# ---- block 1 ----
block_1/detail.png
The bar under the picture is 5 um long. Window x 47 to 67, y 69 to 89 um. Cells in gray, sequential cells in the stronger gray; small squares are vias.
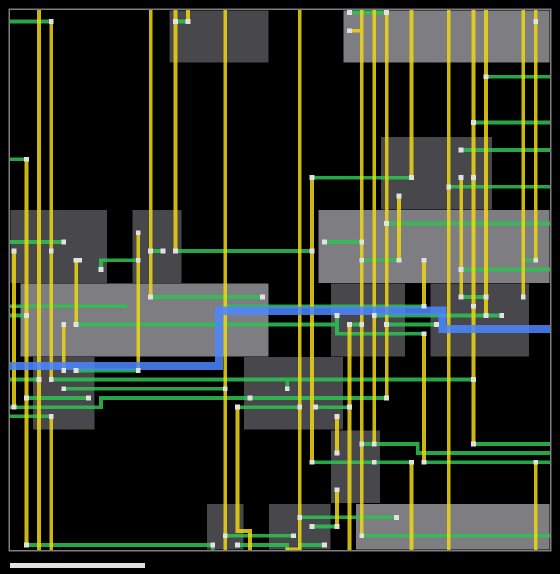

--- src/rtl/addrgen_pkg.sv ---
// rtl/addrgen_pkg.sv - shared types and helpers for the scratchpad address generators
// Contents: FSM state encoding, default widths, encoded-word field positions,
// series length helper (N = 1 << LEN).
package addrgen_pkg;

    localparam int ADDR_W_DEF = 8;
    localparam int DATA_W_DEF = 16;
    localparam int RUN_W_DEF  = 5;
    localparam int LEN_W      = 3;
    // Wide enough for N-1 with N up to 128.
    localparam int CNT_W      = 8;

    // Encoded word = {run, value}; value sits at the bottom.
    localparam int VAL_LSB    = 0;

    typedef enum logic [1:0] {
        ST_IDLE = 2'd0,
        ST_XFER = 2'd1,
        ST_ZERO = 2'd2
    } state_e;

    function automatic int run_lsb(input int data_w);
        return VAL_LSB + data_w;
    endfunction

    function automatic logic [CNT_W-1:0] series_len(input logic [LEN_W-1:0] len);
        return CNT_W'(1) << len;
    endfunction

endpackage

--- src/rtl/addrwr_if.sv ---
// rtl/addrwr_if.sv - input word stream plus scratchpad write bus
// DIN/DIN_VALID/DIN_READY : encoded or raw word stream into the generator
// ADDR/WDATA/WE           : registered memory write port out of the generator
// master = producer / memory side, slave = addrwr.
interface addrwr_if
    import addrgen_pkg::*;
#(
    parameter int ADDR_W = ADDR_W_DEF,
    parameter int DATA_W = DATA_W_DEF,
    parameter int RUN_W  = RUN_W_DEF
) ();

    logic [DATA_W+RUN_W-1:0] DIN;
    logic                    DIN_VALID;
    logic                    DIN_READY;
    logic [ADDR_W-1:0]       ADDR;
    logic [DATA_W-1:0]       WDATA;
    logic                    WE;

    modport master (
        output DIN, DIN_VALID,
        input  DIN_READY, ADDR, WDATA, WE
    );

    modport slave (
        input  DIN, DIN_VALID,
        output DIN_READY, ADDR, WDATA, WE
    );

endinterface

--- src/rtl/addr_cnt.sv ---
// rtl/addr_cnt.sv - loadable address pointer plus down-counter with terminal-count flag
// load_i     : load ptr_init_i / cnt_init_i (wins over step_i)
// step_i     : ptr += stride_i, cnt -= 1
// tc_o       : counter is at zero (the current step is the final one)
module addr_cnt #(
    parameter int PTR_W = 8,
    parameter int CNT_W = 8
) (
    input  logic             clk,
    input  logic             rst,
    input  logic             load_i,
    input  logic [PTR_W-1:0] ptr_init_i,
    input  logic [CNT_W-1:0] cnt_init_i,
    input  logic             step_i,
    input  logic [PTR_W-1:0] stride_i,
    output logic [PTR_W-1:0] ptr_o,
    output logic             tc_o
);

    logic [PTR_W-1:0] ptr_q;
    logic [CNT_W-1:0] cnt_q;

    always_ff @(posedge clk or negedge rst) begin
        if (!rst) begin
            ptr_q <= '0;
            cnt_q <= '0;
        end else if (load_i) begin
            ptr_q <= ptr_init_i;
            cnt_q <= cnt_init_i;
        end else if (step_i) begin
            ptr_q <= ptr_q + stride_i;
            cnt_q <= cnt_q - CNT_W'(1);
        end
    end

    assign ptr_o = ptr_q;
    assign tc_o  = (cnt_q == '0);

endmodule

--- src/rtl/addrwr.sv ---
// rtl/addrwr.sv - write-side scratchpad address generator with optional RLC decode
// clk, rst (async, active low); en start pulse; ENCODE/LEN/BASE latched at start
// bus (addrwr_if.slave): DIN stream in, ADDR/WDATA/WE write port out
// BUSY series in progress; DONE pulse with last WE; OVF sticky run overflow
// Optional macro ADDRWR_STRIDE_EN adds STRIDE input (pointer increment).
module addrwr
    import addrgen_pkg::*;
#(
    parameter int ADDR_W = ADDR_W_DEF,
    parameter int DATA_W = DATA_W_DEF,
    parameter int RUN_W  = RUN_W_DEF,
    parameter int IN_W   = DATA_W + RUN_W
) (
    input  logic              clk,
    input  logic              rst,
    input  logic              en,
    input  logic              ENCODE,
    input  logic [LEN_W-1:0]  LEN,
    input  logic [ADDR_W-1:0] BASE,
`ifdef ADDRWR_STRIDE_EN
    input  logic [ADDR_W-1:0] STRIDE,
`endif
    addrwr_if.slave           bus,
    output logic              BUSY,
    output logic              DONE,
    output logic              OVF
);

    localparam int RUN_LSB = run_lsb(DATA_W);

    state_e            state_q;
    logic              enc_q;
    logic [DATA_W-1:0] hold_q;
    logic [ADDR_W-1:0] addr_q;
    logic [DATA_W-1:0] wdata_q;
    logic              we_q;
    logic              done_q;
    logic              ovf_q;
    logic [ADDR_W-1:0] step;

`ifdef ADDRWR_STRIDE_EN
    logic [ADDR_W-1:0] stride_q;
    assign step = stride_q;
`else
    assign step = ADDR_W'(1);
`endif

    logic [IN_W-1:0]   din;
    logic [RUN_W-1:0]  run;
    logic [DATA_W-1:0] val;
    assign din = bus.DIN;
    assign run = din[RUN_LSB +: RUN_W];
    assign val = din[VAL_LSB +: DATA_W];

    logic              run_nz, start, hs, in_zero, wr, zload, zstep, drop;
    logic              series_tc, zero_tc;
    logic [ADDR_W-1:0] ptr;
    logic [DATA_W-1:0] wdata_d;
    logic              zero_ptr_unused;

    assign run_nz  = enc_q && (run != '0);
    // A start is refused in the DONE cycle so en must be re-asserted after it.
    assign start   = (state_q == ST_IDLE) && en && !done_q;
    assign hs      = (state_q == ST_XFER) && bus.DIN_VALID;
    assign in_zero = (state_q == ST_ZERO);
    // The first zero of a run is written on the accepting cycle itself,
    // so a word with run R costs exactly R+1 write cycles.
    assign wr      = hs || in_zero;
    assign zload   = hs && run_nz;
    assign zstep   = in_zero && !zero_tc;
    // Series ends while the held value is still pending: value is lost.
    assign drop    = series_tc && (zload || zstep);

    always_comb begin
        wdata_d = '0;
        if (hs && !run_nz) begin
            wdata_d = val;
        end else if (in_zero && zero_tc) begin
            wdata_d = hold_q;
        end
    end

    // Counts hold "writes left minus one" so tc marks the final write.
    addr_cnt #(.PTR_W(ADDR_W), .CNT_W(CNT_W)) u_series (
        .clk        (clk),
        .rst        (rst),
        .load_i     (start),
        .ptr_init_i (BASE),
        .cnt_init_i (series_len(LEN) - CNT_W'(1)),
        .step_i     (wr),
        .stride_i   (step),
        .ptr_o      (ptr),
        .tc_o       (series_tc)
    );

    addr_cnt #(.PTR_W(1), .CNT_W(RUN_W)) u_zero (
        .clk        (clk),
        .rst        (rst),
        .load_i     (zload),
        .ptr_init_i (1'b0),
        .cnt_init_i (run - RUN_W'(1)),
        .step_i     (zstep),
        .stride_i   (1'b0),
        .ptr_o      (zero_ptr_unused),
        .tc_o       (zero_tc)
    );

    always_ff @(posedge clk or negedge rst) begin
        if (!rst) begin
            state_q  <= ST_IDLE;
            enc_q    <= 1'b0;
            hold_q   <= '0;
            addr_q   <= '0;
            wdata_q  <= '0;
            we_q     <= 1'b0;
            done_q   <= 1'b0;
            ovf_q    <= 1'b0;
`ifdef ADDRWR_STRIDE_EN
            stride_q <= '0;
`endif
        end else begin
            we_q   <= wr;
            done_q <= wr && series_tc;
            if (wr) begin
                addr_q  <= ptr;
                wdata_q <= wdata_d;
            end
            if (zload) begin
                hold_q <= val;
            end
            if (drop) begin
                ovf_q <= 1'b1;
            end
            case (state_q)
                ST_IDLE: begin
                    if (start) begin
                        enc_q   <= ENCODE;
                        ovf_q   <= 1'b0;
`ifdef ADDRWR_STRIDE_EN
                        stride_q <= STRIDE;
`endif
                        state_q <= ST_XFER;
                    end
                end
                ST_XFER: begin
                    if (hs) begin
                        if (series_tc) begin
                            state_q <= ST_IDLE;
                        end else if (run_nz) begin
                            state_q <= ST_ZERO;
                        end
                    end
                end
                ST_ZERO: begin
                    if (series_tc) begin
                        state_q <= ST_IDLE;
                    end else if (zero_tc) begin
                        state_q <= ST_XFER;
                    end
                end
                default: state_q <= ST_IDLE;
            endcase
        end
    end

    assign bus.DIN_READY = (state_q == ST_XFER);
    assign bus.ADDR      = addr_q;
    assign bus.WDATA     = wdata_q;
    assign bus.WE        = we_q;
    assign BUSY          = (state_q != ST_IDLE);
    assign DONE          = done_q;
    assign OVF           = ovf_q;

endmodule

--- src/flat_wrapper.sv ---
// flat-port wrapper written by rule: the top's interface ports become plain ports
module addrwr_flat import addrgen_pkg::*;
#(
    parameter int ADDR_W = ADDR_W_DEF,
    parameter int DATA_W = DATA_W_DEF,
    parameter int RUN_W  = RUN_W_DEF,
    parameter int IN_W   = DATA_W + RUN_W
)
  (clk, rst, en, ENCODE, LEN, BASE, BUSY, DONE, OVF, bus_DIN, bus_DIN_VALID, bus_DIN_READY, bus_ADDR, bus_WDATA, bus_WE);
  addrwr_if #(.ADDR_W(ADDR_W), .DATA_W(DATA_W), .RUN_W(RUN_W)) bus_i ();
  input  logic clk;
  input  logic rst;
  input  logic en;
  input  logic ENCODE;
  input  logic [LEN_W-1:0] LEN;
  input  logic [ADDR_W-1:0] BASE;
  output logic BUSY;
  output logic DONE;
  output logic OVF;
  input wire logic [$bits(bus_i.DIN)-1:0] bus_DIN;
  input wire logic [$bits(bus_i.DIN_VALID)-1:0] bus_DIN_VALID;
  output wire logic [$bits(bus_i.DIN_READY)-1:0] bus_DIN_READY;
  output wire logic [$bits(bus_i.ADDR)-1:0] bus_ADDR;
  output wire logic [$bits(bus_i.WDATA)-1:0] bus_WDATA;
  output wire logic [$bits(bus_i.WE)-1:0] bus_WE;
  assign bus_i.DIN = bus_DIN;
  assign bus_i.DIN_VALID = bus_DIN_VALID;
  assign bus_DIN_READY = bus_i.DIN_READY;
  assign bus_ADDR = bus_i.ADDR;
  assign bus_WDATA = bus_i.WDATA;
  assign bus_WE = bus_i.WE;
  addrwr #(.ADDR_W(ADDR_W), .DATA_W(DATA_W), .RUN_W(RUN_W), .IN_W(IN_W)) u_core (.clk(clk), .rst(rst), .en(en), .ENCODE(ENCODE), .LEN(LEN), .BASE(BASE), .bus(bus_i), .BUSY(BUSY), .DONE(DONE), .OVF(OVF));
endmodule
--- config.mk ---
export PLATFORM = sky130hd
export DESIGN_NAME = addrwr_flat
export DESIGN_NICKNAME = d
export VERILOG_FILES = /design/src/rtl/addrgen_pkg.sv /design/src/rtl/addrwr_if.sv /design/src/rtl/addr_cnt.sv /design/src/rtl/addrwr.sv /design/src/flat_wrapper.sv
export SDC_FILE = /design/constraint.sdc
export NUM_CORES = 1
export LEC_CHECK = 0
export ABC_CLOCK_PERIOD_IN_PS = 2400
export CAP_MARGIN = 10
export CELL_PAD_IN_SITES_DETAIL_PLACEMENT = 1
export CELL_PAD_IN_SITES_GLOBAL_PLACEMENT = 2
export CORE_MARGIN = 2
export CORE_UTILIZATION = 31
export CTS_BUF_LIST = sky130_fd_sc_hd__clkbuf_4 sky130_fd_sc_hd__clkbuf_8
export DETAILED_ROUTE_END_ITERATION = 8
export PLACE_DENSITY_LB_ADDON = 0.05
export SLEW_MARGIN = 10
export SYNTH_ARGS = -nofsm -noshare
export SYNTH_HDL_FRONTEND = slang
export SYNTH_HIERARCHICAL = 1
export SYNTH_SLANG_ARGS = --single-unit
--- constraint.sdc ---
create_clock -name clk -period 2.4 [get_ports clk]
set_clock_uncertainty 0.1 [all_clocks]
set_input_delay 0.48 -clock clk [delete_from_list [all_inputs] [get_ports clk]]
set_output_delay 0.48 -clock clk [all_outputs]
set_load 0.02 [all_outputs]
# ---- block 2 ----
[config.mk]
export PLATFORM = sky130hd
export DESIGN_NAME = uart_rx_ext
export DESIGN_NICKNAME = d
export VERILOG_FILES = /design/src/rtl/uart_rx_ext.sv
export SDC_FILE = /design/constraint.sdc
export NUM_CORES = 1
export LEC_CHECK = 0
export ABC_AREA = 1
export CAP_MARGIN = 20
export CORE_MARGIN = 1
export CORE_UTILIZATION = 30
export CTS_BUF_LIST = sky130_fd_sc_hd__clkbuf_8
export CTS_CLUSTER_DIAMETER = 80
export DETAILED_ROUTE_END_ITERATION = 12
export PLACE_DENSITY = 0.57
export SLEW_MARGIN = 15
export SYNTH_ARGS = -nofsm -noshare
export SYNTH_HDL_FRONTEND = slang
export SYNTH_SLANG_ARGS = --single-unit
[constraint.sdc]
create_clock -name clk -period 2.29 [get_ports clk]
set_clock_uncertainty 0.2 [all_clocks]
set_input_delay 0.458 -clock clk [delete_from_list [all_inputs] [get_ports clk]]
set_output_delay 0.458 -clock clk [all_outputs]
set_load 0.1 [all_outputs]
[src/rtl/uart_rx_ext.sv]
// -----------------------------------------------------------------------------
// uart_rx_ext -- parametrised asynchronous serial receiver
//
// Receives frames of: start bit, data_bits data bits (LSB first), an optional
// odd/even parity bit and one or two stop bits. Each received word goes into a
// ready/valid holding register together with its error flags.
//
// Parameters
//   sys_clk     system clock frequency in Hz
//   rate        baud rate in bps
//   oversample  ticks per bit period (even, 8..32)
//   data_bits   data bits per frame (5..9)
//   parity      0 = none, 1 = odd, 2 = even
//   stop_bits   1 or 2
//
// Ports
//   clk         system clock
//   reset       asynchronous active-high reset
//   din         serial input (asynchronous, idles high)
//   dout        received data word
//   valid       dout and the error flags hold a frame that has not been accepted
//   ready       consumer accepts the frame when valid && ready at posedge clk
//   frame_err   a stop bit was sampled low (qualified by valid)
//   parity_err  parity mismatch (qualified by valid, always 0 without parity)
//   overrun     sticky: a frame was dropped while valid was held
//   break_det   one-cycle pulse on a break condition
//   busy        receiver FSM is not idle
//
// Build option
//   UART_RX_MAJORITY_EN : each bit is the 2-of-3 majority of the last three
//   ticks ending at mid-bit instead of a single mid-bit sample. Interface and
//   timing are the same in both builds.
// -----------------------------------------------------------------------------
module uart_rx_ext #(
   parameter int sys_clk    = 27000000,
   parameter int rate       = 19200,
   parameter int oversample = 16,
   parameter int data_bits  = 8,
   parameter int parity     = 0,
   parameter int stop_bits  = 1
) (
   input  logic                 clk,
   input  logic                 reset,
   input  logic                 din,
   output logic [data_bits-1:0] dout,
   output logic                 valid,
   input  logic                 ready,
   output logic                 frame_err,
   output logic                 parity_err,
   output logic                 overrun,
   output logic                 break_det,
   output logic                 busy
);

   localparam int DIV = sys_clk / (rate * oversample);
   localparam int TW  = (DIV > 1) ? $clog2(DIV) : 1;
   localparam int SW  = $clog2(oversample);
   localparam int BW  = $clog2(data_bits);

   localparam logic [TW-1:0] TICK_LAST = TW'(DIV - 1);
   localparam logic [SW-1:0] MID_START = SW'(oversample / 2 - 1);
   localparam logic [SW-1:0] BIT_LAST  = SW'(oversample - 1);
   localparam logic [BW-1:0] DATA_LAST = BW'(data_bits - 1);
   localparam logic          STOP_LAST = (stop_bits == 2) ? 1'b1 : 1'b0;
   localparam logic          PAR_EN    = (parity != 0) ? 1'b1 : 1'b0;

   typedef enum logic [2:0] {
      S_IDLE,
      S_START,
      S_DATA,
      S_PARITY,
      S_STOP,
      S_WAIT_HIGH
   } state_t;

   state_t               state_q, state_d;
   logic                 sync1_q, sync2_q, rx_prev_q;
   logic [TW-1:0]        tick_cnt_q, tick_cnt_d;
   logic [SW-1:0]        samp_q, samp_d;
   logic [BW-1:0]        bit_q, bit_d;
   logic                 stop_q, stop_d;
   logic                 par_q, par_d;
   logic                 ferr_acc_q, ferr_acc_d;
   logic                 stop0_q, stop0_d;
   logic [data_bits-1:0] shreg_q, shreg_d;
   logic [data_bits-1:0] dout_q, dout_d;
   logic                 valid_q, valid_d;
   logic                 ferr_q, ferr_d;
   logic                 perr_q, perr_d;
   logic                 ovr_q, ovr_d;
   logic                 brk_q, brk_d;

   logic                 rx;
   logic                 tick;
   logic                 bit_val;
   logic                 done;
   logic                 ferr_now;
   logic                 first_zero;
   logic                 brk_now;
   logic                 perr_now;

   assign rx   = sync2_q;
   // The divider only runs while a frame is in progress so that the first
   // tick is always a fixed distance from the detected start edge.
   assign tick = (state_q != S_IDLE) && (tick_cnt_q == TICK_LAST);

`ifdef UART_RX_MAJORITY_EN
   // hist_q holds rx from the two previous ticks; together with the current
   // rx they form the three samples voted on at mid-bit.
   logic [1:0] hist_q, hist_d;

   always_comb begin
      hist_d = hist_q;
      if (tick) begin
         hist_d = {hist_q[0], rx};
      end
   end

   always_ff @(posedge clk) begin
      hist_q <= hist_d;
   end

   assign bit_val = (hist_q[1] & hist_q[0]) | (hist_q[1] & rx) | (hist_q[0] & rx);
`else
   assign bit_val = rx;
`endif

   always_comb begin
      state_d    = state_q;
      tick_cnt_d = tick_cnt_q;
      samp_d     = samp_q;
      bit_d      = bit_q;
      stop_d     = stop_q;
      par_d      = par_q;
      ferr_acc_d = ferr_acc_q;
      stop0_d    = stop0_q;
      shreg_d    = shreg_q;
      done       = 1'b0;
      ferr_now   = ferr_acc_q | ~bit_val;
      first_zero = (stop_q == 1'b0) ? ~bit_val : stop0_q;
      brk_now    = 1'b0;
      perr_now   = 1'b0;

      if (state_q == S_IDLE || tick) begin
         tick_cnt_d = '0;
      end else begin
         tick_cnt_d = tick_cnt_q + 1'b1;
      end

      if (tick) begin
         samp_d = samp_q + 1'b1;
      end

      if (parity == 1) begin
         perr_now = ~(^shreg_q ^ par_q);
      end else if (parity == 2) begin
         perr_now = ^shreg_q ^ par_q;
      end

      case (state_q)
         S_IDLE: begin
            samp_d = '0;
            if (rx_prev_q && !rx) begin
               state_d = S_START;
            end
         end
         S_START: begin
            if (tick && samp_q == MID_START) begin
               samp_d = '0;
               if (bit_val) begin
                  state_d = S_IDLE;
               end else begin
                  state_d = S_DATA;
                  bit_d   = '0;
                  par_d   = 1'b0;
               end
            end
         end
         S_DATA: begin
            if (tick && samp_q == BIT_LAST) begin
               samp_d  = '0;
               shreg_d = {bit_val, shreg_q[data_bits-1:1]};
               bit_d   = bit_q + 1'b1;
               if (bit_q == DATA_LAST) begin
                  state_d    = PAR_EN ? S_PARITY : S_STOP;
                  stop_d     = 1'b0;
                  ferr_acc_d = 1'b0;
                  stop0_d    = 1'b0;
               end
            end
         end
         S_PARITY: begin
            if (tick && samp_q == BIT_LAST) begin
               samp_d  = '0;
               par_d   = bit_val;
               state_d = S_STOP;
            end
         end
         S_STOP: begin
            if (tick && samp_q == BIT_LAST) begin
               samp_d = '0;
               if (stop_q == STOP_LAST) begin
                  // Completion happens at the mid-point of the last stop bit.
                  done    = 1'b1;
                  brk_now = (shreg_q == '0) && !par_q && first_zero;
                  // A bad stop bit means the line may still be low; wait for
                  // it to go high so that no false start edge is seen.
                  state_d = ferr_now ? S_WAIT_HIGH : S_IDLE;
               end else begin
                  stop_d     = 1'b1;
                  ferr_acc_d = ferr_now;
                  stop0_d    = ~bit_val;
               end
            end
         end
         S_WAIT_HIGH: begin
            if (rx) begin
               state_d = S_IDLE;
            end
         end
         default: begin
            state_d = S_IDLE;
         end
      endcase
   end

   // Holding register: accepting clears valid and overrun; a completing frame
   // loads when the register is free or being accepted in the same cycle,
   // otherwise it is dropped and overrun is flagged.
   always_comb begin
      dout_d  = dout_q;
      valid_d = valid_q;
      ferr_d  = ferr_q;
      perr_d  = perr_q;
      ovr_d   = ovr_q;
      brk_d   = 1'b0;

      if (valid_q && ready) begin
         valid_d = 1'b0;
         ovr_d   = 1'b0;
      end

      if (done) begin
         brk_d = brk_now;
         if (!valid_q || ready) begin
            dout_d  = shreg_q;
            ferr_d  = ferr_now;
            perr_d  = perr_now;
            valid_d = 1'b1;
         end else begin
            ovr_d = 1'b1;
         end
      end
   end

   always_ff @(posedge clk or posedge reset) begin
      if (reset) begin
         sync1_q    <= 1'b1;
         sync2_q    <= 1'b1;
         rx_prev_q  <= 1'b1;
         state_q    <= S_IDLE;
         tick_cnt_q <= '0;
         samp_q     <= '0;
         bit_q      <= '0;
         stop_q     <= 1'b0;
         par_q      <= 1'b0;
         ferr_acc_q <= 1'b0;
         stop0_q    <= 1'b0;
         dout_q     <= '0;
         valid_q    <= 1'b0;
         ferr_q     <= 1'b0;
         perr_q     <= 1'b0;
         ovr_q      <= 1'b0;
         brk_q      <= 1'b0;
      end else begin
         sync1_q    <= din;
         sync2_q    <= sync1_q;
         rx_prev_q  <= sync2_q;
         state_q    <= state_d;
         tick_cnt_q <= tick_cnt_d;
         samp_q     <= samp_d;
         bit_q      <= bit_d;
         stop_q     <= stop_d;
         par_q      <= par_d;
         ferr_acc_q <= ferr_acc_d;
         stop0_q    <= stop0_d;
         dout_q     <= dout_d;
         valid_q    <= valid_d;
         ferr_q     <= ferr_d;
         perr_q     <= perr_d;
         ovr_q      <= ovr_d;
         brk_q      <= brk_d;
      end
   end

   // The shift register is fully rewritten by every frame before use.
   always_ff @(posedge clk) begin
      shreg_q <= shreg_d;
   end

   assign dout       = dout_q;
   assign valid      = valid_q;
   assign frame_err  = ferr_q;
   assign parity_err = perr_q;
   assign overrun    = ovr_q;
   assign break_det  = brk_q;
   assign busy       = (state_q != S_IDLE);

endmodule

# ---- block 3 ----
File: src/rtl/vga_timing_gen.sv
// rtl/vga_timing_gen.sv - 640x480@60 VGA raster timing from a 50 MHz clock.
// Optional 16-bit frame counter output enabled by VGA_FRAME_COUNT_EN.
`timescale 1ns/1ps
module vga_timing_gen #(
  parameter int unsigned H_VISIBLE = 640,
  parameter int unsigned H_FRONT   = 16,
  parameter int unsigned H_SYNC    = 96,
  parameter int unsigned H_BACK    = 48,
  parameter int unsigned V_VISIBLE = 480,
  parameter int unsigned V_FRONT   = 10,
  parameter int unsigned V_SYNC    = 2,
  parameter int unsigned V_BACK    = 33
) (
  input  logic        CLK,
  input  logic        Reset,
  output logic        pixel_clk,
  output logic        hs,
  output logic        vs,
  output logic        blank,
  output logic        sync,
  output logic [9:0]  DrawX,
  output logic [9:0]  DrawY,
  output logic        frame_start
`ifdef VGA_FRAME_COUNT_EN
  ,
  output logic [15:0] frame_count
`endif
);

  localparam logic [9:0] H_TOTAL  = 10'(H_VISIBLE + H_FRONT + H_SYNC + H_BACK);
  localparam logic [9:0] V_TOTAL  = 10'(V_VISIBLE + V_FRONT + V_SYNC + V_BACK);
  localparam logic [9:0] H_VIS    = 10'(H_VISIBLE);
  localparam logic [9:0] V_VIS    = 10'(V_VISIBLE);
  localparam logic [9:0] HS_START = 10'(H_VISIBLE + H_FRONT);
  localparam logic [9:0] HS_END   = 10'(H_VISIBLE + H_FRONT + H_SYNC);
  localparam logic [9:0] VS_START = 10'(V_VISIBLE + V_FRONT);
  localparam logic [9:0] VS_END   = 10'(V_VISIBLE + V_FRONT + V_SYNC);

  logic       pix_en;
  logic [9:0] h_next;
  logic [9:0] v_next;

  always_comb begin
    h_next = DrawX + 10'd1;
    v_next = DrawY;
    if (DrawX == H_TOTAL - 10'd1) begin
      h_next = 10'd0;
      if (DrawY == V_TOTAL - 10'd1) v_next = 10'd0;
      else                          v_next = DrawY + 10'd1;
    end
  end

  assign pixel_clk = pix_en;
  assign sync      = 1'b0;

  // Flags are computed from the next counter values so they change in the
  // same cycle as DrawX/DrawY and never lag them.
  always_ff @(posedge CLK or posedge Reset) begin
    if (Reset) begin
      pix_en      <= 1'b0;
      DrawX       <= 10'd0;
      DrawY       <= 10'd0;
      hs          <= 1'b1;
      vs          <= 1'b1;
      blank       <= 1'b1;
      frame_start <= 1'b0;
`ifdef VGA_FRAME_COUNT_EN
      frame_count <= 16'd0;
`endif
    end else begin
      pix_en      <= ~pix_en;
      frame_start <= 1'b0;
      if (pix_en) begin
        DrawX       <= h_next;
        DrawY       <= v_next;
        hs          <= !((h_next >= HS_START) && (h_next < HS_END));
        vs          <= !((v_next >= VS_START) && (v_next < VS_END));
        blank       <= (h_next < H_VIS) && (v_next < V_VIS);
        frame_start <= (h_next == 10'd0) && (v_next == 10'd0);
`ifdef VGA_FRAME_COUNT_EN
        if ((h_next == 10'd0) && (v_next == 10'd0))
          frame_count <= frame_count + 16'd1;
`endif
      end
    end
  end

endmodule

File: config.mk
export PLATFORM = sky130hd
export DESIGN_NAME = vga_timing_gen
export DESIGN_NICKNAME = d
export VERILOG_FILES = /design/src/rtl/vga_timing_gen.sv
export SDC_FILE = /design/constraint.sdc
export NUM_CORES = 1
export LEC_CHECK = 0
export ABC_CLOCK_PERIOD_IN_PS = 6500
export CAP_MARGIN = 10
export CORE_MARGIN = 5
export CORE_UTILIZATION = 30
export CTS_BUF_LIST = sky130_fd_sc_hd__clkbuf_8
export CTS_CLUSTER_DIAMETER = 30
export DETAILED_ROUTE_END_ITERATION = 7
export SYNTH_ARGS = -nofsm -noshare
export SYNTH_HDL_FRONTEND = slang
export SYNTH_SLANG_ARGS = --single-unit
export TNS_END_PERCENT = 1
File: constraint.sdc
create_clock -name CLK -period 6.5 [get_ports CLK]
set_clock_uncertainty 0.05 [all_clocks]
set_input_delay 1.3 -clock CLK [delete_from_list [all_inputs] [get_ports CLK]]
set_output_delay 1.3 -clock CLK [all_outputs]
set_load 0.01 [all_outputs]
# ---- block 4 ----
$ cat config.mk
export PLATFORM = sky130hd
export DESIGN_NAME = shift_reg_univ_flat
export DESIGN_NICKNAME = d
export VERILOG_FILES = /design/src/rtl/shift_reg_univ_if.sv /design/src/rtl/shift_reg_univ.sv /design/src/flat_wrapper.sv
export SDC_FILE = /design/constraint.sdc
export NUM_CORES = 1
export LEC_CHECK = 0
export CAP_MARGIN = 20
export CORE_UTILIZATION = 45
export CTS_BUF_LIST = sky130_fd_sc_hd__clkbuf_2
export DETAILED_ROUTE_END_ITERATION = 10
export GPL_ROUTABILITY_DRIVEN = 0
export PLACE_DENSITY = 0.83
export SETUP_SLACK_MARGIN = 0.05
export SKIP_LAST_GASP = 1
export SLEW_MARGIN = 20
export SYNTH_ARGS = -nofsm -noshare
export SYNTH_HDL_FRONTEND = slang
export SYNTH_SLANG_ARGS = --single-unit
export TNS_END_PERCENT = 20
$ cat constraint.sdc
create_clock -name clk -period 2.7 [get_ports clk]
set_input_delay 0.27 -clock clk [delete_from_list [all_inputs] [get_ports clk]]
set_output_delay 0.27 -clock clk [all_outputs]
set_load 0.02 [all_outputs]
$ cat src/rtl/shift_reg_univ_if.sv
// Signal bundle for shift_reg_univ: control/data inputs driven by the master,
// registered stage contents and occupancy status returned by the slave.
interface shift_reg_univ_if #(
    parameter int WIDTH = 8,
    parameter int DEPTH = 4
);
    localparam int CW = $clog2(DEPTH + 1);

    logic                     clr;
    logic [1:0]               mode;
    logic [WIDTH-1:0]         sin;
    logic                     sin_valid;
    logic [DEPTH*WIDTH-1:0]   pin;
    logic                     rotate;
    logic [DEPTH*WIDTH-1:0]   q;
    logic [DEPTH-1:0]         q_valid;
    logic [WIDTH-1:0]         sout_up;
    logic [WIDTH-1:0]         sout_down;
    logic [CW-1:0]            count;
    logic                     full;
    logic                     empty;

    modport master (
        output clr, mode, sin, sin_valid, pin, rotate,
        input  q, q_valid, sout_up, sout_down, count, full, empty
    );

    modport slave (
        input  clr, mode, sin, sin_valid, pin, rotate,
        output q, q_valid, sout_up, sout_down, count, full, empty
    );
endinterface

$ cat src/rtl/shift_reg_univ.sv
// Universal DEPTH x WIDTH shift register with per-stage valid bits and registered occupancy.
// Optional macro SHIFT_REG_UNIV_ROTATE_EN enables rotate-in-place on shifts.
module shift_reg_univ #(
    parameter int WIDTH = 8,
    parameter int DEPTH = 4
) (
    input  logic             clk,
    input  logic             rst_n,
    shift_reg_univ_if.slave  bus
);
    localparam int CW = $clog2(DEPTH + 1);

    // Each stage carries its valid bit in the MSB so data and valid always move together.
    typedef logic [WIDTH:0] entry_t;

    localparam logic [1:0] MODE_HOLD = 2'b00;
    localparam logic [1:0] MODE_UP   = 2'b01;
    localparam logic [1:0] MODE_DOWN = 2'b10;
    localparam logic [1:0] MODE_LOAD = 2'b11;

    entry_t [DEPTH-1:0] ent_q;
    entry_t [DEPTH-1:0] ent_d;
    logic   [CW-1:0]    count_q;
    logic   [CW-1:0]    count_d;
    logic               full_q;
    logic               empty_q;

    entry_t serial_in;
    entry_t up_fill;
    entry_t down_fill;
    logic   rot;

`ifdef SHIFT_REG_UNIV_ROTATE_EN
    assign rot = bus.rotate;
`else
    logic unused_rotate;
    assign unused_rotate = bus.rotate;
    assign rot           = 1'b0;
`endif

    assign serial_in = {bus.sin_valid, bus.sin};
    assign up_fill   = rot ? ent_q[DEPTH-1] : serial_in;
    assign down_fill = rot ? ent_q[0]       : serial_in;

    // An unknown mode yields X rather than silently picking a legal branch.
    function automatic entry_t pick_next(
        input logic       clr,
        input logic [1:0] mode,
        input entry_t     hold_v,
        input entry_t     up_v,
        input entry_t     down_v,
        input entry_t     load_v
    );
        entry_t res;
        if (clr) begin
            res = '0;
        end else begin
            case (mode)
                MODE_HOLD: res = hold_v;
                MODE_UP:   res = up_v;
                MODE_DOWN: res = down_v;
                MODE_LOAD: res = load_v;
                default:   res = 'x;
            endcase
        end
        return res;
    endfunction

    generate
        for (genvar gi = 0; gi < DEPTH; gi++) begin : g_stage
            entry_t up_src;
            entry_t down_src;

            if (gi == 0) begin : g_up_edge
                assign up_src = up_fill;
            end else begin : g_up_mid
                assign up_src = ent_q[gi-1];
            end

            if (gi == DEPTH - 1) begin : g_down_edge
                assign down_src = down_fill;
            end else begin : g_down_mid
                assign down_src = ent_q[gi+1];
            end

            assign ent_d[gi] = pick_next(bus.clr, bus.mode, ent_q[gi], up_src, down_src,
                                         {1'b1, bus.pin[gi*WIDTH +: WIDTH]});

            assign bus.q[gi*WIDTH +: WIDTH] = ent_q[gi][WIDTH-1:0];
            assign bus.q_valid[gi]          = ent_q[gi][WIDTH];
        end
    endgenerate

    // Occupancy is derived from the next valid vector so it lands on the same edge.
    always_comb begin
        count_d = '0;
        for (int i = 0; i < DEPTH; i++) begin
            count_d = count_d + CW'(ent_d[i][WIDTH]);
        end
    end

    always_ff @(posedge clk or negedge rst_n) begin
        if (!rst_n) begin
            ent_q   <= '0;
            count_q <= '0;
            full_q  <= 1'b0;
            empty_q <= 1'b1;
        end else begin
            ent_q   <= ent_d;
            count_q <= count_d;
            full_q  <= (count_d == CW'(DEPTH));
            empty_q <= (count_d == '0);
        end
    end

    assign bus.sout_up   = ent_q[DEPTH-1][WIDTH-1:0];
    assign bus.sout_down = ent_q[0][WIDTH-1:0];
    assign bus.count     = count_q;
    assign bus.full      = full_q;
    assign bus.empty     = empty_q;

endmodule

$ cat src/flat_wrapper.sv
// flat-port wrapper written by rule: the top's interface ports become plain ports
module shift_reg_univ_flat 
#(
    parameter int WIDTH = 8,
    parameter int DEPTH = 4
)
  (clk, rst_n, bus_clr, bus_mode, bus_sin, bus_sin_valid, bus_pin, bus_rotate, bus_q, bus_q_valid, bus_sout_up, bus_sout_down, bus_count, bus_full, bus_empty);
  shift_reg_univ_if #(.WIDTH(WIDTH), .DEPTH(DEPTH)) bus_i ();
  input  logic clk;
  input  logic rst_n;
  input wire logic [$bits(bus_i.clr)-1:0] bus_clr;
  input wire logic [$bits(bus_i.mode)-1:0] bus_mode;
  input wire logic [$bits(bus_i.sin)-1:0] bus_sin;
  input wire logic [$bits(bus_i.sin_valid)-1:0] bus_sin_valid;
  input wire logic [$bits(bus_i.pin)-1:0] bus_pin;
  input wire logic [$bits(bus_i.rotate)-1:0] bus_rotate;
  output wire logic [$bits(bus_i.q)-1:0] bus_q;
  output wire logic [$bits(bus_i.q_valid)-1:0] bus_q_valid;
  output wire logic [$bits(bus_i.sout_up)-1:0] bus_sout_up;
  output wire logic [$bits(bus_i.sout_down)-1:0] bus_sout_down;
  output wire logic [$bits(bus_i.count)-1:0] bus_count;
  output wire logic [$bits(bus_i.full)-1:0] bus_full;
  output wire logic [$bits(bus_i.empty)-1:0] bus_empty;
  assign bus_i.clr = bus_clr;
  assign bus_i.mode = bus_mode;
  assign bus_i.sin = bus_sin;
  assign bus_i.sin_valid = bus_sin_valid;
  assign bus_i.pin = bus_pin;
  assign bus_i.rotate = bus_rotate;
  assign bus_q = bus_i.q;
  assign bus_q_valid = bus_i.q_valid;
  assign bus_sout_up = bus_i.sout_up;
  assign bus_sout_down = bus_i.sout_down;
  assign bus_count = bus_i.count;
  assign bus_full = bus_i.full;
  assign bus_empty = bus_i.empty;
  shift_reg_univ #(.WIDTH(WIDTH), .DEPTH(DEPTH)) u_core (.clk(clk), .rst_n(rst_n), .bus(bus_i));
endmodule
block_1/wires.png
The bar under the picture is 20 um long.
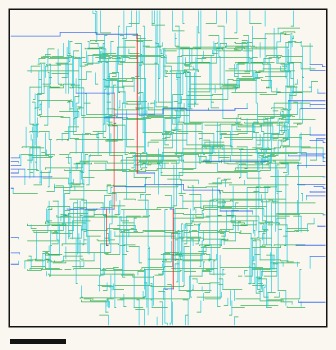
Blue stands for metal 3, wire length 407 um. Cyan stands for metal 2, wire length 4440 um. Red stands for metal 4, wire length 133 um. Green stands for metal 1, wire length 4420 um.

block_1/congestion.png
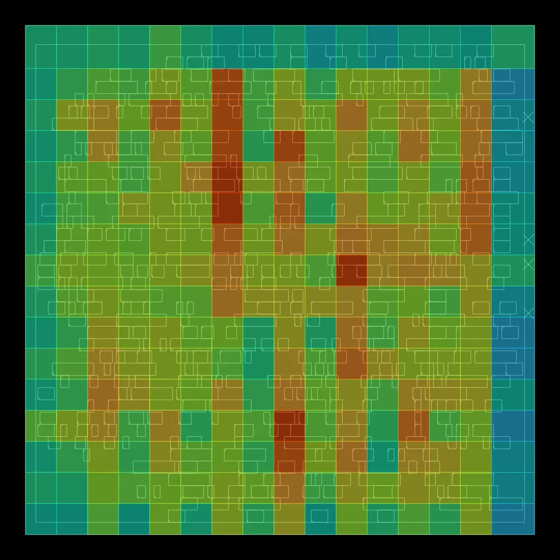
layer with the highest usage: met2
post-layout util: 42.83%
met1 GRT Util: 21.30%

Notes on block_1/detail.png above:
Green stands for metal 1. Blue stands for metal 3. Yellow stands for metal 2.
Most frequent: dfrtp_1 (4), and4b_1 (3). Sequential cells in the window: 4. 15 logic cells have their middle in the window. Netlist names of flops here include u_core/bus.WDATA (2), u_core/hold_q (2).

==> results.yml, block 1 <==
# generated from flow reports
clock_network:
  cts_tree: "yes"
route:
  routed.top_layer: "met4"
  firstDrtPassIters: 6
  post-route-drc-count: 4
  vias_per_cell: 4.924
final_timing:
  finalClockPeriodUsage_pct: 96.47
  finalSetupViolCount: 0
  fin_crit_ps: 2315
floorplan:
  die_w_um: 113.1
  core_sq_um: 11520
global_route:
  grt.total_usage_pct: 16.02
  grt_pass1_vias: 3121
  grt_max_degree: 68
pwr:
  pg_comb_mw: 3.11
flow_run:
  log.warning_count: 28
outcome:
  violations: "DRC"
  status: "finished, violations left"
setup_path:
  critPathCapture: "BUSY"
  slowest_stage: "clkdlybuf4s50_1"
final_layout:
  n_fill_cell: 1285
  lay_top_count: "dfrtp_1"
  seqCellArea_sq_um: 1679
yosys:
  syn_area_sq_um: 3687
block 1: layout make-up:
cell class / count / share of cell area (%)
well taps: 143 / 3.628
clock inverters: 7 / 2.359
multi-input cells: 256 / 37.90
repair buffers: 95 / 18.42
inverters: 15 / 1.142
clock buffers: 9 / 2.511
flip-flops and latches: 67 / 34.04
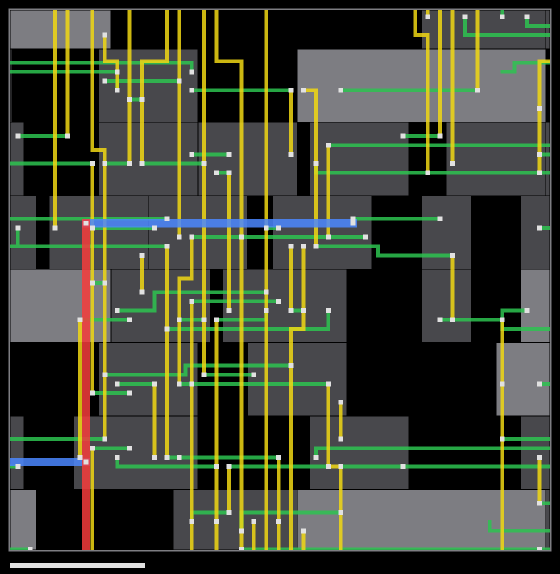
block_4/detail.png
The bar under the picture is 5 um long. Window x 28 to 48, y 44 to 64 um. Cells in gray, sequential cells in the stronger gray; small squares are vias.
Blue stands for metal 3. Red stands for metal 4. Green stands for metal 1. Yellow stands for metal 2.
Most frequent: mux2i_1 (7), clkdlybuf4s50_1 (5), o22ai_2 (4). Sequential cells in the window: 2. Netlist names of flops here include u_core.g_stage.up_src (1), u_core.g_stage.down_src (1). 20 logic cells have their middle in the window.

==> results.yml, block 4 <==
# generated from flow reports
yosys:
  numSynthFlops: 41
  synth_cell_types: 20
  edf_count: 0
final_layout:
  lay_top_count: "clkdlybuf4s50_1"
  final_cells: 347
pwr:
  cellPowerDensity_nw_per_um2: 422.5
  pg_comb_mw: 0.490
  seq_power_mw: 0.706
  internal_power_mw: 0.9908
outcome:
  status: "completed"
worst_hold_path:
  whs_endpoint: "u_core.g_stage[1].up_src[8]"
final_timing:
  slew_viol_final: 0
placed_design:
  placement.io_buffers: 102
setup_path:
  timing.critical_path.buf_inv: 4
  reg2reg_from: "u_core.g_stage[0].down_src[8]"
==> block 4: layout make-up <==
cell class | count | share of cell area [%]
Clock buffer | 7 | 1.012
Clock inverter | 1 | 0.1446
Inverter | 5 | 0.5421
Multi-Input combinational cell | 117 | 35.53
Sequential cell | 41 | 29.67
Tap cell | 70 | 2.530
Timing Repair Buffer | 106 | 30.57
==> block 4: state kept, by name, summed over array words and instances (netlist names) <==
register	cells
u_core.bus.empty	1
u_core.g_stage.up_src	9
u_core.bus.full	1
u_core.g_stage.down_src	27
u_core.bus.count	3
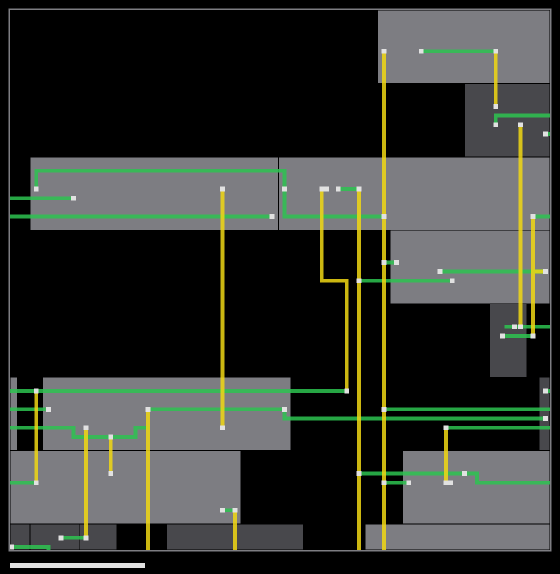
block_2/detail.png
The bar under the picture is 5 um long. Window x 31 to 51, y 48 to 68 um. Cells in gray, sequential cells in the stronger gray; small squares are vias.
Green stands for metal 1. Yellow stands for metal 2.
Most frequent: dfrtp_1 (3), edfxtp_1 (2). 8 logic cells have their middle in the window. Netlist names of flops here include shreg_q (2). Sequential cells in the window: 6.

==> results.yml, block 2 <==
# generated from flow reports
global_route:
  grt-busiest-layer: "met2"
clock_network:
  clock_sinks: 42
  clock_latency_ps: 300
yosys:
  ys_sh_aoi_pct: 8.773
  flop_cell: "dfrtp_1"
  synthCells: 210
  yosys_cells: 210
  top_logic_kind: "simple AND/OR/NAND/NOR gates"
  ys_chip_area_sq_um: 1968
floorplan:
  io_pins: 18
  fp_util_pct: 31.00
final_timing:
  fmax_mhz: 510.0
  hold_viol_final: 0
  finalSetupViolCount: 0
final_layout:
  seq_cells: 42
  final_cell_mix: "nand2_1 (52), dfrtp_1 (31), inv_1 (27), nor2_1 (20)"
  n_fill_cell: 630
outcome:
  status: "completed"
route:
  firstDrtPassIters: 4
pwr:
  clock_power_share_pct: 32.4
-- block 2: path summary, 6_finish.rpt --
path | from | to | slack, ps | cells past startpoint
max in group asynchronous | reset | rx_prev_q | 1200 | 3
worst max register to register | tick_cnt_q[0] | shreg_q[1] | 330 | 8
min in group asynchronous | reset | dout[1] | 350 | 3
worst min-delay path | sync1_q | bit_val | 170 | 0
worst max-delay path | state_q[1] | busy | 330 | 3
worst min register to register | sync1_q | bit_val | 170 | 0
-- block 2: worst max-delay path: stages (launching register included) --
cell	delay, ps
dfrtp_1	460
nor2_4	170
nand2_2	160
buf_12	210
block_3/congestion.png
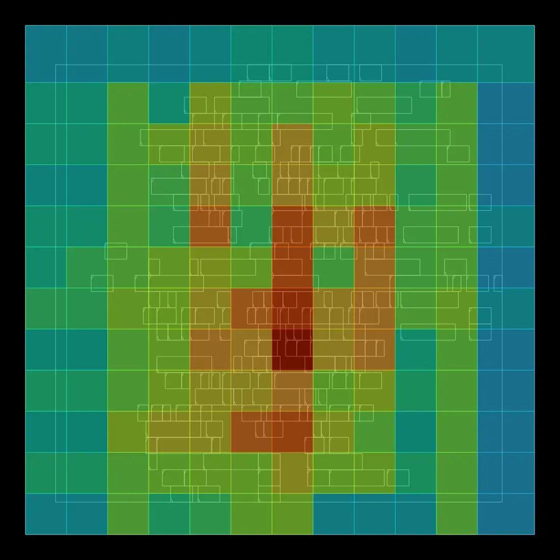
drt wl/cell: 14.37 um
met2 usage: 18.36%
layer with the highest usage: met2
total track usage: 11.84%
met1 GRT Util: 16.23%

==> results.yml, block 3 <==
# generated from flow reports
outcome:
  status: "completed"
yosys:
  yosys_cells: 198
  ys_sh_simple_pct: 28.99
  yosysTopAreaCell: "dfrtp_1"
  ys_sh_aoi_pct: 14.57
  numSynthFlops: 25
  flop_cell: "dfrtp_1"
  synth_cell_types: 53
pwr:
  cellPowerDensity_nw_per_um2: 126.1
final_timing:
  fin_crit_ps: 3157
  finalClockPeriodUsage_pct: 48.56
final_layout:
  mi_logic_area_sq_um: 969.7
  stdcell_area_sq_um: 2022
  seqCellArea_sq_um: 629.4
  drive_gt1_share_pct: 8.057
placed_design:
  placement.io_buffers: 26
route:
  met3WireLength_um: 232
  firstDrtPassIters: 4
floorplan:
  fp_util_pct: 31.04
  io_pins: 28
  core_sq_um: 5507
setup_path:
  crit_cells: 1
  ff2ff_path_depth: 8
  reg2reg_from: "DrawY[0]"
  endpoint_kind: "output port"
  slowest_stage: "dfrtp_1"
clock_network:
  post_cts_resized: 0
worst_hold_path:
  hold_start: "vs"
## block 3: power by group
group	internal [mW]	switching [mW]	total (mW)
clock network	0.0430	0.0526	0.0956
registers	0.155	0	0.155
logic	0.000551	0.00328	0.00383
total	0.199	0.0558	0.255
## block 3: area by class of cell
cell class                 instances  area share [%]
clock buffer                       3           2.042
clock inverter                     1          0.2475
inverter                           7           1.300
multi-input combinational        149           47.96
sequential                        25           31.13
tap                               72           4.455
timing repair buffer              26           12.87
## block 3: worst min-delay path, stage by stage, from the launching register on
cell     delay (ps)
dfstp_2         380
nor2_1           70
a31oi_1          50

==> screenshots <==
Selected gate families.
The bar under the picture is 20 um long.
image #1
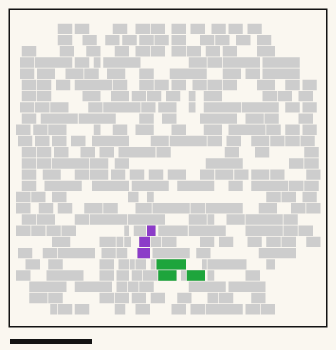
image #2
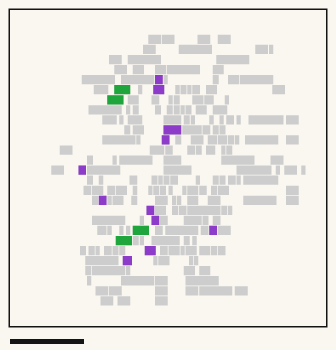
image #3
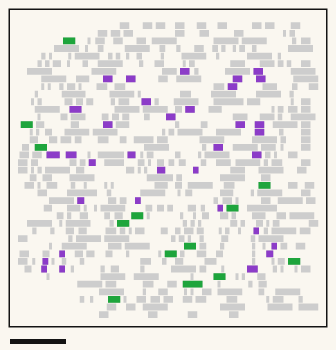
image #4
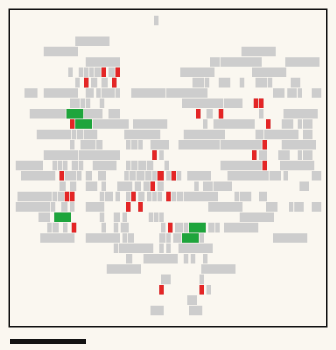
- largest die: image #3
- most cells: image #3
block 4: image #1
block 1: image #3
block 2: image #4
block 3: image #2

Key to image #4:
Green stands for fa/ha/maj cells, cells 5. Red stands for inv cells, cells 28.


# ---- block 5 ----
### config.mk
export PLATFORM = sky130hd
export DESIGN_NAME = mux_rr
export DESIGN_NICKNAME = d
export VERILOG_FILES = /design/src/rtl/mux_rr.sv
export SDC_FILE = /design/constraint.sdc
export NUM_CORES = 1
export LEC_CHECK = 0
export CORE_ASPECT_RATIO = 1.2
export CORE_MARGIN = 2
export CORE_UTILIZATION = 42
export CTS_BUF_LIST = sky130_fd_sc_hd__clkbuf_16
export CTS_CLUSTER_SIZE = 8
export DETAILED_ROUTE_END_ITERATION = 10
export GPL_ROUTABILITY_DRIVEN = 0
export PLACE_DENSITY = 0.8
export SYNTH_ARGS = -nofsm -noshare
export SYNTH_HDL_FRONTEND = slang
export SYNTH_SLANG_ARGS = --single-unit
### constraint.sdc
create_clock -name clk -period 4.3 [get_ports clk]
set_clock_uncertainty 0.2 [all_clocks]
set_input_delay 0.86 -clock clk [delete_from_list [all_inputs] [get_ports clk]]
set_output_delay 0.86 -clock clk [all_outputs]
set_load 0.03 [all_outputs]
### src/rtl/mux_rr.sv
// mux_rr: round-robin N:1 word multiplexer with bounded bursts.
//
// A channel that wins arbitration keeps the output for up to MAX_BURST
// consecutive words while other channels compete. It keeps the output for
// longer only when no other channel is valid. Words land in a single output
// register, one cycle after the source sees its pop pulse.
//
// Ports:
//   clk          - clock, rising edge
//   reset        - synchronous, active-high
//   data_in_c    - packed channel words, channel i at [i*DATA_WIDTH +: DATA_WIDTH]
//   valid_in_c   - per-channel word valid
//   ready_in_c   - downstream ready; all state holds while low
//   data_out_c   - registered output word
//   valid_out_c  - registered output valid
//   grant_out_c  - registered index of the channel that sourced data_out_c
//   pop_out_c    - combinational one-hot consume strobe back to the sources
module mux_rr #(
    parameter int NUM_CH     = 4,
    parameter int DATA_WIDTH = 8,
    parameter int MAX_BURST  = 4,
    localparam int GW = (NUM_CH > 1) ? $clog2(NUM_CH) : 1
) (
    input  logic                         clk,
    input  logic                         reset,
    input  logic [NUM_CH*DATA_WIDTH-1:0] data_in_c,
    input  logic [NUM_CH-1:0]            valid_in_c,
    input  logic                         ready_in_c,
    output logic [DATA_WIDTH-1:0]        data_out_c,
    output logic                         valid_out_c,
    output logic [GW-1:0]                grant_out_c,
    output logic [NUM_CH-1:0]            pop_out_c
);

    localparam int CW = $clog2(MAX_BURST + 1);
    localparam logic [CW-1:0] MAXB = CW'(MAX_BURST);

    typedef enum logic {IDLE, GRANT} state_t;

    state_t         state;
    logic [GW-1:0]  cur;
    logic [GW-1:0]  last;
    logic [CW-1:0]  cnt;

    logic [NUM_CH-1:0][DATA_WIDTH-1:0] words;
    assign words = data_in_c;

    logic              any_vld;
    logic [NUM_CH-1:0] others;
    logic [GW-1:0]     start;
    logic [GW-1:0]     srch;
    logic [GW-1:0]     sel;
    logic [GW-1:0]     idx;
    logic              found;
    logic              keep;
    logic              take;
    int                idx_i;

    // The search begins one past the reference index and wraps around. The
    // reference index is therefore the last candidate considered: it is
    // last-served when idle and the held channel while granting.
    always_comb begin
        any_vld = |valid_in_c;
        others  = valid_in_c & ~(NUM_CH'(1) << cur);
        start   = (state == IDLE) ? last : cur;
        found   = 1'b0;
        srch    = '0;
        idx     = '0;
        idx_i   = 0;
        for (int k = 1; k <= NUM_CH; k++) begin
            idx_i = (int'(start) + k) % NUM_CH;
            idx   = GW'(idx_i);
            if (!found && valid_in_c[idx]) begin
                found = 1'b1;
                srch  = idx;
            end
        end
        // Stay on the held channel until its burst budget is spent. Stay
        // longer only if nobody else is waiting.
        keep = (state == GRANT) && valid_in_c[cur] &&
               ((cnt < MAXB) || (others == '0));
        sel  = keep ? cur : srch;
        take = ready_in_c && any_vld && !reset;
        pop_out_c = take ? (NUM_CH'(1) << sel) : '0;
    end

    always_ff @(posedge clk) begin
        if (reset) begin
            data_out_c  <= '0;
            valid_out_c <= 1'b0;
            grant_out_c <= '0;
            state       <= IDLE;
            cnt         <= '0;
            cur         <= '0;
            last        <= GW'(NUM_CH - 1);
        end else if (ready_in_c) begin
            if (any_vld) begin
                data_out_c  <= words[sel];
                valid_out_c <= 1'b1;
                grant_out_c <= sel;
                cur         <= sel;
                last        <= sel;
                state       <= GRANT;
                if (keep)
                    cnt <= (cnt == MAXB) ? cnt : cnt + CW'(1);
                else
                    cnt <= CW'(1);
            end else begin
                // Nothing to send. Data, grant and last hold, so the next
                // search resumes after the channel that was served last.
                valid_out_c <= 1'b0;
                state       <= IDLE;
                cnt         <= '0;
            end
        end
    end

endmodule

# ---- block 6 ----
## src/rtl/enokida_mem_arbiter.sv

```systemverilog
// enokida_mem_arbiter: shares one RI5CY-style memory data port between the
// data cache miss/writeback port (m0) and instruction fetch (m1). One
// transaction is in flight at a time. The winning request is captured in
// IDLE and replayed to memory. The grant and response are steered back to
// the captured owner.
// Optional feature: define ENOKIDA_ARB_ROUND_ROBIN_EN for round-robin
// arbitration. Without it, m0 has fixed priority.
module enokida_mem_arbiter #(
  parameter int ADDR_WIDTH = 16,
  parameter int DATA_WIDTH = 32
) (
  input  logic                    clk,
  input  logic                    rst_n,
  input  logic                    m0_req_i,
  input  logic [ADDR_WIDTH-1:0]   m0_addr_i,
  input  logic                    m0_we_i,
  input  logic [DATA_WIDTH/8-1:0] m0_be_i,
  input  logic [DATA_WIDTH-1:0]   m0_wdata_i,
  output logic                    m0_gnt_o,
  output logic                    m0_rvalid_o,
  output logic [DATA_WIDTH-1:0]   m0_rdata_o,
  input  logic                    m1_req_i,
  input  logic [ADDR_WIDTH-1:0]   m1_addr_i,
  input  logic                    m1_we_i,
  input  logic [DATA_WIDTH/8-1:0] m1_be_i,
  input  logic [DATA_WIDTH-1:0]   m1_wdata_i,
  output logic                    m1_gnt_o,
  output logic                    m1_rvalid_o,
  output logic [DATA_WIDTH-1:0]   m1_rdata_o,
  output logic                    mem_req_o,
  output logic [ADDR_WIDTH-1:0]   mem_addr_o,
  output logic                    mem_we_o,
  output logic [DATA_WIDTH/8-1:0] mem_be_o,
  output logic [DATA_WIDTH-1:0]   mem_wdata_o,
  input  logic                    mem_gnt_i,
  input  logic                    mem_rvalid_i,
  input  logic [DATA_WIDTH-1:0]   mem_rdata_i,
  output logic [31:0]             m0_grant_count,
  output logic [31:0]             m1_grant_count,
  output logic [31:0]             contention_count
);

  localparam int BE_W = DATA_WIDTH / 8;

  typedef enum logic [1:0] {S_IDLE, S_REQ, S_RESP} state_t;

  state_t                r_state, w_next;
  logic                  r_own;
  logic [ADDR_WIDTH-1:0] r_addr;
  logic                  r_we;
  logic [BE_W-1:0]       r_be;
  logic [DATA_WIDTH-1:0] r_wdata;
  logic [31:0]           r_m0_cnt, r_m1_cnt, r_cont_cnt;
  logic                  w_both, w_latch, w_gnt, w_win;

  assign w_both  = m0_req_i && m1_req_i;
  assign w_latch = (r_state == S_IDLE) && (m0_req_i || m1_req_i);
  assign w_gnt   = (r_state == S_REQ) && mem_gnt_i;

`ifdef ENOKIDA_ARB_ROUND_ROBIN_EN
  // Last owner; reset to 1 so the first contention goes to m0.
  logic r_last;

  // Remember who was granted most recently.
  always_ff @(posedge clk or negedge rst_n) begin
    if (!rst_n)     r_last <= 1'b1;
    else if (w_gnt) r_last <= r_own;
  end

  // On contention the requester that was not served last wins.
  assign w_win = w_both ? ~r_last : !m0_req_i;
`else
  // Fixed priority: m0 wins whenever it is requesting.
  assign w_win = !m0_req_i;
`endif

  // Read data is a plain fan-out; rvalid tells each side whether it applies.
  assign m0_rdata_o       = mem_rdata_i;
  assign m1_rdata_o       = mem_rdata_i;
  assign mem_addr_o       = r_addr;
  assign mem_we_o         = r_we;
  assign mem_be_o         = r_be;
  assign mem_wdata_o      = r_wdata;
  assign m0_grant_count   = r_m0_cnt;
  assign m1_grant_count   = r_m1_cnt;
  assign contention_count = r_cont_cnt;

  // State register.
  always_ff @(posedge clk or negedge rst_n) begin
    if (!rst_n) r_state <= S_IDLE;
    else        r_state <= w_next;
  end

  // Next state plus handshake decode; gnt/rvalid follow memory combinationally.
  always_comb begin
    w_next      = r_state;
    mem_req_o   = 1'b0;
    m0_gnt_o    = 1'b0;
    m1_gnt_o    = 1'b0;
    m0_rvalid_o = 1'b0;
    m1_rvalid_o = 1'b0;
    case (r_state)
      S_IDLE: if (m0_req_i || m1_req_i) w_next = S_REQ;
      S_REQ: begin
        mem_req_o = 1'b1;
        if (mem_gnt_i) begin
          m0_gnt_o = !r_own;
          m1_gnt_o = r_own;
          w_next   = S_RESP;
        end
      end
      S_RESP: begin
        if (mem_rvalid_i) begin
          m0_rvalid_o = !r_own;
          m1_rvalid_o = r_own;
          w_next      = S_IDLE;
        end
      end
      default: w_next = S_IDLE;
    endcase
  end

  // Capture the winner's request once; inputs are not looked at again until IDLE.
  always_ff @(posedge clk or negedge rst_n) begin
    if (!rst_n) begin
      r_own   <= 1'b0;
      r_addr  <= '0;
      r_we    <= 1'b0;
      r_be    <= '0;
      r_wdata <= '0;
    end else if (w_latch) begin
      r_own   <= w_win;
      r_addr  <= w_win ? m1_addr_i  : m0_addr_i;
      r_we    <= w_win ? m1_we_i    : m0_we_i;
      r_be    <= w_win ? m1_be_i    : m0_be_i;
      r_wdata <= w_win ? m1_wdata_i : m0_wdata_i;
    end
  end

  // Saturating statistics: grants per owner and contended arbitration cycles.
  always_ff @(posedge clk or negedge rst_n) begin
    if (!rst_n) begin
      r_m0_cnt   <= '0;
      r_m1_cnt   <= '0;
      r_cont_cnt <= '0;
    end else begin
      if (w_gnt && !r_own && (r_m0_cnt != '1)) r_m0_cnt <= r_m0_cnt + 32'd1;
      if (w_gnt &&  r_own && (r_m1_cnt != '1)) r_m1_cnt <= r_m1_cnt + 32'd1;
      if ((r_state == S_IDLE) && w_both && (r_cont_cnt != '1))
        r_cont_cnt <= r_cont_cnt + 32'd1;
    end
  end

endmodule
```

## config.mk

```make
export PLATFORM = sky130hd
export DESIGN_NAME = enokida_mem_arbiter
export DESIGN_NICKNAME = d
export VERILOG_FILES = /design/src/rtl/enokida_mem_arbiter.sv
export SDC_FILE = /design/constraint.sdc
export NUM_CORES = 1
export LEC_CHECK = 0
export ABC_AREA = 1
export CAP_MARGIN = 20
export CORE_MARGIN = 5
export CORE_UTILIZATION = 49
export DETAILED_ROUTE_END_ITERATION = 16
export HOLD_SLACK_MARGIN = 0.12
export PLACE_DENSITY = 0.87
export SKIP_CTS_REPAIR_TIMING = 1
export SLEW_MARGIN = 40
export SYNTH_ARGS = -nofsm -noshare
export SYNTH_HDL_FRONTEND = slang
export SYNTH_SLANG_ARGS = --single-unit
```

## constraint.sdc

```tcl
create_clock -name clk -period 3.1 [get_ports clk]
set_input_delay 0.775 -clock clk [delete_from_list [all_inputs] [get_ports clk]]
set_output_delay 0.775 -clock clk [all_outputs]
set_load 0.01 [all_outputs]
```

# ---- block 7 ----
===== config.mk =====
export PLATFORM = sky130hd
export DESIGN_NAME = prod_accum
export DESIGN_NICKNAME = d
export VERILOG_FILES = /design/src/rtl/prod_accum_pkg.sv /design/src/rtl/prod_accum_sat_add.sv /design/src/rtl/prod_accum.sv
export SDC_FILE = /design/constraint.sdc
export NUM_CORES = 1
export LEC_CHECK = 0
export CORE_UTILIZATION = 41
export CTS_CLUSTER_DIAMETER = 50
export DETAILED_ROUTE_END_ITERATION = 6
export MAX_ROUTING_LAYER = met4
export PLACE_DENSITY = 0.61
export REMOVE_ABC_BUFFERS = 1
export SYNTH_ARGS = -nofsm -noshare
export SYNTH_HDL_FRONTEND = slang
export SYNTH_HIERARCHICAL = 1
export SYNTH_SLANG_ARGS = --single-unit

===== constraint.sdc =====
create_clock -name clock -period 3.9 [get_ports clock]
set_clock_uncertainty 0.1 [all_clocks]
set_input_delay 0.39 -clock clock [delete_from_list [all_inputs] [get_ports clock]]
set_output_delay 0.39 -clock clock [all_outputs]
set_load 0.02 [all_outputs]

===== src/rtl/prod_accum_pkg.sv =====
// Shared types and sizing helpers for the prod_accum product accumulator.
package prod_accum_pkg;

    localparam int unsigned PROD_W = 10;

    typedef enum logic {
        ACCUM = 1'b0,
        HOLD  = 1'b1
    } state_t;

    // Term counter width for a batch of n products; at least one bit.
    function automatic int unsigned cnt_w(input int unsigned n);
        return (n < 2) ? 1 : $clog2(n);
    endfunction

endpackage


===== src/rtl/prod_accum_sat_add.sv =====
// ACC_W-bit adder with a zero-extended product addend, carry out and
// optional saturation (enabled by defining PROD_ACCUM_SAT_EN).
module sat_add
    import prod_accum_pkg::*;
#(
    parameter int unsigned ACC_W = 12
) (
    input  logic [ACC_W-1:0]  acc_in,
    input  logic [PROD_W-1:0] addend,
    output logic [ACC_W-1:0]  sum,
    output logic              carry
);

    logic [ACC_W:0] sum_ext;

    // Full-width add so the carry out of bit ACC_W-1 is visible.
    always_comb begin
        sum_ext = {1'b0, acc_in} + (ACC_W+1)'(addend);
        carry   = sum_ext[ACC_W];
`ifdef PROD_ACCUM_SAT_EN
        sum     = carry ? {ACC_W{1'b1}} : sum_ext[ACC_W-1:0];
`else
        sum     = sum_ext[ACC_W-1:0];
`endif
    end

endmodule


===== src/rtl/prod_accum.sv =====
// Streaming batch accumulator for 10-bit multiplier products.
// Sums NTERMS accepted products and holds the registered result until taken.
// Optional saturation: define PROD_ACCUM_SAT_EN (handled inside sat_add).
module prod_accum
    import prod_accum_pkg::*;
#(
    parameter int unsigned NTERMS = 8,
    parameter int unsigned ACC_W  = 12
) (
    input  logic              clock,
    input  logic              reset,
    input  logic              in_valid,
    output logic              in_ready,
    input  logic [PROD_W-1:0] in_prod,
    input  logic              in_clear,
    output logic              out_valid,
    input  logic              out_ready,
    output logic [ACC_W-1:0]  out_sum,
    output logic              out_ovf
);

    localparam int unsigned CNT_W = cnt_w(NTERMS);
    localparam logic [CNT_W-1:0] LAST = CNT_W'(NTERMS - 1);

    state_t             state;
    logic [ACC_W-1:0]   acc;
    logic [CNT_W-1:0]   cnt;
    logic               ovf;
    logic [ACC_W-1:0]   add_sum;
    logic               add_carry;
    logic               accept;
    logic               complete;

    // Accumulate path; saturation policy lives in the adder.
    sat_add #(
        .ACC_W (ACC_W)
    ) u_add (
        .acc_in (acc),
        .addend (in_prod),
        .sum    (add_sum),
        .carry  (add_carry)
    );

    // Handshake decode: a clear always blocks the input for that cycle.
    always_comb begin
        in_ready = !in_clear && (!out_valid || out_ready);
        accept   = in_valid && in_ready;
        complete = accept && (cnt == LAST);
    end

    assign out_valid = (state == HOLD);

    // Partial-batch accumulator, term count and sticky carry.
    always_ff @(posedge clock or posedge reset) begin
        if (reset) begin
            acc <= '0;
            cnt <= '0;
            ovf <= 1'b0;
        end else if (in_clear || complete) begin
            acc <= '0;
            cnt <= '0;
            ovf <= 1'b0;
        end else if (accept) begin
            acc <= add_sum;
            cnt <= cnt + CNT_W'(1);
            ovf <= ovf | add_carry;
        end
    end

    // Output FSM: ACCUM while collecting, HOLD while a result is presented.
    always_ff @(posedge clock or posedge reset) begin
        if (reset) begin
            state   <= ACCUM;
            out_sum <= '0;
            out_ovf <= 1'b0;
        end else begin
            if (complete) begin
                out_sum <= add_sum;
                out_ovf <= ovf | add_carry;
            end
            case (state)
                ACCUM: if (complete) state <= HOLD;
                HOLD:  if (out_ready && !complete) state <= ACCUM;
                default: state <= ACCUM;
            endcase
        end
    end

endmodule


# ---- block 8 ----
File: src/rtl/mips_decode_alu_unit_if.sv
// Bus between the decode/ALU core and the surrounding pipeline.
// The slave modport is the core's view; the master modport is the pipeline's view.
interface mips_decode_alu_unit_if #(
    parameter int DATA_W = 32
);
    logic [31:0]       instr;
    logic [DATA_W-1:0] pc;
    logic [DATA_W-1:0] src_a;
    logic [DATA_W-1:0] src_b;
    logic [2:0]        alu_ctrl;
    logic [DATA_W-1:0] pc_plus4;
    logic              reg_dst;
    logic              jump;
    logic              branch;
    logic              mem_read;
    logic              mem_to_reg;
    logic              reg_write;
    logic              alu_src;
    logic              mem_write;
    logic [2:0]        alu_control_d;
    logic              illegal;
    logic [DATA_W-1:0] alu_result;
    logic              zero;
    logic [DATA_W-1:0] alu_result_q;
    logic              zero_q;

    modport master (
        output instr, pc, src_a, src_b, alu_ctrl,
        input  pc_plus4, reg_dst, jump, branch, mem_read, mem_to_reg, reg_write,
               alu_src, mem_write, alu_control_d, illegal, alu_result, zero,
               alu_result_q, zero_q
    );

    modport slave (
        input  instr, pc, src_a, src_b, alu_ctrl,
        output pc_plus4, reg_dst, jump, branch, mem_read, mem_to_reg, reg_write,
               alu_src, mem_write, alu_control_d, illegal, alu_result, zero,
               alu_result_q, zero_q
    );
endinterface

File: src/rtl/mips_decode_alu_unit.sv
// MIPS main/ALU-control decoder, PC+4 incrementer and 3-bit ALU with a registered result.
// Optional macro ALU_NOR_EN adds the NOR operation (alu_ctrl 100, R-type funct 100111).
module mips_decode_alu_unit #(
    parameter int DATA_W = 32
) (
    input logic                  clk,
    input logic                  rst_n,
    mips_decode_alu_unit_if.slave bus
);
    localparam logic [2:0] ALU_AND = 3'b000;
    localparam logic [2:0] ALU_OR  = 3'b001;
    localparam logic [2:0] ALU_ADD = 3'b010;
    localparam logic [2:0] ALU_NOR = 3'b100;
    localparam logic [2:0] ALU_SUB = 3'b110;
    localparam logic [2:0] ALU_SLT = 3'b111;

    logic [5:0] opcode;
    logic [5:0] funct;
    logic       unused_instr_bits;

    assign opcode            = bus.instr[31:26];
    assign funct             = bus.instr[5:0];
    assign unused_instr_bits = &{1'b0, bus.instr[25:6]};

    assign bus.pc_plus4 = bus.pc + DATA_W'(4);

    // Control vector order: reg_dst, jump, branch, mem_read, mem_to_reg, reg_write, alu_src, mem_write
    logic [7:0] ctl;
    assign {bus.reg_dst, bus.jump, bus.branch, bus.mem_read,
            bus.mem_to_reg, bus.reg_write, bus.alu_src, bus.mem_write} = ctl;

    always_comb begin
        ctl               = 8'b0;
        bus.alu_control_d = ALU_ADD;
        bus.illegal       = 1'b0;
        unique case (opcode)
            6'b000000: begin
                ctl = 8'b1000_0100;
                unique case (funct)
                    6'b100000: bus.alu_control_d = ALU_ADD;
                    6'b100010: bus.alu_control_d = ALU_SUB;
                    6'b100100: bus.alu_control_d = ALU_AND;
                    6'b100101: bus.alu_control_d = ALU_OR;
                    6'b101010: bus.alu_control_d = ALU_SLT;
`ifdef ALU_NOR_EN
                    6'b100111: bus.alu_control_d = ALU_NOR;
`endif
                    default: begin
                        // Unknown funct keeps reg_dst but must not write the register file
                        ctl         = 8'b1000_0000;
                        bus.illegal = 1'b1;
                    end
                endcase
            end
            6'b100011: ctl = 8'b0001_1110;
            6'b101011: ctl = 8'b0000_0011;
            6'b000100: begin
                ctl               = 8'b0010_0000;
                bus.alu_control_d = ALU_SUB;
            end
            6'b001000: ctl = 8'b0000_0110;
            6'b000010: ctl = 8'b0100_0000;
            default:   bus.illegal = 1'b1;
        endcase
    end

    always_comb begin
        bus.alu_result = '0;
        unique case (bus.alu_ctrl)
            ALU_ADD: bus.alu_result = bus.src_a + bus.src_b;
            ALU_SUB: bus.alu_result = bus.src_a - bus.src_b;
            ALU_AND: bus.alu_result = bus.src_a & bus.src_b;
            ALU_OR:  bus.alu_result = bus.src_a | bus.src_b;
            ALU_SLT: bus.alu_result = DATA_W'($signed(bus.src_a) < $signed(bus.src_b));
`ifdef ALU_NOR_EN
            ALU_NOR: bus.alu_result = ~(bus.src_a | bus.src_b);
`endif
            default: bus.alu_result = '0;
        endcase
    end

    assign bus.zero = (bus.alu_result == '0);

    always_ff @(posedge clk or negedge rst_n) begin
        if (!rst_n) begin
            bus.alu_result_q <= '0;
            bus.zero_q       <= 1'b0;
        end else begin
            bus.alu_result_q <= bus.alu_result;
            bus.zero_q       <= bus.zero;
        end
    end
endmodule

File: src/flat_wrapper.sv
// flat-port wrapper written by rule: the top's interface ports become plain ports
module mips_decode_alu_unit_flat 
#(
    parameter int DATA_W = 32
)
  (clk, rst_n, bus_instr, bus_pc, bus_src_a, bus_src_b, bus_alu_ctrl, bus_pc_plus4, bus_reg_dst, bus_jump, bus_branch, bus_mem_read, bus_mem_to_reg, bus_reg_write, bus_alu_src, bus_mem_write, bus_alu_control_d, bus_illegal, bus_alu_result, bus_zero, bus_alu_result_q, bus_zero_q);
  mips_decode_alu_unit_if #(.DATA_W(DATA_W)) bus_i ();
  input logic clk;
  input logic rst_n;
  input wire logic [$bits(bus_i.instr)-1:0] bus_instr;
  input wire logic [$bits(bus_i.pc)-1:0] bus_pc;
  input wire logic [$bits(bus_i.src_a)-1:0] bus_src_a;
  input wire logic [$bits(bus_i.src_b)-1:0] bus_src_b;
  input wire logic [$bits(bus_i.alu_ctrl)-1:0] bus_alu_ctrl;
  output wire logic [$bits(bus_i.pc_plus4)-1:0] bus_pc_plus4;
  output wire logic [$bits(bus_i.reg_dst)-1:0] bus_reg_dst;
  output wire logic [$bits(bus_i.jump)-1:0] bus_jump;
  output wire logic [$bits(bus_i.branch)-1:0] bus_branch;
  output wire logic [$bits(bus_i.mem_read)-1:0] bus_mem_read;
  output wire logic [$bits(bus_i.mem_to_reg)-1:0] bus_mem_to_reg;
  output wire logic [$bits(bus_i.reg_write)-1:0] bus_reg_write;
  output wire logic [$bits(bus_i.alu_src)-1:0] bus_alu_src;
  output wire logic [$bits(bus_i.mem_write)-1:0] bus_mem_write;
  output wire logic [$bits(bus_i.alu_control_d)-1:0] bus_alu_control_d;
  output wire logic [$bits(bus_i.illegal)-1:0] bus_illegal;
  output wire logic [$bits(bus_i.alu_result)-1:0] bus_alu_result;
  output wire logic [$bits(bus_i.zero)-1:0] bus_zero;
  output wire logic [$bits(bus_i.alu_result_q)-1:0] bus_alu_result_q;
  output wire logic [$bits(bus_i.zero_q)-1:0] bus_zero_q;
  assign bus_i.instr = bus_instr;
  assign bus_i.pc = bus_pc;
  assign bus_i.src_a = bus_src_a;
  assign bus_i.src_b = bus_src_b;
  assign bus_i.alu_ctrl = bus_alu_ctrl;
  assign bus_pc_plus4 = bus_i.pc_plus4;
  assign bus_reg_dst = bus_i.reg_dst;
  assign bus_jump = bus_i.jump;
  assign bus_branch = bus_i.branch;
  assign bus_mem_read = bus_i.mem_read;
  assign bus_mem_to_reg = bus_i.mem_to_reg;
  assign bus_reg_write = bus_i.reg_write;
  assign bus_alu_src = bus_i.alu_src;
  assign bus_mem_write = bus_i.mem_write;
  assign bus_alu_control_d = bus_i.alu_control_d;
  assign bus_illegal = bus_i.illegal;
  assign bus_alu_result = bus_i.alu_result;
  assign bus_zero = bus_i.zero;
  assign bus_alu_result_q = bus_i.alu_result_q;
  assign bus_zero_q = bus_i.zero_q;
  mips_decode_alu_unit #(.DATA_W(DATA_W)) u_core (.clk(clk), .rst_n(rst_n), .bus(bus_i));
endmodule
File: config.mk
export PLATFORM = sky130hd
export DESIGN_NAME = mips_decode_alu_unit_flat
export DESIGN_NICKNAME = d
export VERILOG_FILES = /design/src/rtl/mips_decode_alu_unit_if.sv /design/src/rtl/mips_decode_alu_unit.sv /design/src/flat_wrapper.sv
export SDC_FILE = /design/constraint.sdc
export NUM_CORES = 1
export LEC_CHECK = 0
export ABC_AREA = 1
export CORE_MARGIN = 4
export CORE_UTILIZATION = 45
export DETAILED_ROUTE_END_ITERATION = 12
export DONT_BUFFER_PORTS = 1
export PLACE_DENSITY = 0.59
export SYNTH_ARGS = -nofsm -noshare
export SYNTH_HDL_FRONTEND = slang
export SYNTH_SLANG_ARGS = --single-unit
File: constraint.sdc
create_clock -name clk -period 3.8 [get_ports clk]
set_input_delay 0.76 -clock clk [delete_from_list [all_inputs] [get_ports clk]]
set_output_delay 0.76 -clock clk [all_outputs]
set_load 0.05 [all_outputs]
block_5/congestion.png
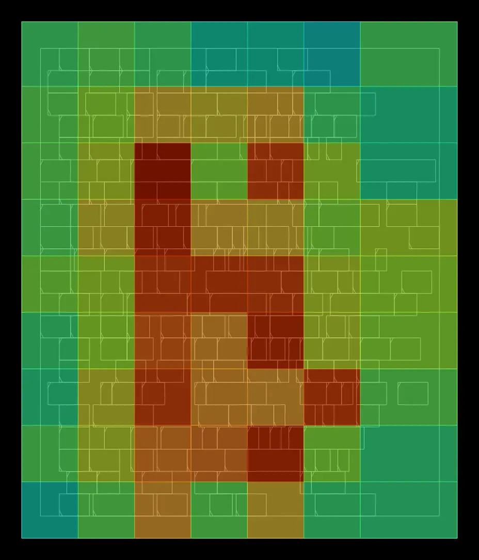
met1 GRT Util: 25.26%
met2 usage: 41.20%

==> results.yml, block 5 <==
# generated from flow reports
yosys:
  synthTopCellsByArea: "dfxtp_1 (26%), mux2i_1 (8.2%), o32ai_1 (7.2%)"
  yosys_cells: 147
  postSynthAreaPerCell_sq_um: 8.316
  top_cells_by_count: "nand2_1 (17), dfxtp_1 (16), a21oi_1 (12)"
  syn_area_sq_um: 1222
  muxShareOfSynthArea_pct: 12.18
pwr:
  combPwrFrac_pct: 38.2
  swShare_pct: 32.52
  cellPowerDensity_nw_per_um2: 314.8
  leakage_nw: 0.7092
  seq_power_mw: 0.182
setup_path:
  endpoint_kind: "output port"
  critPathCapture: "pop_out_c[3]"
  required_ps: 3240
  path_delay_family: "simple AND/OR/NAND/NOR gates"
  startpoint: "valid_in_c[1]"
clock_network:
  post_cts_buffers: 0
  holdBufCountCts: 0
  cts_inserted_buffers: 3
  cts_tree: "yes"
route:
  wl_met2_mm: 1.902
  wl_per_cell_um: 15.41
  routed.top_layer: "met4"
outcome:
  status: "completed"
final_timing:
  slew_viol_final: 0
  finalWorstSetupSlack_ps: 130.6
  fmax_mhz: 239.8
  finalClockPeriodUsage_pct: 96.96
  holdWs_ps: 294.4
placed_design:
  dpl.hpwl_mm: 2.801
  pre_cts_slack_ps: 50.60
  placement.io_buffers: 53
global_route:
  grt-busiest-layer: "met2"
  grt_use_met3_pct: 5.924
final_layout:
  final_cell_mix: "clkdlybuf4s50_1 (49), nand2_1 (17), dfxtp_1 (16), buf_4 (14), a21oi_1 (12)"
  n_fill_cell: 243
flow_run:
  log.warning_count: 27
floorplan:
  chip_area_sq_um: 3360
## block 5: area by class of cell
class | count | share of cell area (%)
sequential | 16 | 16.90
multi-input combinational | 114 | 44.29
tap | 34 | 2.244
timing repair buffer | 63 | 31.42
clock buffer | 3 | 3.960
inverter | 5 | 0.9901
clock inverter | 1 | 0.1980
## block 5: kinds of logic after synthesis
logic type,count (synthesis)
buffers and inverters,17
adders and majority gates,2
DFF,16
muxes,13
and+or+nand+nor,42
AOI/OAI and AO/OA,57
## block 5: registers in the layout (all words and copies together) (netlist names)
register    count
last            2
state           1
cnt             3
cur             2
data_out_c      8
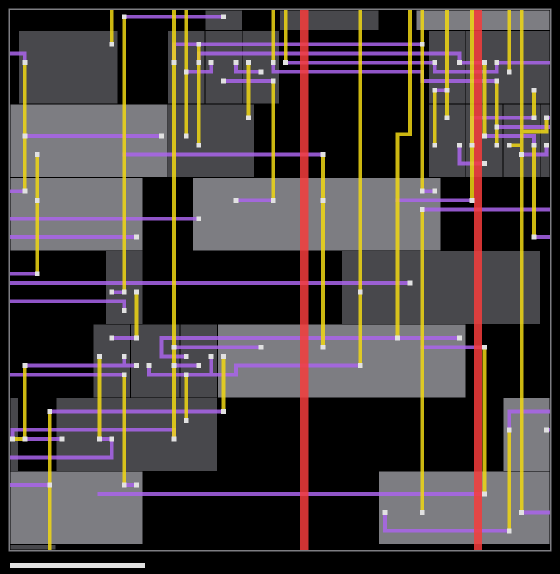
block_6/detail.png
The bar under the picture is 5 um long. Window x 65 to 85, y 95 to 115 um. Cells in gray, sequential cells in the stronger gray; small squares are vias.
Red stands for metal 4. Purple stands for metal 1. Yellow stands for metal 2.
Sequential cells in the window: 6. Most frequent: nand2_1 (9), dfrtp_1 (6). Netlist names of flops here include contention_count (3), m0_grant_count (2). 22 logic cells have their middle in the window.

==> results.yml, block 6 <==
# generated from flow reports
outcome:
  status: "completed"
yosys:
  adder_share_pct: 0.3942
  synth.most_common_cell: "nand2_1"
  top_logic_kind: "simple AND/OR/NAND/NOR gates"
  edf_count: 0
  top_cells_by_count: "nand2_1 (593), nor2_1 (153), dfrtp_1 (152)"
  syn_area_sq_um: 9523
  yosysTopAreaCell: "dfrtp_1"
  postSynthAreaPerCell_sq_um: 6.702
  muxShareOfSynthArea_pct: 0
  synth_warnings: 0
final_layout:
  seq_share_pct: 30.37
  fin_nets: 1760
  n_antenna_cell: 0
  seq_cells: 152
  mi_logic_area_sq_um: 4516
  nonClockBufferCount: 274
  seqCellArea_sq_um: 3804
  sh_comb_area_pct: 36.05
  stdcell_area_sq_um: 12520
  final_cells: 1890
  dominant_cells: "multi-input combinational cells"
route:
  met3WireLength_mm: 2.166
  firstDrtPassIters: 5
placed_design:
  dp_cells: 1859
final_timing:
  fin_setup_tns_ps: 0
  slew_viol_final: 0
  finalClockPeriodUsage_pct: 94.06
  finalSetupViolCount: 0
floorplan:
  io_pins: 362
worst_hold_path:
  min_path_type: "input port to asynchronous set/reset pin"
clock_network:
  root_buffer: "clkbuf_16"
flow_run:
  log.warning_count: 31
pwr:
  swShare_pct: 32.99
  pg_comb_mw: 2.36
  combPwrFrac_pct: 33.2
  power.total_mw: 7.107
  internal_power_mw: 4.763
  clock_power_share_pct: 28.3
  p_clk_mw: 2.01
global_route:
  grt-ovfl-total: 0
setup_path:
  required_ps: 2320
[block 6: sequential cells by signal, summed over array words and instances (netlist names)]
signal,flops
mem_we_o,1
r_own,1
r_state,2
mem_be_o,4
m1_grant_count,32
contention_count,32
mem_wdata_o,32
mem_addr_o,16
m0_grant_count,32
[block 6: per-layer routing]
layer	GRT usage [%]	vias to the layer above
li1	-	4681
met1	28.71	4276
met2	40.86	366
met3	6.563	57
met4	8.513	2
met5	0	-
[block 6: critical path: stages]
cell and delay [ps]:
clkdlybuf4s50_1 470, nand2_1 60, nor2_2 240, clkdlybuf4s50_1 590
block_8/wires.png
The bar under the picture is 50 um long.
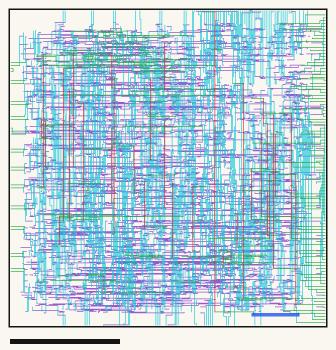
Red stands for metal 4, wire length 1280 um. Blue stands for metal 5, wire length 20.2 um. Green stands for metal 3, wire length 2550 um. Cyan stands for metal 2, wire length 16800 um. Purple stands for metal 1, wire length 14000 um.

block_8/io_fan.png
The bar under the picture is 50 um long.
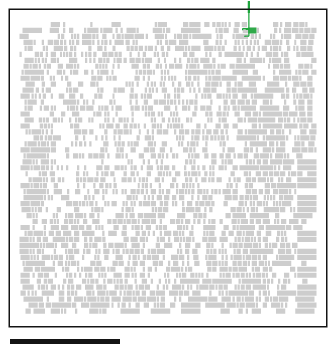
Green stands for bus_jump, direction output, edge north, end cells 1, buffers 1, wire 19.1 um.
I/O pin cnt: 243
# port buffers: 0

==> results.yml, block 8 <==
# generated from flow reports
outcome:
  status: "finished, violations left"
  violations: "setup timing"
final_layout:
  clock_buffers: 5
  n_fill_cell: 1721
  dominant_cells: "multi-input combinational cells"
  seq_share_pct: 6.792
yosys:
  top_cell_area_share_pct: 18.86
  numSynthFlops: 33
  yosys_cells: 1489
  top_logic_kind: "simple AND/OR/NAND/NOR gates"
  postSynthSeqShare_pct: 9.928
  ys_sh_aoi_pct: 8.739
flow_run:
  drv_cap: 0
  log.warning_count: 125
pwr:
  leakage_nw: 6.628
  power.total_mw: 2.889
placed_design:
  postPlaceCellArea_sq_um: 10790
final_timing:
  rsz0062_at_grt: "yes"
  finalSetupViolCount: 1
  finalWorstSetupSlack_ps: -12.58
clock_network:
  post_cts_buffers: 7
  root_buffer: "clkbuf_16"
  holdBufCountCts: 0
route:
  post-route-drc-count: 0
  vias_per_cell: 5.167
  ant_nets: 0
global_route:
  grt_pass1_vias: 9655
floorplan:
  die_w_um: 144.0
  die_h_um: 144.0
## block 8: placed cells by master (no fill, tap or decap), types with 11 or more instances in the layout
master	instances
nor3_2	12
nor2_4	24
xor2_1	20
o21ai_0	22
buf_6	11
a21oi_2	13
nand3_2	29
inv_2	31
a21oi_1	39
nor2_1	98
nand4_1	23
buf_4	299
nand3b_1	11
nand3_1	113
nand2_1	350
nor2_2	42
inv_1	291
nor3_1	15
dfrtp_1	33
o22ai_1	23
ha_4	23
ha_1	83
nand2_2	80
## block 8: state kept, by name, indices dropped and copies added (netlist names)
name                     cells
u_core.bus.alu_result_q     32
u_core.bus.zero_q            1
block_7/wires.png
The bar under the picture is 20 um long.
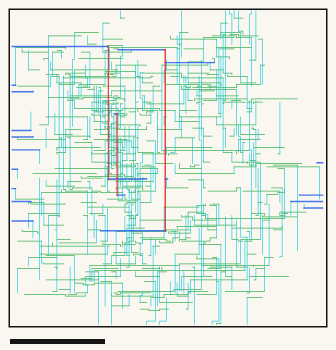
Red stands for metal 4, wire length 83.0 um. Cyan stands for metal 2, wire length 1660 um. Blue stands for metal 3, wire length 110 um. Green stands for metal 1, wire length 1660 um.
total track usage: 18.65%
vias: 1246
Routed WL: 3.508 mm
drt wl/cell: 15.73 um

block_7/detail.png
The bar under the picture is 5 um long. Window x 23 to 43, y 37 to 57 um. Cells in gray, sequential cells in the stronger gray; small squares are vias.
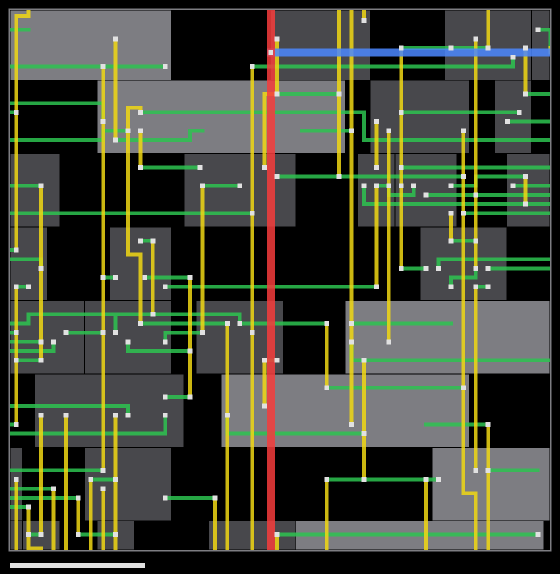
Red stands for metal 4. Green stands for metal 1. Yellow stands for metal 2. Blue stands for metal 3.
Netlist names of flops here include acc (2). Most frequent: dfrtp_1 (4). 19 logic cells have their middle in the window. Sequential cells in the window: 4.

==> results.yml, block 7 <==
# generated from flow reports
outcome:
  status: "completed"
setup_path:
  crit_cells: 10
  cpPeakStageDelay_ps: 420
  startpoint: "in_prod[0]"
  reg2reg_to: "ovf"
yosys:
  flop_cell: "dfrtp_1"
  muxShareOfSynthArea_pct: 10.93
  ys_sh_aoi_pct: 19.22
  numSynthFlops: 30
final_layout:
  sh_comb_area_pct: 42.36
  seqCellArea_sq_um: 750.7
  seq_share_pct: 35.11
  clock_buffers: 8
  bufAreaShareNonClock_pct: 13.58
clock_network:
  root_buffer: "clkbuf_8"
  h-tree-depth: 2
  holdBufCountCts: 0
final_timing:
  slew_headroom_pct: 25.37
  finalSetupViolCount: 0
route:
  routed.top_layer: "met4"
  ant_nets: 0
  post-route-drc-count: 0
floorplan:
  fp_util_pct: 42.63
  chip_area_sq_um: 4422
  core_sq_um: 4000
  die_h_um: 66.50
pwr:
  power.total_mw: 0.8250
  pg_comb_mw: 0.190
  combPwrFrac_pct: 23.0
global_route:
  grt-busiest-layer: "met2"
placed_design:
  gp_congestion: 0.7551
[block 7: Yosys cell counts, types with 2 or more instances]
| master | instances |
|---|---|
| nand2_1 | 4 |
| xor2_1 | 4 |
| and3_1 | 3 |
| dfrtp_1 | 30 |
| ha_1 | 12 |
| nand3_1 | 2 |
| inv_1 | 5 |
| mux2_2 | 5 |
| a22o_1 | 14 |
| a31oi_1 | 2 |
| buf_6 | 2 |
| nor2_1 | 6 |
| mux2_4 | 8 |
| a21oi_1 | 11 |
| o21ai_0 | 5 |
| xnor2_1 | 4 |

# ---- block 9 ----
block_9/wires.png
The bar under the picture is 20 um long.
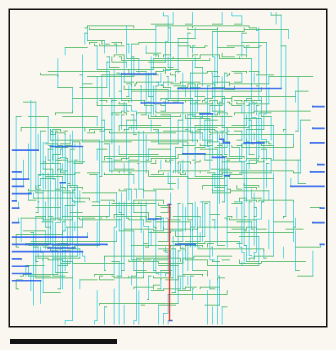

===== src/rtl/cpu_pkg.sv =====
// Shared definitions for the accumulator CPU control path: opcodes,
// sequencer states and datapath mux select encodings.
package cpu_pkg;

    typedef enum logic [4:0] {
        HLT  = 5'b00000,
        STO  = 5'b00001,
        LD   = 5'b00010,
        LDI  = 5'b00011,
        ADD  = 5'b00100,
        ADDI = 5'b00101,
        SUB  = 5'b00110,
        SUBI = 5'b00111,
        BEQ  = 5'b01000,
        BNE  = 5'b01001,
        BGT  = 5'b01010,
        BGE  = 5'b01011,
        BLT  = 5'b01100,
        BLE  = 5'b01101,
        JMP  = 5'b01110
    } opcode_t;

    typedef enum logic [2:0] {
        RST, FETCH, DECODE, EXEC, MEM, HALT
    } state_t;

    localparam logic [1:0] SEL_A_ALU = 2'b00;
    localparam logic [1:0] SEL_A_MEM = 2'b01;
    localparam logic [1:0] SEL_A_IMM = 2'b10;
    localparam logic       SEL_B_MEM = 1'b0;
    localparam logic       SEL_B_IMM = 1'b1;

    // Opcodes that need a data memory access before they retire
    function automatic logic is_mem_op(input opcode_t op);
        return (op == STO) || (op == LD) || (op == ADD) || (op == SUB);
    endfunction

endpackage


===== src/rtl/control_sequencer_if.sv =====
// Sequencer <-> datapath/memory signal bundle. The sequencer uses the
// slave view; whoever drives opcode, flags and ready lines uses master.
interface control_sequencer_if #(
    parameter int DATA_WIDTH        = 11,
    parameter int INSTRUCTION_WIDTH = 15,
    parameter int COUNT_WIDTH       = 16
);
    localparam int OPW = INSTRUCTION_WIDTH - DATA_WIDTH + 1;

    logic [OPW-1:0]         op_code;
    logic                   status_Z_in;
    logic                   status_N_in;
    logic                   imem_ready_in;
    logic                   dmem_ready_in;
    logic                   run_in;

    logic                   branch_out;
    logic [1:0]             sel_A_out;
    logic                   sel_B_out;
    logic                   alu_op_out;
    logic                   data_memory_wr_out;
    logic                   acc_wr_out;
    logic                   pc_wr_out;
    logic                   status_wr_out;
    logic                   ir_wr_out;
    logic                   acc_reset_out;
    logic                   pc_reset_out;
    logic                   status_reset_out;
    logic                   ir_reset_out;
    logic                   imem_req_out;
    logic                   dmem_req_out;
    logic                   halted_out;
    logic                   illegal_out;
    logic [COUNT_WIDTH-1:0] retired_count_out;

    modport slave (
        input  op_code, status_Z_in, status_N_in, imem_ready_in, dmem_ready_in, run_in,
        output branch_out, sel_A_out, sel_B_out, alu_op_out, data_memory_wr_out,
               acc_wr_out, pc_wr_out, status_wr_out, ir_wr_out,
               acc_reset_out, pc_reset_out, status_reset_out, ir_reset_out,
               imem_req_out, dmem_req_out, halted_out, illegal_out, retired_count_out
    );

    modport master (
        output op_code, status_Z_in, status_N_in, imem_ready_in, dmem_ready_in, run_in,
        input  branch_out, sel_A_out, sel_B_out, alu_op_out, data_memory_wr_out,
               acc_wr_out, pc_wr_out, status_wr_out, ir_wr_out,
               acc_reset_out, pc_reset_out, status_reset_out, ir_reset_out,
               imem_req_out, dmem_req_out, halted_out, illegal_out, retired_count_out
    );

endinterface


===== src/rtl/control_sequencer_branch_condition.sv =====
// Branch resolution from the STATUS flags. Non-branch opcodes never take.
module branch_condition
    import cpu_pkg::*;
(
    input  opcode_t op_code,
    input  logic    Z,
    input  logic    N,
    output logic    taken
);

    // Flag condition per branch opcode; JMP is unconditional
    always_comb begin
        taken = 1'b0;
        case (op_code)
            BEQ:     taken = Z;
            BNE:     taken = !Z;
            BGT:     taken = !Z && !N;
            BGE:     taken = !N;
            BLT:     taken = N;
            BLE:     taken = N || Z;
            JMP:     taken = 1'b1;
            default: taken = 1'b0;
        endcase
    end

endmodule


===== src/rtl/control_sequencer.sv =====
// Multi-cycle fetch/decode/execute sequencer for the accumulator CPU.
// Outputs are decoded combinationally from the registered state, the
// opcode, the flags and the ready lines, so a ready completes an access
// in the same cycle and reset drops requests without waiting for a clock.
module control_sequencer
    import cpu_pkg::*;
#(
    parameter int DATA_WIDTH        = 11,
    parameter int INSTRUCTION_WIDTH = 15,
    parameter int COUNT_WIDTH       = 16
) (
    input logic                clock_in,
    input logic                reset_in,
    control_sequencer_if.slave bus
);

    localparam int OPW = INSTRUCTION_WIDTH - DATA_WIDTH + 1;

    state_t                 r_state;
    logic [COUNT_WIDTH-1:0] r_count;
    logic [OPW-1:0]         w_op_raw;
    opcode_t                w_op;
    logic                   w_taken;
    logic                   w_retire;

    assign w_op_raw = bus.op_code;
    assign w_op     = opcode_t'(w_op_raw);

    branch_condition u_branch (
        .op_code (w_op),
        .Z       (bus.status_Z_in),
        .N       (bus.status_N_in),
        .taken   (w_taken)
    );

    // An instruction retires when it completes: MEM on ready, any EXEC, or HLT at decode
    assign w_retire = ((r_state == MEM) && bus.dmem_ready_in) ||
                      (r_state == EXEC) ||
                      ((r_state == DECODE) && (w_op == HLT));

    // State sequencing; RST is held for one extra cycle after reset release
    always_ff @(posedge clock_in or posedge reset_in) begin
        if (reset_in) begin
            r_state <= RST;
        end else begin
            case (r_state)
                RST:     r_state <= FETCH;
                FETCH:   if (bus.imem_ready_in) r_state <= DECODE;
                DECODE: begin
                    if (w_op == HLT)         r_state <= HALT;
                    else if (is_mem_op(w_op)) r_state <= MEM;
                    else                      r_state <= EXEC;
                end
                MEM:     if (bus.dmem_ready_in) r_state <= FETCH;
                EXEC:    r_state <= FETCH;
                HALT:    if (bus.run_in) r_state <= FETCH;
                default: r_state <= RST;
            endcase
        end
    end

    // Retired-instruction counter, saturating at all-ones
    always_ff @(posedge clock_in or posedge reset_in) begin
        if (reset_in)                      r_count <= '0;
        else if (w_retire && r_count != '1) r_count <= r_count + COUNT_WIDTH'(1);
    end

    assign bus.retired_count_out = r_count;

    // Control decode: everything defaults low, each state raises only what it needs
    always_comb begin
        bus.branch_out         = 1'b0;
        bus.sel_A_out          = SEL_A_ALU;
        bus.sel_B_out          = SEL_B_MEM;
        bus.alu_op_out         = 1'b0;
        bus.data_memory_wr_out = 1'b0;
        bus.acc_wr_out         = 1'b0;
        bus.pc_wr_out          = 1'b0;
        bus.status_wr_out      = 1'b0;
        bus.ir_wr_out          = 1'b0;
        bus.acc_reset_out      = 1'b0;
        bus.pc_reset_out       = 1'b0;
        bus.status_reset_out   = 1'b0;
        bus.ir_reset_out       = 1'b0;
        bus.imem_req_out       = 1'b0;
        bus.dmem_req_out       = 1'b0;
        bus.halted_out         = 1'b0;
        bus.illegal_out        = 1'b0;
        case (r_state)
            RST: begin
                bus.acc_reset_out    = 1'b1;
                bus.pc_reset_out     = 1'b1;
                bus.status_reset_out = 1'b1;
                bus.ir_reset_out     = 1'b1;
            end
            FETCH: begin
                bus.imem_req_out = 1'b1;
                bus.ir_wr_out    = bus.imem_ready_in;
            end
            MEM: begin
                bus.dmem_req_out       = 1'b1;
                bus.data_memory_wr_out = (w_op == STO);
                if (bus.dmem_ready_in) begin
                    bus.pc_wr_out = 1'b1;
                    case (w_op)
                        LD: begin
                            bus.acc_wr_out    = 1'b1;
                            bus.status_wr_out = 1'b1;
                            bus.sel_A_out     = SEL_A_MEM;
                        end
                        ADD, SUB: begin
                            bus.acc_wr_out    = 1'b1;
                            bus.status_wr_out = 1'b1;
                            bus.sel_A_out     = SEL_A_ALU;
                            bus.sel_B_out     = SEL_B_MEM;
                            bus.alu_op_out    = (w_op == SUB);
                        end
                        default: ;
                    endcase
                end
            end
            EXEC: begin
                bus.pc_wr_out = 1'b1;
                case (w_op)
                    LDI: begin
                        bus.acc_wr_out    = 1'b1;
                        bus.status_wr_out = 1'b1;
                        bus.sel_A_out     = SEL_A_IMM;
                    end
                    ADDI, SUBI: begin
                        bus.acc_wr_out    = 1'b1;
                        bus.status_wr_out = 1'b1;
                        bus.sel_A_out     = SEL_A_ALU;
                        bus.sel_B_out     = SEL_B_IMM;
                        bus.alu_op_out    = (w_op == SUBI);
                    end
                    BEQ, BNE, BGT, BGE, BLT, BLE, JMP: bus.branch_out = w_taken;
                    // Memory opcodes and HLT never reach EXEC
                    HLT, STO, LD, ADD, SUB: ;
                    default: bus.illegal_out = 1'b1;
                endcase
            end
            HALT: begin
                bus.halted_out = 1'b1;
                bus.pc_wr_out  = bus.run_in;
            end
            default: ;
        endcase
    end

endmodule


===== src/flat_wrapper.sv =====
// flat-port wrapper written by rule: the top's interface ports become plain ports
module control_sequencer_flat import cpu_pkg::*;
#(
    parameter int DATA_WIDTH        = 11,
    parameter int INSTRUCTION_WIDTH = 15,
    parameter int COUNT_WIDTH       = 16
)
  (clock_in, reset_in, bus_op_code, bus_status_Z_in, bus_status_N_in, bus_imem_ready_in, bus_dmem_ready_in, bus_run_in, bus_branch_out, bus_sel_A_out, bus_sel_B_out, bus_alu_op_out, bus_data_memory_wr_out, bus_acc_wr_out, bus_pc_wr_out, bus_status_wr_out, bus_ir_wr_out, bus_acc_reset_out, bus_pc_reset_out, bus_status_reset_out, bus_ir_reset_out, bus_imem_req_out, bus_dmem_req_out, bus_halted_out, bus_illegal_out, bus_retired_count_out);
  control_sequencer_if #(.DATA_WIDTH(DATA_WIDTH), .INSTRUCTION_WIDTH(INSTRUCTION_WIDTH), .COUNT_WIDTH(COUNT_WIDTH)) bus_i ();
  input logic clock_in;
  input logic reset_in;
  input wire logic [$bits(bus_i.op_code)-1:0] bus_op_code;
  input wire logic [$bits(bus_i.status_Z_in)-1:0] bus_status_Z_in;
  input wire logic [$bits(bus_i.status_N_in)-1:0] bus_status_N_in;
  input wire logic [$bits(bus_i.imem_ready_in)-1:0] bus_imem_ready_in;
  input wire logic [$bits(bus_i.dmem_ready_in)-1:0] bus_dmem_ready_in;
  input wire logic [$bits(bus_i.run_in)-1:0] bus_run_in;
  output wire logic [$bits(bus_i.branch_out)-1:0] bus_branch_out;
  output wire logic [$bits(bus_i.sel_A_out)-1:0] bus_sel_A_out;
  output wire logic [$bits(bus_i.sel_B_out)-1:0] bus_sel_B_out;
  output wire logic [$bits(bus_i.alu_op_out)-1:0] bus_alu_op_out;
  output wire logic [$bits(bus_i.data_memory_wr_out)-1:0] bus_data_memory_wr_out;
  output wire logic [$bits(bus_i.acc_wr_out)-1:0] bus_acc_wr_out;
  output wire logic [$bits(bus_i.pc_wr_out)-1:0] bus_pc_wr_out;
  output wire logic [$bits(bus_i.status_wr_out)-1:0] bus_status_wr_out;
  output wire logic [$bits(bus_i.ir_wr_out)-1:0] bus_ir_wr_out;
  output wire logic [$bits(bus_i.acc_reset_out)-1:0] bus_acc_reset_out;
  output wire logic [$bits(bus_i.pc_reset_out)-1:0] bus_pc_reset_out;
  output wire logic [$bits(bus_i.status_reset_out)-1:0] bus_status_reset_out;
  output wire logic [$bits(bus_i.ir_reset_out)-1:0] bus_ir_reset_out;
  output wire logic [$bits(bus_i.imem_req_out)-1:0] bus_imem_req_out;
  output wire logic [$bits(bus_i.dmem_req_out)-1:0] bus_dmem_req_out;
  output wire logic [$bits(bus_i.halted_out)-1:0] bus_halted_out;
  output wire logic [$bits(bus_i.illegal_out)-1:0] bus_illegal_out;
  output wire logic [$bits(bus_i.retired_count_out)-1:0] bus_retired_count_out;
  assign bus_i.op_code = bus_op_code;
  assign bus_i.status_Z_in = bus_status_Z_in;
  assign bus_i.status_N_in = bus_status_N_in;
  assign bus_i.imem_ready_in = bus_imem_ready_in;
  assign bus_i.dmem_ready_in = bus_dmem_ready_in;
  assign bus_i.run_in = bus_run_in;
  assign bus_branch_out = bus_i.branch_out;
  assign bus_sel_A_out = bus_i.sel_A_out;
  assign bus_sel_B_out = bus_i.sel_B_out;
  assign bus_alu_op_out = bus_i.alu_op_out;
  assign bus_data_memory_wr_out = bus_i.data_memory_wr_out;
  assign bus_acc_wr_out = bus_i.acc_wr_out;
  assign bus_pc_wr_out = bus_i.pc_wr_out;
  assign bus_status_wr_out = bus_i.status_wr_out;
  assign bus_ir_wr_out = bus_i.ir_wr_out;
  assign bus_acc_reset_out = bus_i.acc_reset_out;
  assign bus_pc_reset_out = bus_i.pc_reset_out;
  assign bus_status_reset_out = bus_i.status_reset_out;
  assign bus_ir_reset_out = bus_i.ir_reset_out;
  assign bus_imem_req_out = bus_i.imem_req_out;
  assign bus_dmem_req_out = bus_i.dmem_req_out;
  assign bus_halted_out = bus_i.halted_out;
  assign bus_illegal_out = bus_i.illegal_out;
  assign bus_retired_count_out = bus_i.retired_count_out;
  control_sequencer #(.DATA_WIDTH(DATA_WIDTH), .INSTRUCTION_WIDTH(INSTRUCTION_WIDTH), .COUNT_WIDTH(COUNT_WIDTH)) u_core (.clock_in(clock_in), .reset_in(reset_in), .bus(bus_i));
endmodule

===== config.mk =====
export PLATFORM = sky130hd
export DESIGN_NAME = control_sequencer_flat
export DESIGN_NICKNAME = d
export VERILOG_FILES = /design/src/rtl/cpu_pkg.sv /design/src/rtl/control_sequencer_if.sv /design/src/rtl/control_sequencer_branch_condition.sv /design/src/rtl/control_sequencer.sv /design/src/flat_wrapper.sv
export SDC_FILE = /design/constraint.sdc
export NUM_CORES = 1
export LEC_CHECK = 0
export ABC_AREA = 1
export ABC_CLOCK_PERIOD_IN_PS = 1950
export CORE_UTILIZATION = 48
export CTS_CLUSTER_DIAMETER = 40
export CTS_CLUSTER_SIZE = 28
export DETAILED_ROUTE_END_ITERATION = 10
export PLACE_DENSITY = 0.86
export SLEW_MARGIN = 20
export SYNTH_ARGS = -nofsm -noshare
export SYNTH_HDL_FRONTEND = slang
export SYNTH_SLANG_ARGS = --single-unit

===== constraint.sdc =====
create_clock -name clock_in -period 1.95 [get_ports clock_in]
set_input_delay 0.195 -clock clock_in [delete_from_list [all_inputs] [get_ports clock_in]]
set_output_delay 0.195 -clock clock_in [all_outputs]
set_load 0.05 [all_outputs]

# ---- block 10 ----
$ cat config.mk
export PLATFORM = sky130hd
export DESIGN_NAME = multicycle_control_fsm
export DESIGN_NICKNAME = d
export VERILOG_FILES = /design/src/rtl/multicycle_control_fsm.sv
export SDC_FILE = /design/constraint.sdc
export NUM_CORES = 1
export LEC_CHECK = 0
export CAP_MARGIN = 15
export CORE_MARGIN = 2
export CORE_UTILIZATION = 45
export CTS_BUF_LIST = sky130_fd_sc_hd__clkbuf_16
export DETAILED_ROUTE_END_ITERATION = 10
export PLACE_DENSITY = 0.8
export SETUP_SLACK_MARGIN = 0.2
export SLEW_MARGIN = 20
export SYNTH_ARGS = -nofsm -noshare
export SYNTH_HDL_FRONTEND = slang
export SYNTH_SLANG_ARGS = --single-unit
$ cat constraint.sdc
create_clock -name clk -period 3.15 [get_ports clk]
set_input_delay 0.63 -clock clk [delete_from_list [all_inputs] [get_ports clk]]
set_output_delay 0.63 -clock clk [all_outputs]
set_load 0.05 [all_outputs]
$ cat src/rtl/multicycle_control_fsm.sv
// Multi-cycle MIPS-subset control sequencer (R-type, lw, sw, beq, j).
// This is a Moore FSM. The datapath controls are decoded from the registered
// state. The only exceptions are the FETCH pc_write/ir_write strobes, which
// wait for mem_ready. A per-state wait counter traps memory stalls that run
// too long.
module multicycle_control_fsm #(
  parameter int OPCODE_SIZE = 6,
  parameter int MEM_TIMEOUT = 16
) (
  input  logic                   clk,
  input  logic                   rst_n,
  input  logic                   run,
  input  logic [OPCODE_SIZE-1:0] opcode,
  input  logic                   mem_ready,
  output logic                   pc_write,
  output logic                   pc_write_cond,
  output logic                   iord,
  output logic                   mem_read,
  output logic                   mem_write,
  output logic                   ir_write,
  output logic                   mem_to_reg,
  output logic                   reg_dst,
  output logic                   reg_write,
  output logic                   alu_src_a,
  output logic [1:0]             alu_src_b,
  output logic [1:0]             alu_op,
  output logic [1:0]             pc_source,
  output logic [3:0]             state,
  output logic                   trap
);

  localparam int CNT_W = (MEM_TIMEOUT > 1) ? $clog2(MEM_TIMEOUT) : 1;

  localparam logic [OPCODE_SIZE-1:0] OP_RTYPE = OPCODE_SIZE'(6'b000000);
  localparam logic [OPCODE_SIZE-1:0] OP_LW    = OPCODE_SIZE'(6'b100011);
  localparam logic [OPCODE_SIZE-1:0] OP_SW    = OPCODE_SIZE'(6'b101011);
  localparam logic [OPCODE_SIZE-1:0] OP_BEQ   = OPCODE_SIZE'(6'b000100);
  localparam logic [OPCODE_SIZE-1:0] OP_J     = OPCODE_SIZE'(6'b000010);

  localparam logic [1:0] SRCB_RT     = 2'b00;
  localparam logic [1:0] SRCB_FOUR   = 2'b01;
  localparam logic [1:0] SRCB_IMM    = 2'b10;
  localparam logic [1:0] SRCB_IMMSH2 = 2'b11;

  localparam logic [1:0] ALUOP_SUB   = 2'b01;
  localparam logic [1:0] ALUOP_FUNCT = 2'b10;

  localparam logic [1:0] PCSRC_ALUOUT = 2'b01;
  localparam logic [1:0] PCSRC_JUMP   = 2'b10;

  typedef enum logic [3:0] {
    IDLE   = 4'd0,
    FETCH  = 4'd1,
    DECODE = 4'd2,
    MEMADR = 4'd3,
    MEMRD  = 4'd4,
    MEMWB  = 4'd5,
    MEMWR  = 4'd6,
    EXEC   = 4'd7,
    ALUWB  = 4'd8,
    BRANCH = 4'd9,
    JUMP   = 4'd10,
    TRAP   = 4'd11
  } state_e;

  state_e             state_q, state_d;
  logic [CNT_W-1:0]   wait_cnt_q, wait_cnt_d;
  logic               is_lw_q, is_lw_d;
  logic               waiting;
  logic               timeout;
  state_e             instr_end;

  // Memory-handshake states are the only states that stall. They are also
  // the only states where the wait counter advances.
  assign waiting = (state_q == FETCH) || (state_q == MEMRD) || (state_q == MEMWR);

  // Timeout applies only while memory is still not ready. mem_ready in the
  // final allowed cycle takes priority, so the FSM advances normally.
  assign timeout = waiting && !mem_ready &&
                   (wait_cnt_q == CNT_W'(MEM_TIMEOUT - 1));

  // run is looked at only at an instruction boundary. An instruction that is
  // already in flight always completes.
  assign instr_end = run ? FETCH : IDLE;

  // State, wait counter and latched lw/sw selector registers.
  always_ff @(posedge clk or negedge rst_n) begin
    if (!rst_n) begin
      state_q    <= IDLE;
      wait_cnt_q <= '0;
      is_lw_q    <= 1'b0;
    end else begin
      state_q    <= state_d;
      wait_cnt_q <= wait_cnt_d;
      is_lw_q    <= is_lw_d;
    end
  end

  // Next-state selection. The opcode is sampled only in DECODE. MEMADR picks
  // between MEMRD and MEMWR from the bit latched during DECODE.
  always_comb begin
    state_d = state_q;
    is_lw_d = is_lw_q;
    case (state_q)
      IDLE: begin
        if (run) state_d = FETCH;
      end
      FETCH: begin
        if (mem_ready)    state_d = DECODE;
        else if (timeout) state_d = TRAP;
      end
      DECODE: begin
        is_lw_d = (opcode == OP_LW);
        if ((opcode == OP_LW) || (opcode == OP_SW)) state_d = MEMADR;
        else if (opcode == OP_RTYPE)                state_d = EXEC;
        else if (opcode == OP_BEQ)                  state_d = BRANCH;
        else if (opcode == OP_J)                    state_d = JUMP;
        else                                        state_d = TRAP;
      end
      MEMADR: begin
        state_d = is_lw_q ? MEMRD : MEMWR;
      end
      MEMRD: begin
        if (mem_ready)    state_d = MEMWB;
        else if (timeout) state_d = TRAP;
      end
      MEMWB: begin
        state_d = instr_end;
      end
      MEMWR: begin
        if (mem_ready)    state_d = instr_end;
        else if (timeout) state_d = TRAP;
      end
      EXEC: begin
        state_d = ALUWB;
      end
      ALUWB, BRANCH, JUMP: begin
        state_d = instr_end;
      end
      TRAP: begin
        state_d = TRAP;
      end
      default: begin
        state_d = TRAP;
      end
    endcase
  end

  // Wait counter. It restarts on every state change and counts the
  // not-ready cycles spent in a handshake state.
  always_comb begin
    wait_cnt_d = wait_cnt_q;
    if (state_d != state_q) begin
      wait_cnt_d = '0;
    end else if (waiting && !mem_ready) begin
      wait_cnt_d = wait_cnt_q + CNT_W'(1);
    end
  end

  // Moore control decode from the registered state. Only the FETCH PC/IR
  // strobes are qualified by mem_ready.
  always_comb begin
    pc_write      = 1'b0;
    pc_write_cond = 1'b0;
    iord          = 1'b0;
    mem_read      = 1'b0;
    mem_write     = 1'b0;
    ir_write      = 1'b0;
    mem_to_reg    = 1'b0;
    reg_dst       = 1'b0;
    reg_write     = 1'b0;
    alu_src_a     = 1'b0;
    alu_src_b     = SRCB_RT;
    alu_op        = 2'b00;
    pc_source     = 2'b00;
    trap          = 1'b0;
    case (state_q)
      FETCH: begin
        mem_read  = 1'b1;
        alu_src_b = SRCB_FOUR;
        ir_write  = mem_ready;
        pc_write  = mem_ready;
      end
      DECODE: begin
        alu_src_b = SRCB_IMMSH2;
      end
      MEMADR: begin
        alu_src_a = 1'b1;
        alu_src_b = SRCB_IMM;
      end
      MEMRD: begin
        mem_read = 1'b1;
        iord     = 1'b1;
      end
      MEMWB: begin
        reg_write  = 1'b1;
        mem_to_reg = 1'b1;
      end
      MEMWR: begin
        mem_write = 1'b1;
        iord      = 1'b1;
      end
      EXEC: begin
        alu_src_a = 1'b1;
        alu_op    = ALUOP_FUNCT;
      end
      ALUWB: begin
        reg_write = 1'b1;
        reg_dst   = 1'b1;
      end
      BRANCH: begin
        alu_src_a     = 1'b1;
        alu_op        = ALUOP_SUB;
        pc_write_cond = 1'b1;
        pc_source     = PCSRC_ALUOUT;
      end
      JUMP: begin
        pc_write  = 1'b1;
        pc_source = PCSRC_JUMP;
      end
      TRAP: begin
        trap = 1'b1;
      end
      default: begin
      end
    endcase
  end

  assign state = state_q;

endmodule
# ---- block 11 ----
**config.mk**
```make
export PLATFORM = sky130hd
export DESIGN_NAME = datapath_sequencer_flat
export DESIGN_NICKNAME = d
export VERILOG_FILES = /design/src/rtl/datapath_sequencer_pkg.sv /design/src/rtl/datapath_sequencer_if.sv /design/src/rtl/datapath_sequencer_buffer.sv /design/src/rtl/datapath_sequencer.sv /design/src/flat_wrapper.sv
export SDC_FILE = /design/constraint.sdc
export NUM_CORES = 1
export LEC_CHECK = 0
export CELL_PAD_IN_SITES_DETAIL_PLACEMENT = 0
export CELL_PAD_IN_SITES_GLOBAL_PLACEMENT = 1
export CORE_ASPECT_RATIO = 1.2
export CORE_MARGIN = 8
export CORE_UTILIZATION = 55
export DETAILED_ROUTE_END_ITERATION = 10
export PLACE_DENSITY = 0.91
export SLEW_MARGIN = 40
export SYNTH_ARGS = -nofsm -noshare
export SYNTH_HDL_FRONTEND = slang
export SYNTH_SLANG_ARGS = --single-unit
```
**constraint.sdc**
```tcl
create_clock -name clk -period 8.5 [get_ports clk]
set_input_delay 1.7 -clock clk [delete_from_list [all_inputs] [get_ports clk]]
set_output_delay 1.7 -clock clk [all_outputs]
set_load 0.05 [all_outputs]
```
**src/rtl/datapath_sequencer_pkg.sv**
```systemverilog
// Shared types and constants for the datapath sequencer: FSM states, the NOP
// encoding and the two InitSel selector values.
package datapath_seq_pkg;

  typedef enum logic [1:0] {
    IDLE = 2'd0,
    INIT = 2'd1,
    RUN  = 2'd2,
    DONE = 2'd3
  } seq_state_t;

  localparam logic [15:0] NOP_INSTR     = 16'h0000;
  localparam logic        INITSEL_DATA  = 1'b0;
  localparam logic        INITSEL_INSTR = 1'b1;

endpackage

```
**src/rtl/datapath_sequencer_if.sv**
```systemverilog
// Host/datapath-facing bundle of the datapath sequencer. The step input exists
// only when DATAPATH_SEQUENCER_STEP_EN is defined.
interface datapath_sequencer_if #(
  parameter int DW    = 16,
  parameter int DEPTH = 16
);
  localparam int AW = $clog2(DEPTH);

`ifdef DATAPATH_SEQUENCER_STEP_EN
  logic          step;
`endif
  logic          start;
  logic          init_valid;
  logic [DW-1:0] init_data;
  logic          init_ready;
  logic          prog_we;
  logic [AW-1:0] prog_addr;
  logic [DW-1:0] prog_data;
  logic [AW:0]   prog_len;
  logic [DW-1:0] Instruction;
  logic [DW-1:0] DataInit;
  logic          InitSel;
  logic          busy;
  logic          done;
  logic [AW-1:0] pc;

  modport master (
`ifdef DATAPATH_SEQUENCER_STEP_EN
    output step,
`endif
    output start, init_valid, init_data, prog_we, prog_addr, prog_data, prog_len,
    input  init_ready, Instruction, DataInit, InitSel, busy, done, pc
  );

  modport slave (
`ifdef DATAPATH_SEQUENCER_STEP_EN
    input  step,
`endif
    input  start, init_valid, init_data, prog_we, prog_addr, prog_data, prog_len,
    output init_ready, Instruction, DataInit, InitSel, busy, done, pc
  );

endinterface

```
**src/rtl/datapath_sequencer_buffer.sv**
```systemverilog
// Instruction buffer: DEPTH x DW register array, synchronous write and
// combinational read. Contents are deliberately not reset.
module seq_instr_buffer #(
  parameter int DW    = 16,
  parameter int DEPTH = 16,
  parameter int AW    = $clog2(DEPTH)
) (
  input  logic          clk,
  input  logic          we,
  input  logic [AW-1:0] waddr,
  input  logic [DW-1:0] wdata,
  input  logic [AW-1:0] raddr,
  output logic [DW-1:0] rdata
);

  logic [DW-1:0] mem_q [DEPTH];

  always_ff @(posedge clk) begin
    if (we) begin
      mem_q[waddr] <= wdata;
    end
  end

  assign rdata = mem_q[raddr];

endmodule

```
**src/rtl/datapath_sequencer.sv**
```systemverilog
// Datapath sequencer: streams INIT_WORDS init words, then issues prog_len
// buffered instructions. Optional macro DATAPATH_SEQUENCER_STEP_EN gates issue.
module datapath_sequencer
  import datapath_seq_pkg::*;
#(
  parameter int DW         = 16,
  parameter int DEPTH      = 16,
  parameter int INIT_WORDS = 16
) (
  input logic                 clk,
  input logic                 reset,
  datapath_sequencer_if.slave bus
);

  localparam int          AW        = $clog2(DEPTH);
  localparam logic [15:0] LAST_INIT = 16'(INIT_WORDS - 1);

  seq_state_t    state_q, state_d;
  logic [15:0]   init_cnt_q, init_cnt_d;
  logic [AW:0]   len_q, len_d;
  logic [AW-1:0] pc_q, pc_d;
  logic [DW-1:0] instr_q, instr_d;
  logic [DW-1:0] data_init_q, data_init_d;
  logic          init_sel_q, init_sel_d;
  logic          init_ready_q, init_ready_d;
  logic          busy_q, busy_d;
  logic          done_q, done_d;

  logic [DW-1:0] buf_rdata;
  logic          handshake;
  logic          issue;
  logic          last_instr;

  seq_instr_buffer #(
    .DW   (DW),
    .DEPTH(DEPTH),
    .AW   (AW)
  ) u_buffer (
    .clk  (clk),
    .we   (bus.prog_we && (state_q == IDLE)),
    .waddr(bus.prog_addr),
    .wdata(bus.prog_data),
    .raddr(pc_q),
    .rdata(buf_rdata)
  );

`ifdef DATAPATH_SEQUENCER_STEP_EN
  assign issue = bus.step;
`else
  assign issue = 1'b1;
`endif

  assign handshake  = bus.init_valid && init_ready_q;
  assign last_instr = ({1'b0, pc_q} == (len_q - (AW+1)'(1)));

  // done is raised on the edge that enters DONE, so it is visible for the
  // single cycle spent in DONE; busy and done both drop on leaving it.
  always_comb begin
    state_d      = state_q;
    init_cnt_d   = init_cnt_q;
    len_d        = len_q;
    pc_d         = pc_q;
    instr_d      = instr_q;
    data_init_d  = data_init_q;
    init_sel_d   = init_sel_q;
    init_ready_d = init_ready_q;
    busy_d       = busy_q;
    done_d       = 1'b0;

    case (state_q)
      IDLE: begin
        if (bus.start) begin
          len_d        = bus.prog_len;
          init_cnt_d   = 16'd0;
          init_ready_d = 1'b1;
          busy_d       = 1'b1;
          state_d      = INIT;
        end
      end

      INIT: begin
        if (handshake) begin
          data_init_d = bus.init_data;
          init_sel_d  = INITSEL_DATA;
          init_cnt_d  = init_cnt_q + 16'd1;
          if (init_cnt_q == LAST_INIT) begin
            init_ready_d = 1'b0;
            pc_d         = '0;
            if (len_q == '0) begin
              state_d = DONE;
              done_d  = 1'b1;
            end else begin
              state_d = RUN;
            end
          end
        end else begin
          init_sel_d = INITSEL_INSTR;
        end
      end

      RUN: begin
        init_sel_d = INITSEL_INSTR;
        if (issue) begin
          instr_d = buf_rdata;
          pc_d    = pc_q + AW'(1);
          if (last_instr) begin
            state_d = DONE;
            done_d  = 1'b1;
          end
        end else begin
          instr_d = DW'(NOP_INSTR);
        end
      end

      DONE: begin
        instr_d = DW'(NOP_INSTR);
        busy_d  = 1'b0;
        state_d = IDLE;
      end

      default: state_d = IDLE;
    endcase
  end

  always_ff @(posedge clk or posedge reset) begin
    if (reset) begin
      state_q      <= IDLE;
      init_cnt_q   <= 16'd0;
      len_q        <= '0;
      pc_q         <= '0;
      instr_q      <= DW'(NOP_INSTR);
      data_init_q  <= '0;
      init_sel_q   <= INITSEL_INSTR;
      init_ready_q <= 1'b0;
      busy_q       <= 1'b0;
      done_q       <= 1'b0;
    end else begin
      state_q      <= state_d;
      init_cnt_q   <= init_cnt_d;
      len_q        <= len_d;
      pc_q         <= pc_d;
      instr_q      <= instr_d;
      data_init_q  <= data_init_d;
      init_sel_q   <= init_sel_d;
      init_ready_q <= init_ready_d;
      busy_q       <= busy_d;
      done_q       <= done_d;
    end
  end

  assign bus.Instruction = instr_q;
  assign bus.DataInit    = data_init_q;
  assign bus.InitSel     = init_sel_q;
  assign bus.init_ready  = init_ready_q;
  assign bus.busy        = busy_q;
  assign bus.done        = done_q;
  assign bus.pc          = pc_q;

endmodule
```
**src/flat_wrapper.sv**
```systemverilog
// flat-port wrapper written by rule: the top's interface ports become plain ports
module datapath_sequencer_flat import datapath_seq_pkg::*;
#(
  parameter int DW         = 16,
  parameter int DEPTH      = 16,
  parameter int INIT_WORDS = 16
)
  (clk, reset, bus_start, bus_init_valid, bus_init_data, bus_prog_we, bus_prog_addr, bus_prog_data, bus_prog_len, bus_init_ready, bus_Instruction, bus_DataInit, bus_InitSel, bus_busy, bus_done, bus_pc);
  datapath_sequencer_if #(.DW(DW), .DEPTH(DEPTH)) bus_i ();
  input logic clk;
  input logic reset;
  input wire logic [$bits(bus_i.start)-1:0] bus_start;
  input wire logic [$bits(bus_i.init_valid)-1:0] bus_init_valid;
  input wire logic [$bits(bus_i.init_data)-1:0] bus_init_data;
  input wire logic [$bits(bus_i.prog_we)-1:0] bus_prog_we;
  input wire logic [$bits(bus_i.prog_addr)-1:0] bus_prog_addr;
  input wire logic [$bits(bus_i.prog_data)-1:0] bus_prog_data;
  input wire logic [$bits(bus_i.prog_len)-1:0] bus_prog_len;
  output wire logic [$bits(bus_i.init_ready)-1:0] bus_init_ready;
  output wire logic [$bits(bus_i.Instruction)-1:0] bus_Instruction;
  output wire logic [$bits(bus_i.DataInit)-1:0] bus_DataInit;
  output wire logic [$bits(bus_i.InitSel)-1:0] bus_InitSel;
  output wire logic [$bits(bus_i.busy)-1:0] bus_busy;
  output wire logic [$bits(bus_i.done)-1:0] bus_done;
  output wire logic [$bits(bus_i.pc)-1:0] bus_pc;
  assign bus_i.start = bus_start;
  assign bus_i.init_valid = bus_init_valid;
  assign bus_i.init_data = bus_init_data;
  assign bus_i.prog_we = bus_prog_we;
  assign bus_i.prog_addr = bus_prog_addr;
  assign bus_i.prog_data = bus_prog_data;
  assign bus_i.prog_len = bus_prog_len;
  assign bus_init_ready = bus_i.init_ready;
  assign bus_Instruction = bus_i.Instruction;
  assign bus_DataInit = bus_i.DataInit;
  assign bus_InitSel = bus_i.InitSel;
  assign bus_busy = bus_i.busy;
  assign bus_done = bus_i.done;
  assign bus_pc = bus_i.pc;
  datapath_sequencer #(.DW(DW), .DEPTH(DEPTH), .INIT_WORDS(INIT_WORDS)) u_core (.clk(clk), .reset(reset), .bus(bus_i));
endmodule
```

==> screenshots <==
Congestion heat map.
panel A
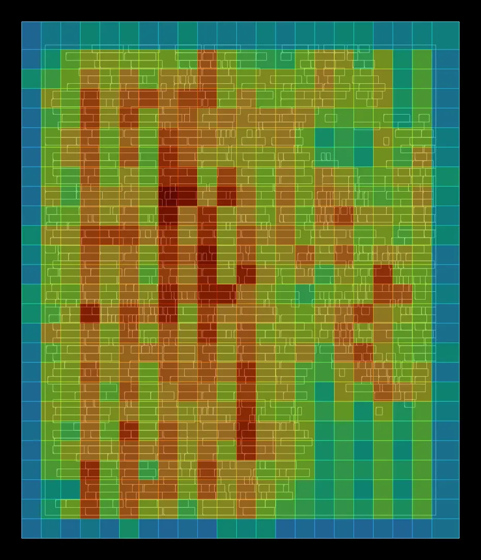
panel B
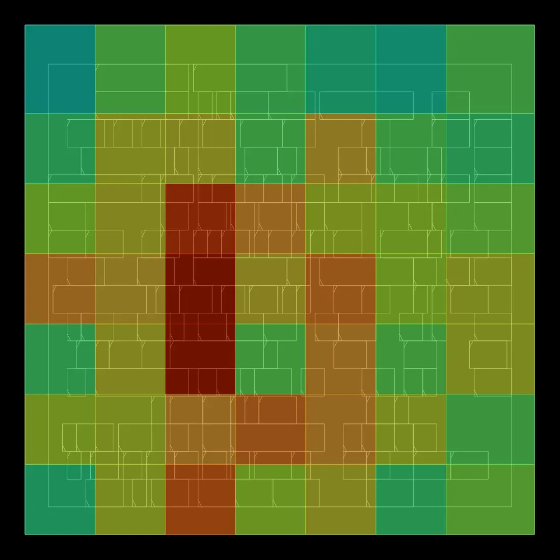
panel C
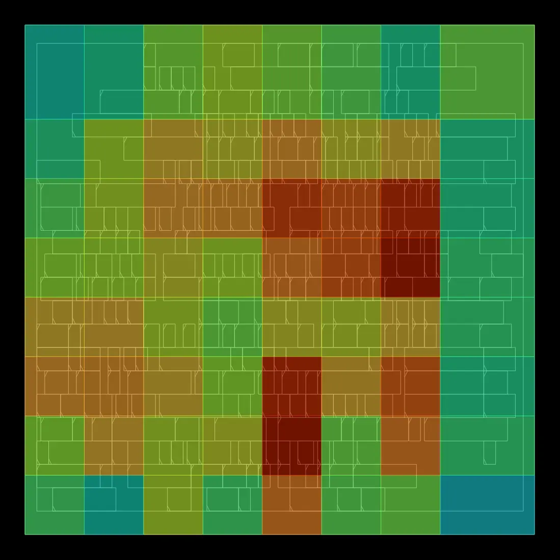
For block 9, see panel C.
For block 10, see panel B.
For block 11, see panel A.

block_10/logic_types.png
The bar under the picture is 20 um long.
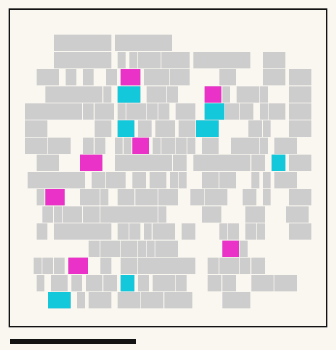
Cyan stands for and/or cells, cells 7. Magenta stands for non-inverting ao/oa cells, cells 7.

block_10/detail.png
The bar under the picture is 5 um long. Window x 15 to 35, y 25 to 45 um. Cells in gray, sequential cells in the stronger gray; small squares are vias.
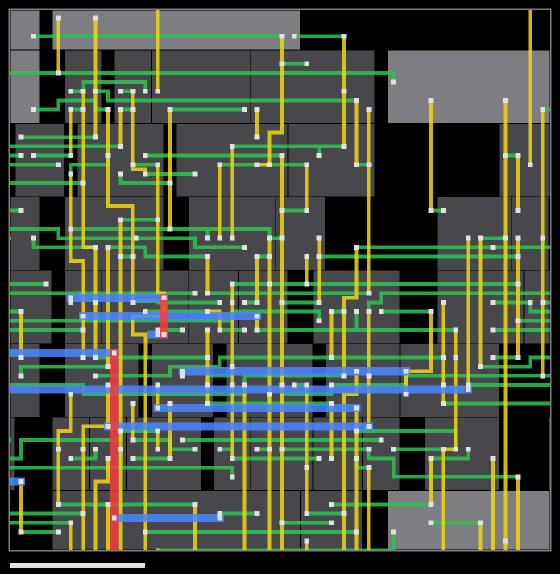
Green stands for metal 1. Red stands for metal 4. Blue stands for metal 3. Yellow stands for metal 2.
Sequential cells in the window: 3. Most frequent: nand2_1 (7), dfrtp_1 (3). 39 logic cells have their middle in the window. Netlist names of flops here include state (2), wait_cnt_q (1).

==> results.yml, block 10 <==
# generated from flow reports
route:
  routed.top_layer: "met4"
  post-route-drc-count: 0
  firstDrtPassIters: 4
  wirelength_mm: 2.877
  wl_met2_mm: 1.369
floorplan:
  core_sq_um: 1982
  die_h_um: 50.09
final_layout:
  seq_share_pct: 16.41
  seqCellArea_sq_um: 225.2
  num-multi-input-gates: 110
  clock_buffers: 3
  mi_logic_area_sq_um: 691.9
  area_growth_pct: 43.59
  stdcell_area_sq_um: 1373
  final_cells: 187
  n_antenna_cell: 0
pwr:
  p_clk_mw: 0.225
  leakage_nw: 0.5596
  power_leader: "combinational cells"
yosys:
  synth_cell_types: 46
  top_logic_kind: "simple AND/OR/NAND/NOR gates"
  muxShareOfSynthArea_pct: 1.178
  synth_warnings: 0
  yosysTopAreaCell: "dfrtp_1"
  ys_sh_aoi_pct: 27.49
final_timing:
  fin_crit_ps: 2849
  hold_viol_final: 0
  fin_setup_tns_ps: 0
  fmax_mhz: 351.0
setup_path:
  reg2reg_from: "state[1]"
  path_cells: "buf_4 > nor3_2 > or2_2 > clkdlybuf4s50_1"
  reg2reg_to: "wait_cnt_q[1]"
  worstSetupPathType: "flop to output port"
  path_delay_family: "buffers and inverters"
  crit_cells: 4
  reg2reg_setup_slack_ps: 830
outcome:
  status: "completed"
global_route:
  grt_antenna_before_repair: 0
  met2_usage_pct: 40.79
clock_network:
  post_cts_buffers: 0
  clock_sinks: 9
flow_run:
  drv_cap: 0
[block 10: placed cells by master, fill, tap and decap left out, drive strengths merged, types with 3 or more instances in the layout]
master / netlist / final
o21ai: 8 / 8
inv: 2 / 3
nor2: 12 / 12
nor2b: 5 / 5
a221oi: 3 / 3
clkdlybuf4s50: 0 / 27
buf: 6 / 7
nor3: 8 / 8
a21oi: 7 / 7
nand3: 4 / 4
nand2b: 5 / 5
o22ai: 3 / 3
clkbuf: 5 / 3
nand2: 16 / 16
dfrtp: 9 / 9
[block 10: sequential cells by signal (all words and copies together), names as in the netlist]
register / cells
wait_cnt_q: 4
is_lw_q: 1
state: 4
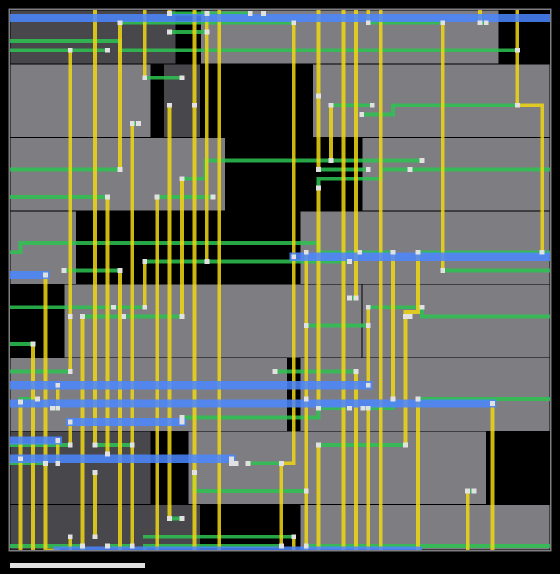
block_11/detail.png
The bar under the picture is 5 um long. Window x 67 to 87, y 118 to 138 um. Cells in gray, sequential cells in the stronger gray; small squares are vias.
Green stands for metal 1. Yellow stands for metal 2. Blue stands for metal 3.
15 logic cells have their middle in the window. Most frequent: edfxtp_1 (11), mux4_2 (2). Netlist names of flops here include u_core.u_buffer.mem_q (11). Sequential cells in the window: 11.

==> results.yml, block 11 <==
# generated from flow reports
route:
  wirelength_mm: 25.82
  met1_length_mm: 10.32
  firstDrtPassIters: 5
placed_design:
  pre_cts_slack_ps: 4803
yosys:
  syn_area_sq_um: 12670
  synthTopCellsByArea: "edfxtp_1 (61%), dfrtp_1 (12%), mux4_2 (11%)"
  ys_sh_xor_pct: 1.313
  muxShareOfSynthArea_pct: 14.92
  ys_chip_area_sq_um: 12670
flow_run:
  log.warning_count: 30
  drv_cap: 0
worst_hold_path:
  min_path_cells: 2
  hold_start: "u_core.bus.Instruction[9]"
pwr:
  power.total_mw: 4.580
  combPwrFrac_pct: 28.4
  power_leader: "sequential cells"
  swShare_pct: 31.27
final_layout:
  final-clk-cell-share_pct: 6.884
  seqCellArea_sq_um: 9271
  stdcell_area_sq_um: 14940
setup_path:
  ff2ff_path_depth: 6
  start_kind: "flop"
global_route:
  grt_antenna_before_repair: 0
floorplan:
  die_h_um: 182.3
  taps: 283
  placementRows: 61
  core_sq_um: 22900
clock_network:
  clk_pin_slew_ps: 60
  root_buffer: "clkbuf_16"
  cts_tree: "yes"
final_timing:
  finalWorstSetupSlack_ps: 4437
  fin_crit_ps: 4063
  fmax_mhz: 246.1
  finalSetupViolCount: 0
outcome:
  status: "completed"
-- block 11: sequential cells by signal (all words and copies together), names as in the netlist, 2 cells and up --
name,count
u_core.u_buffer.mem_q,256
u_core.bus.DataInit,16
u_core.bus.Instruction,16
u_core.init_cnt_q,16
u_core.len_q,5
u_core.bus.pc,4
u_core.state_q,2
-- block 11: tightest hold or removal path, stage by stage (launching register included) --
cell	delay [ps]
dfrtp_1	340
a21oi_1	60
o21ai_0	60
block_9/detail.png
The bar under the picture is 5 um long. Window x 20 to 40, y 31 to 51 um. Cells in gray, sequential cells in the stronger gray; small squares are vias.
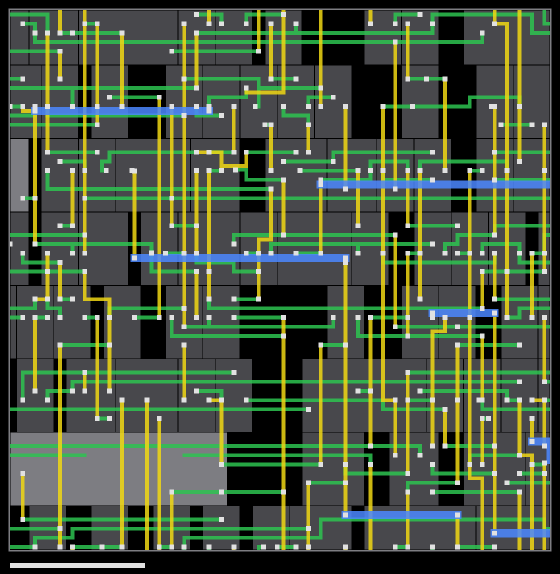
Yellow stands for metal 2. Blue stands for metal 3. Green stands for metal 1.
Most frequent: nand2_1 (29), nor2_1 (14), inv_1 (7). 72 logic cells have their middle in the window. Netlist names of flops here include u_core.bus.retired_count_out (1). Sequential cells in the window: 1.

Notes on block_9/wires.png above:
Red stands for metal 4, wire length 21.8 um. Green stands for metal 1, wire length 1780 um. Blue stands for metal 3, wire length 164 um. Cyan stands for metal 2, wire length 1880 um.

==> results.yml, block 9 <==
# generated from flow reports
final_layout:
  final_util_pct: 72.20
  num-multi-input-gates: 188
  sh_comb_area_pct: 41.89
  seq_share_pct: 21.57
  mi_logic_area_sq_um: 930.9
  bufAreaShareNonClock_pct: 27.25
  clock_buffers: 3
  seqCellArea_sq_um: 479.2
  dominant_cells: "multi-input combinational cells"
  area_growth_pct: 41.18
  final_cell_mix: "nand2_1 (96), inv_1 (29), clkdlybuf4s50_1 (26), nor2_1 (24), dfrtp_1 (16)"
yosys:
  yosysTopAreaCell: "dfrtp_1"
  postSynthAreaPerCell_sq_um: 6.347
  numSynthFlops: 19
  synth.most_common_cell: "nand2_1"
  ys_sh_xor_pct: 3.895
  ys_chip_area_sq_um: 1574
  top_logic_kind: "simple AND/OR/NAND/NOR gates"
placed_design:
  dpl.hpwl_mm: 3.046
  placement.io_buffers: 45
clock_network:
  clock_latency_ps: 300
  h-tree-depth: 1
  cts_tree: "yes"
pwr:
  power_leader: "combinational cells"
  p_seq_share_pct: 27.8
global_route:
  grt_pass1_vias: 1517
  grt_pass1_wl_mm: 6.575
  grt.total_usage_pct: 24.20
final_timing:
  hold_viol_final: 0
  finalWorstSetupSlack_ps: 84.83
  slew_headroom_pct: 64.37
  finalSetupViolCount: 0
  tightest_slew_ps: 532.8
setup_path:
  reg2reg_to: "u_core.bus.retired_count_out[13]"
  worstSetupPathType: "flop to output port"
  cp.arrival_ps: 1670
  timing.critical_path.buf_inv: 1
  crit_fanout: 7
floorplan:
  taps: 44
  die_w_um: 59.27
  io_pins: 46
route:
  drtIter0Drc: 92
  wl_per_cell_um: 11.29
outcome:
  status: "completed"
## block 9: layer usage
metal	global-route usage [%]	routed length [um]	up-vias	part of all wire [%]
met5	0	0	-	0
li1	-	-	873	-
met2	40.45	1880	55	49
met4	5.782	21	0	0.55
met1	31.93	1783	762	46
met3	4.803	163	2	4.2
## block 9: registers in the layout (all words and copies together) (netlist names)
register / cells
u_core.r_state: 3
u_core.bus.retired_count_out: 16
## block 9: timing repair
item	4_1_cts	5_1_grt
pin swaps	1	0
setup endpoints to repair	2	4
setup buffers	2	2
resized	0	6


==> gallery <==
Wiring by layer.
(a)
The bar under the picture is 20 um long.
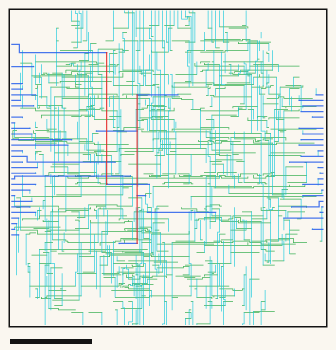
(b)
The bar under the picture is 20 um long.
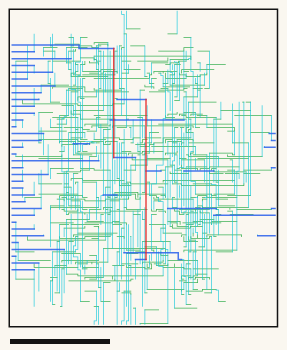
(c)
The bar under the picture is 50 um long.
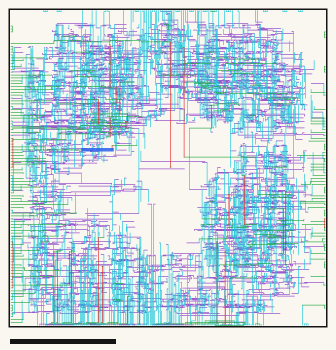
(d)
The bar under the picture is 20 um long.
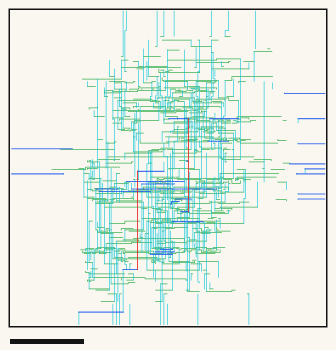
(e)
The bar under the picture is 50 um long.
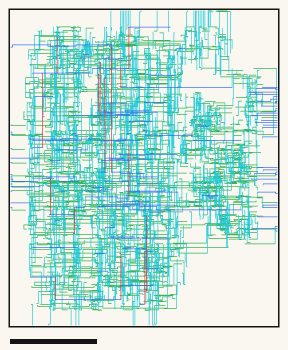
(f)
The bar under the picture is 20 um long.
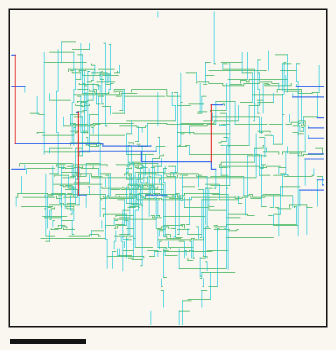
The one with the largest die is (e).
The one with the smallest die is (b).
Block 5 is (b).
Block 4 is (a).
Block 6 is (c).
Block 3 is (d).
Block 2 is (f).
Block 11 is (e).

Key to (b):
Blue stands for metal 3, wire length 264 um. Green stands for metal 1, wire length 1420 um. Red stands for metal 4, wire length 53.7 um. Cyan stands for metal 2, wire length 1900 um.


==> layout pictures side by side <==
Layout detail.
Plate I
The bar under the picture is 5 um long. Window x 62 to 82, y 91 to 111 um. Cells in gray, sequential cells in the stronger gray; small squares are vias.
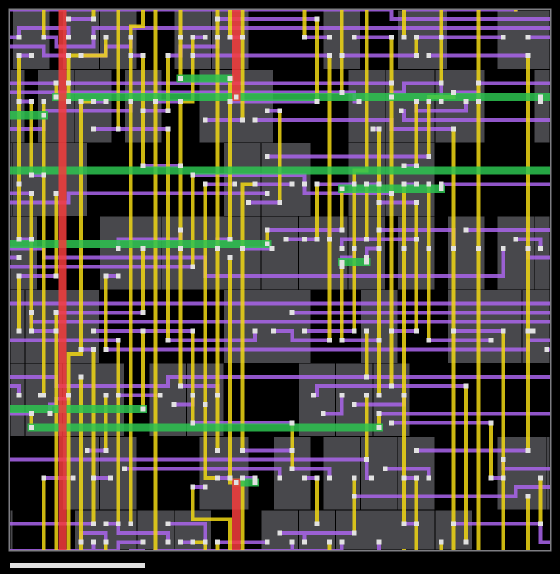
Plate II
The bar under the picture is 5 um long. Window x 17 to 37, y 34 to 54 um. Cells in gray, sequential cells in the stronger gray; small squares are vias.
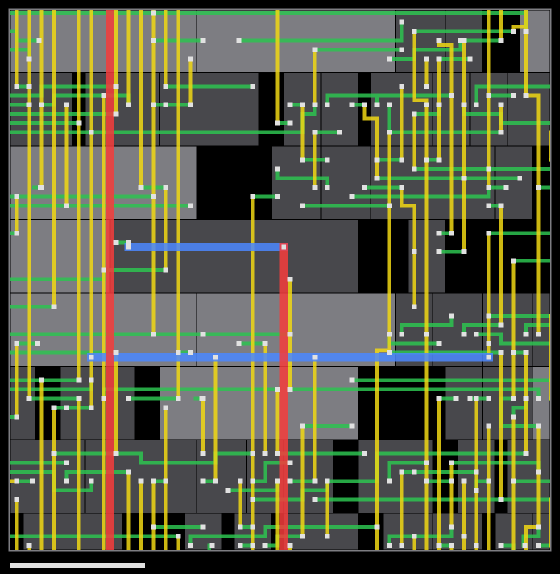
Plate III
The bar under the picture is 5 um long. Window x 33 to 53, y 50 to 70 um. Cells in gray, sequential cells in the stronger gray; small squares are vias.
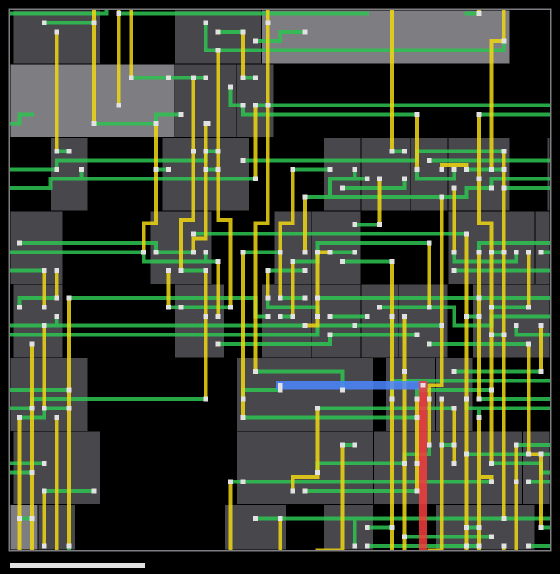
The one with the largest die is Plate I.
The one with the smallest die is Plate II.
block 5 -> Plate II
block 8 -> Plate I
block 3 -> Plate III

Power and IR drop assume default switching activity.
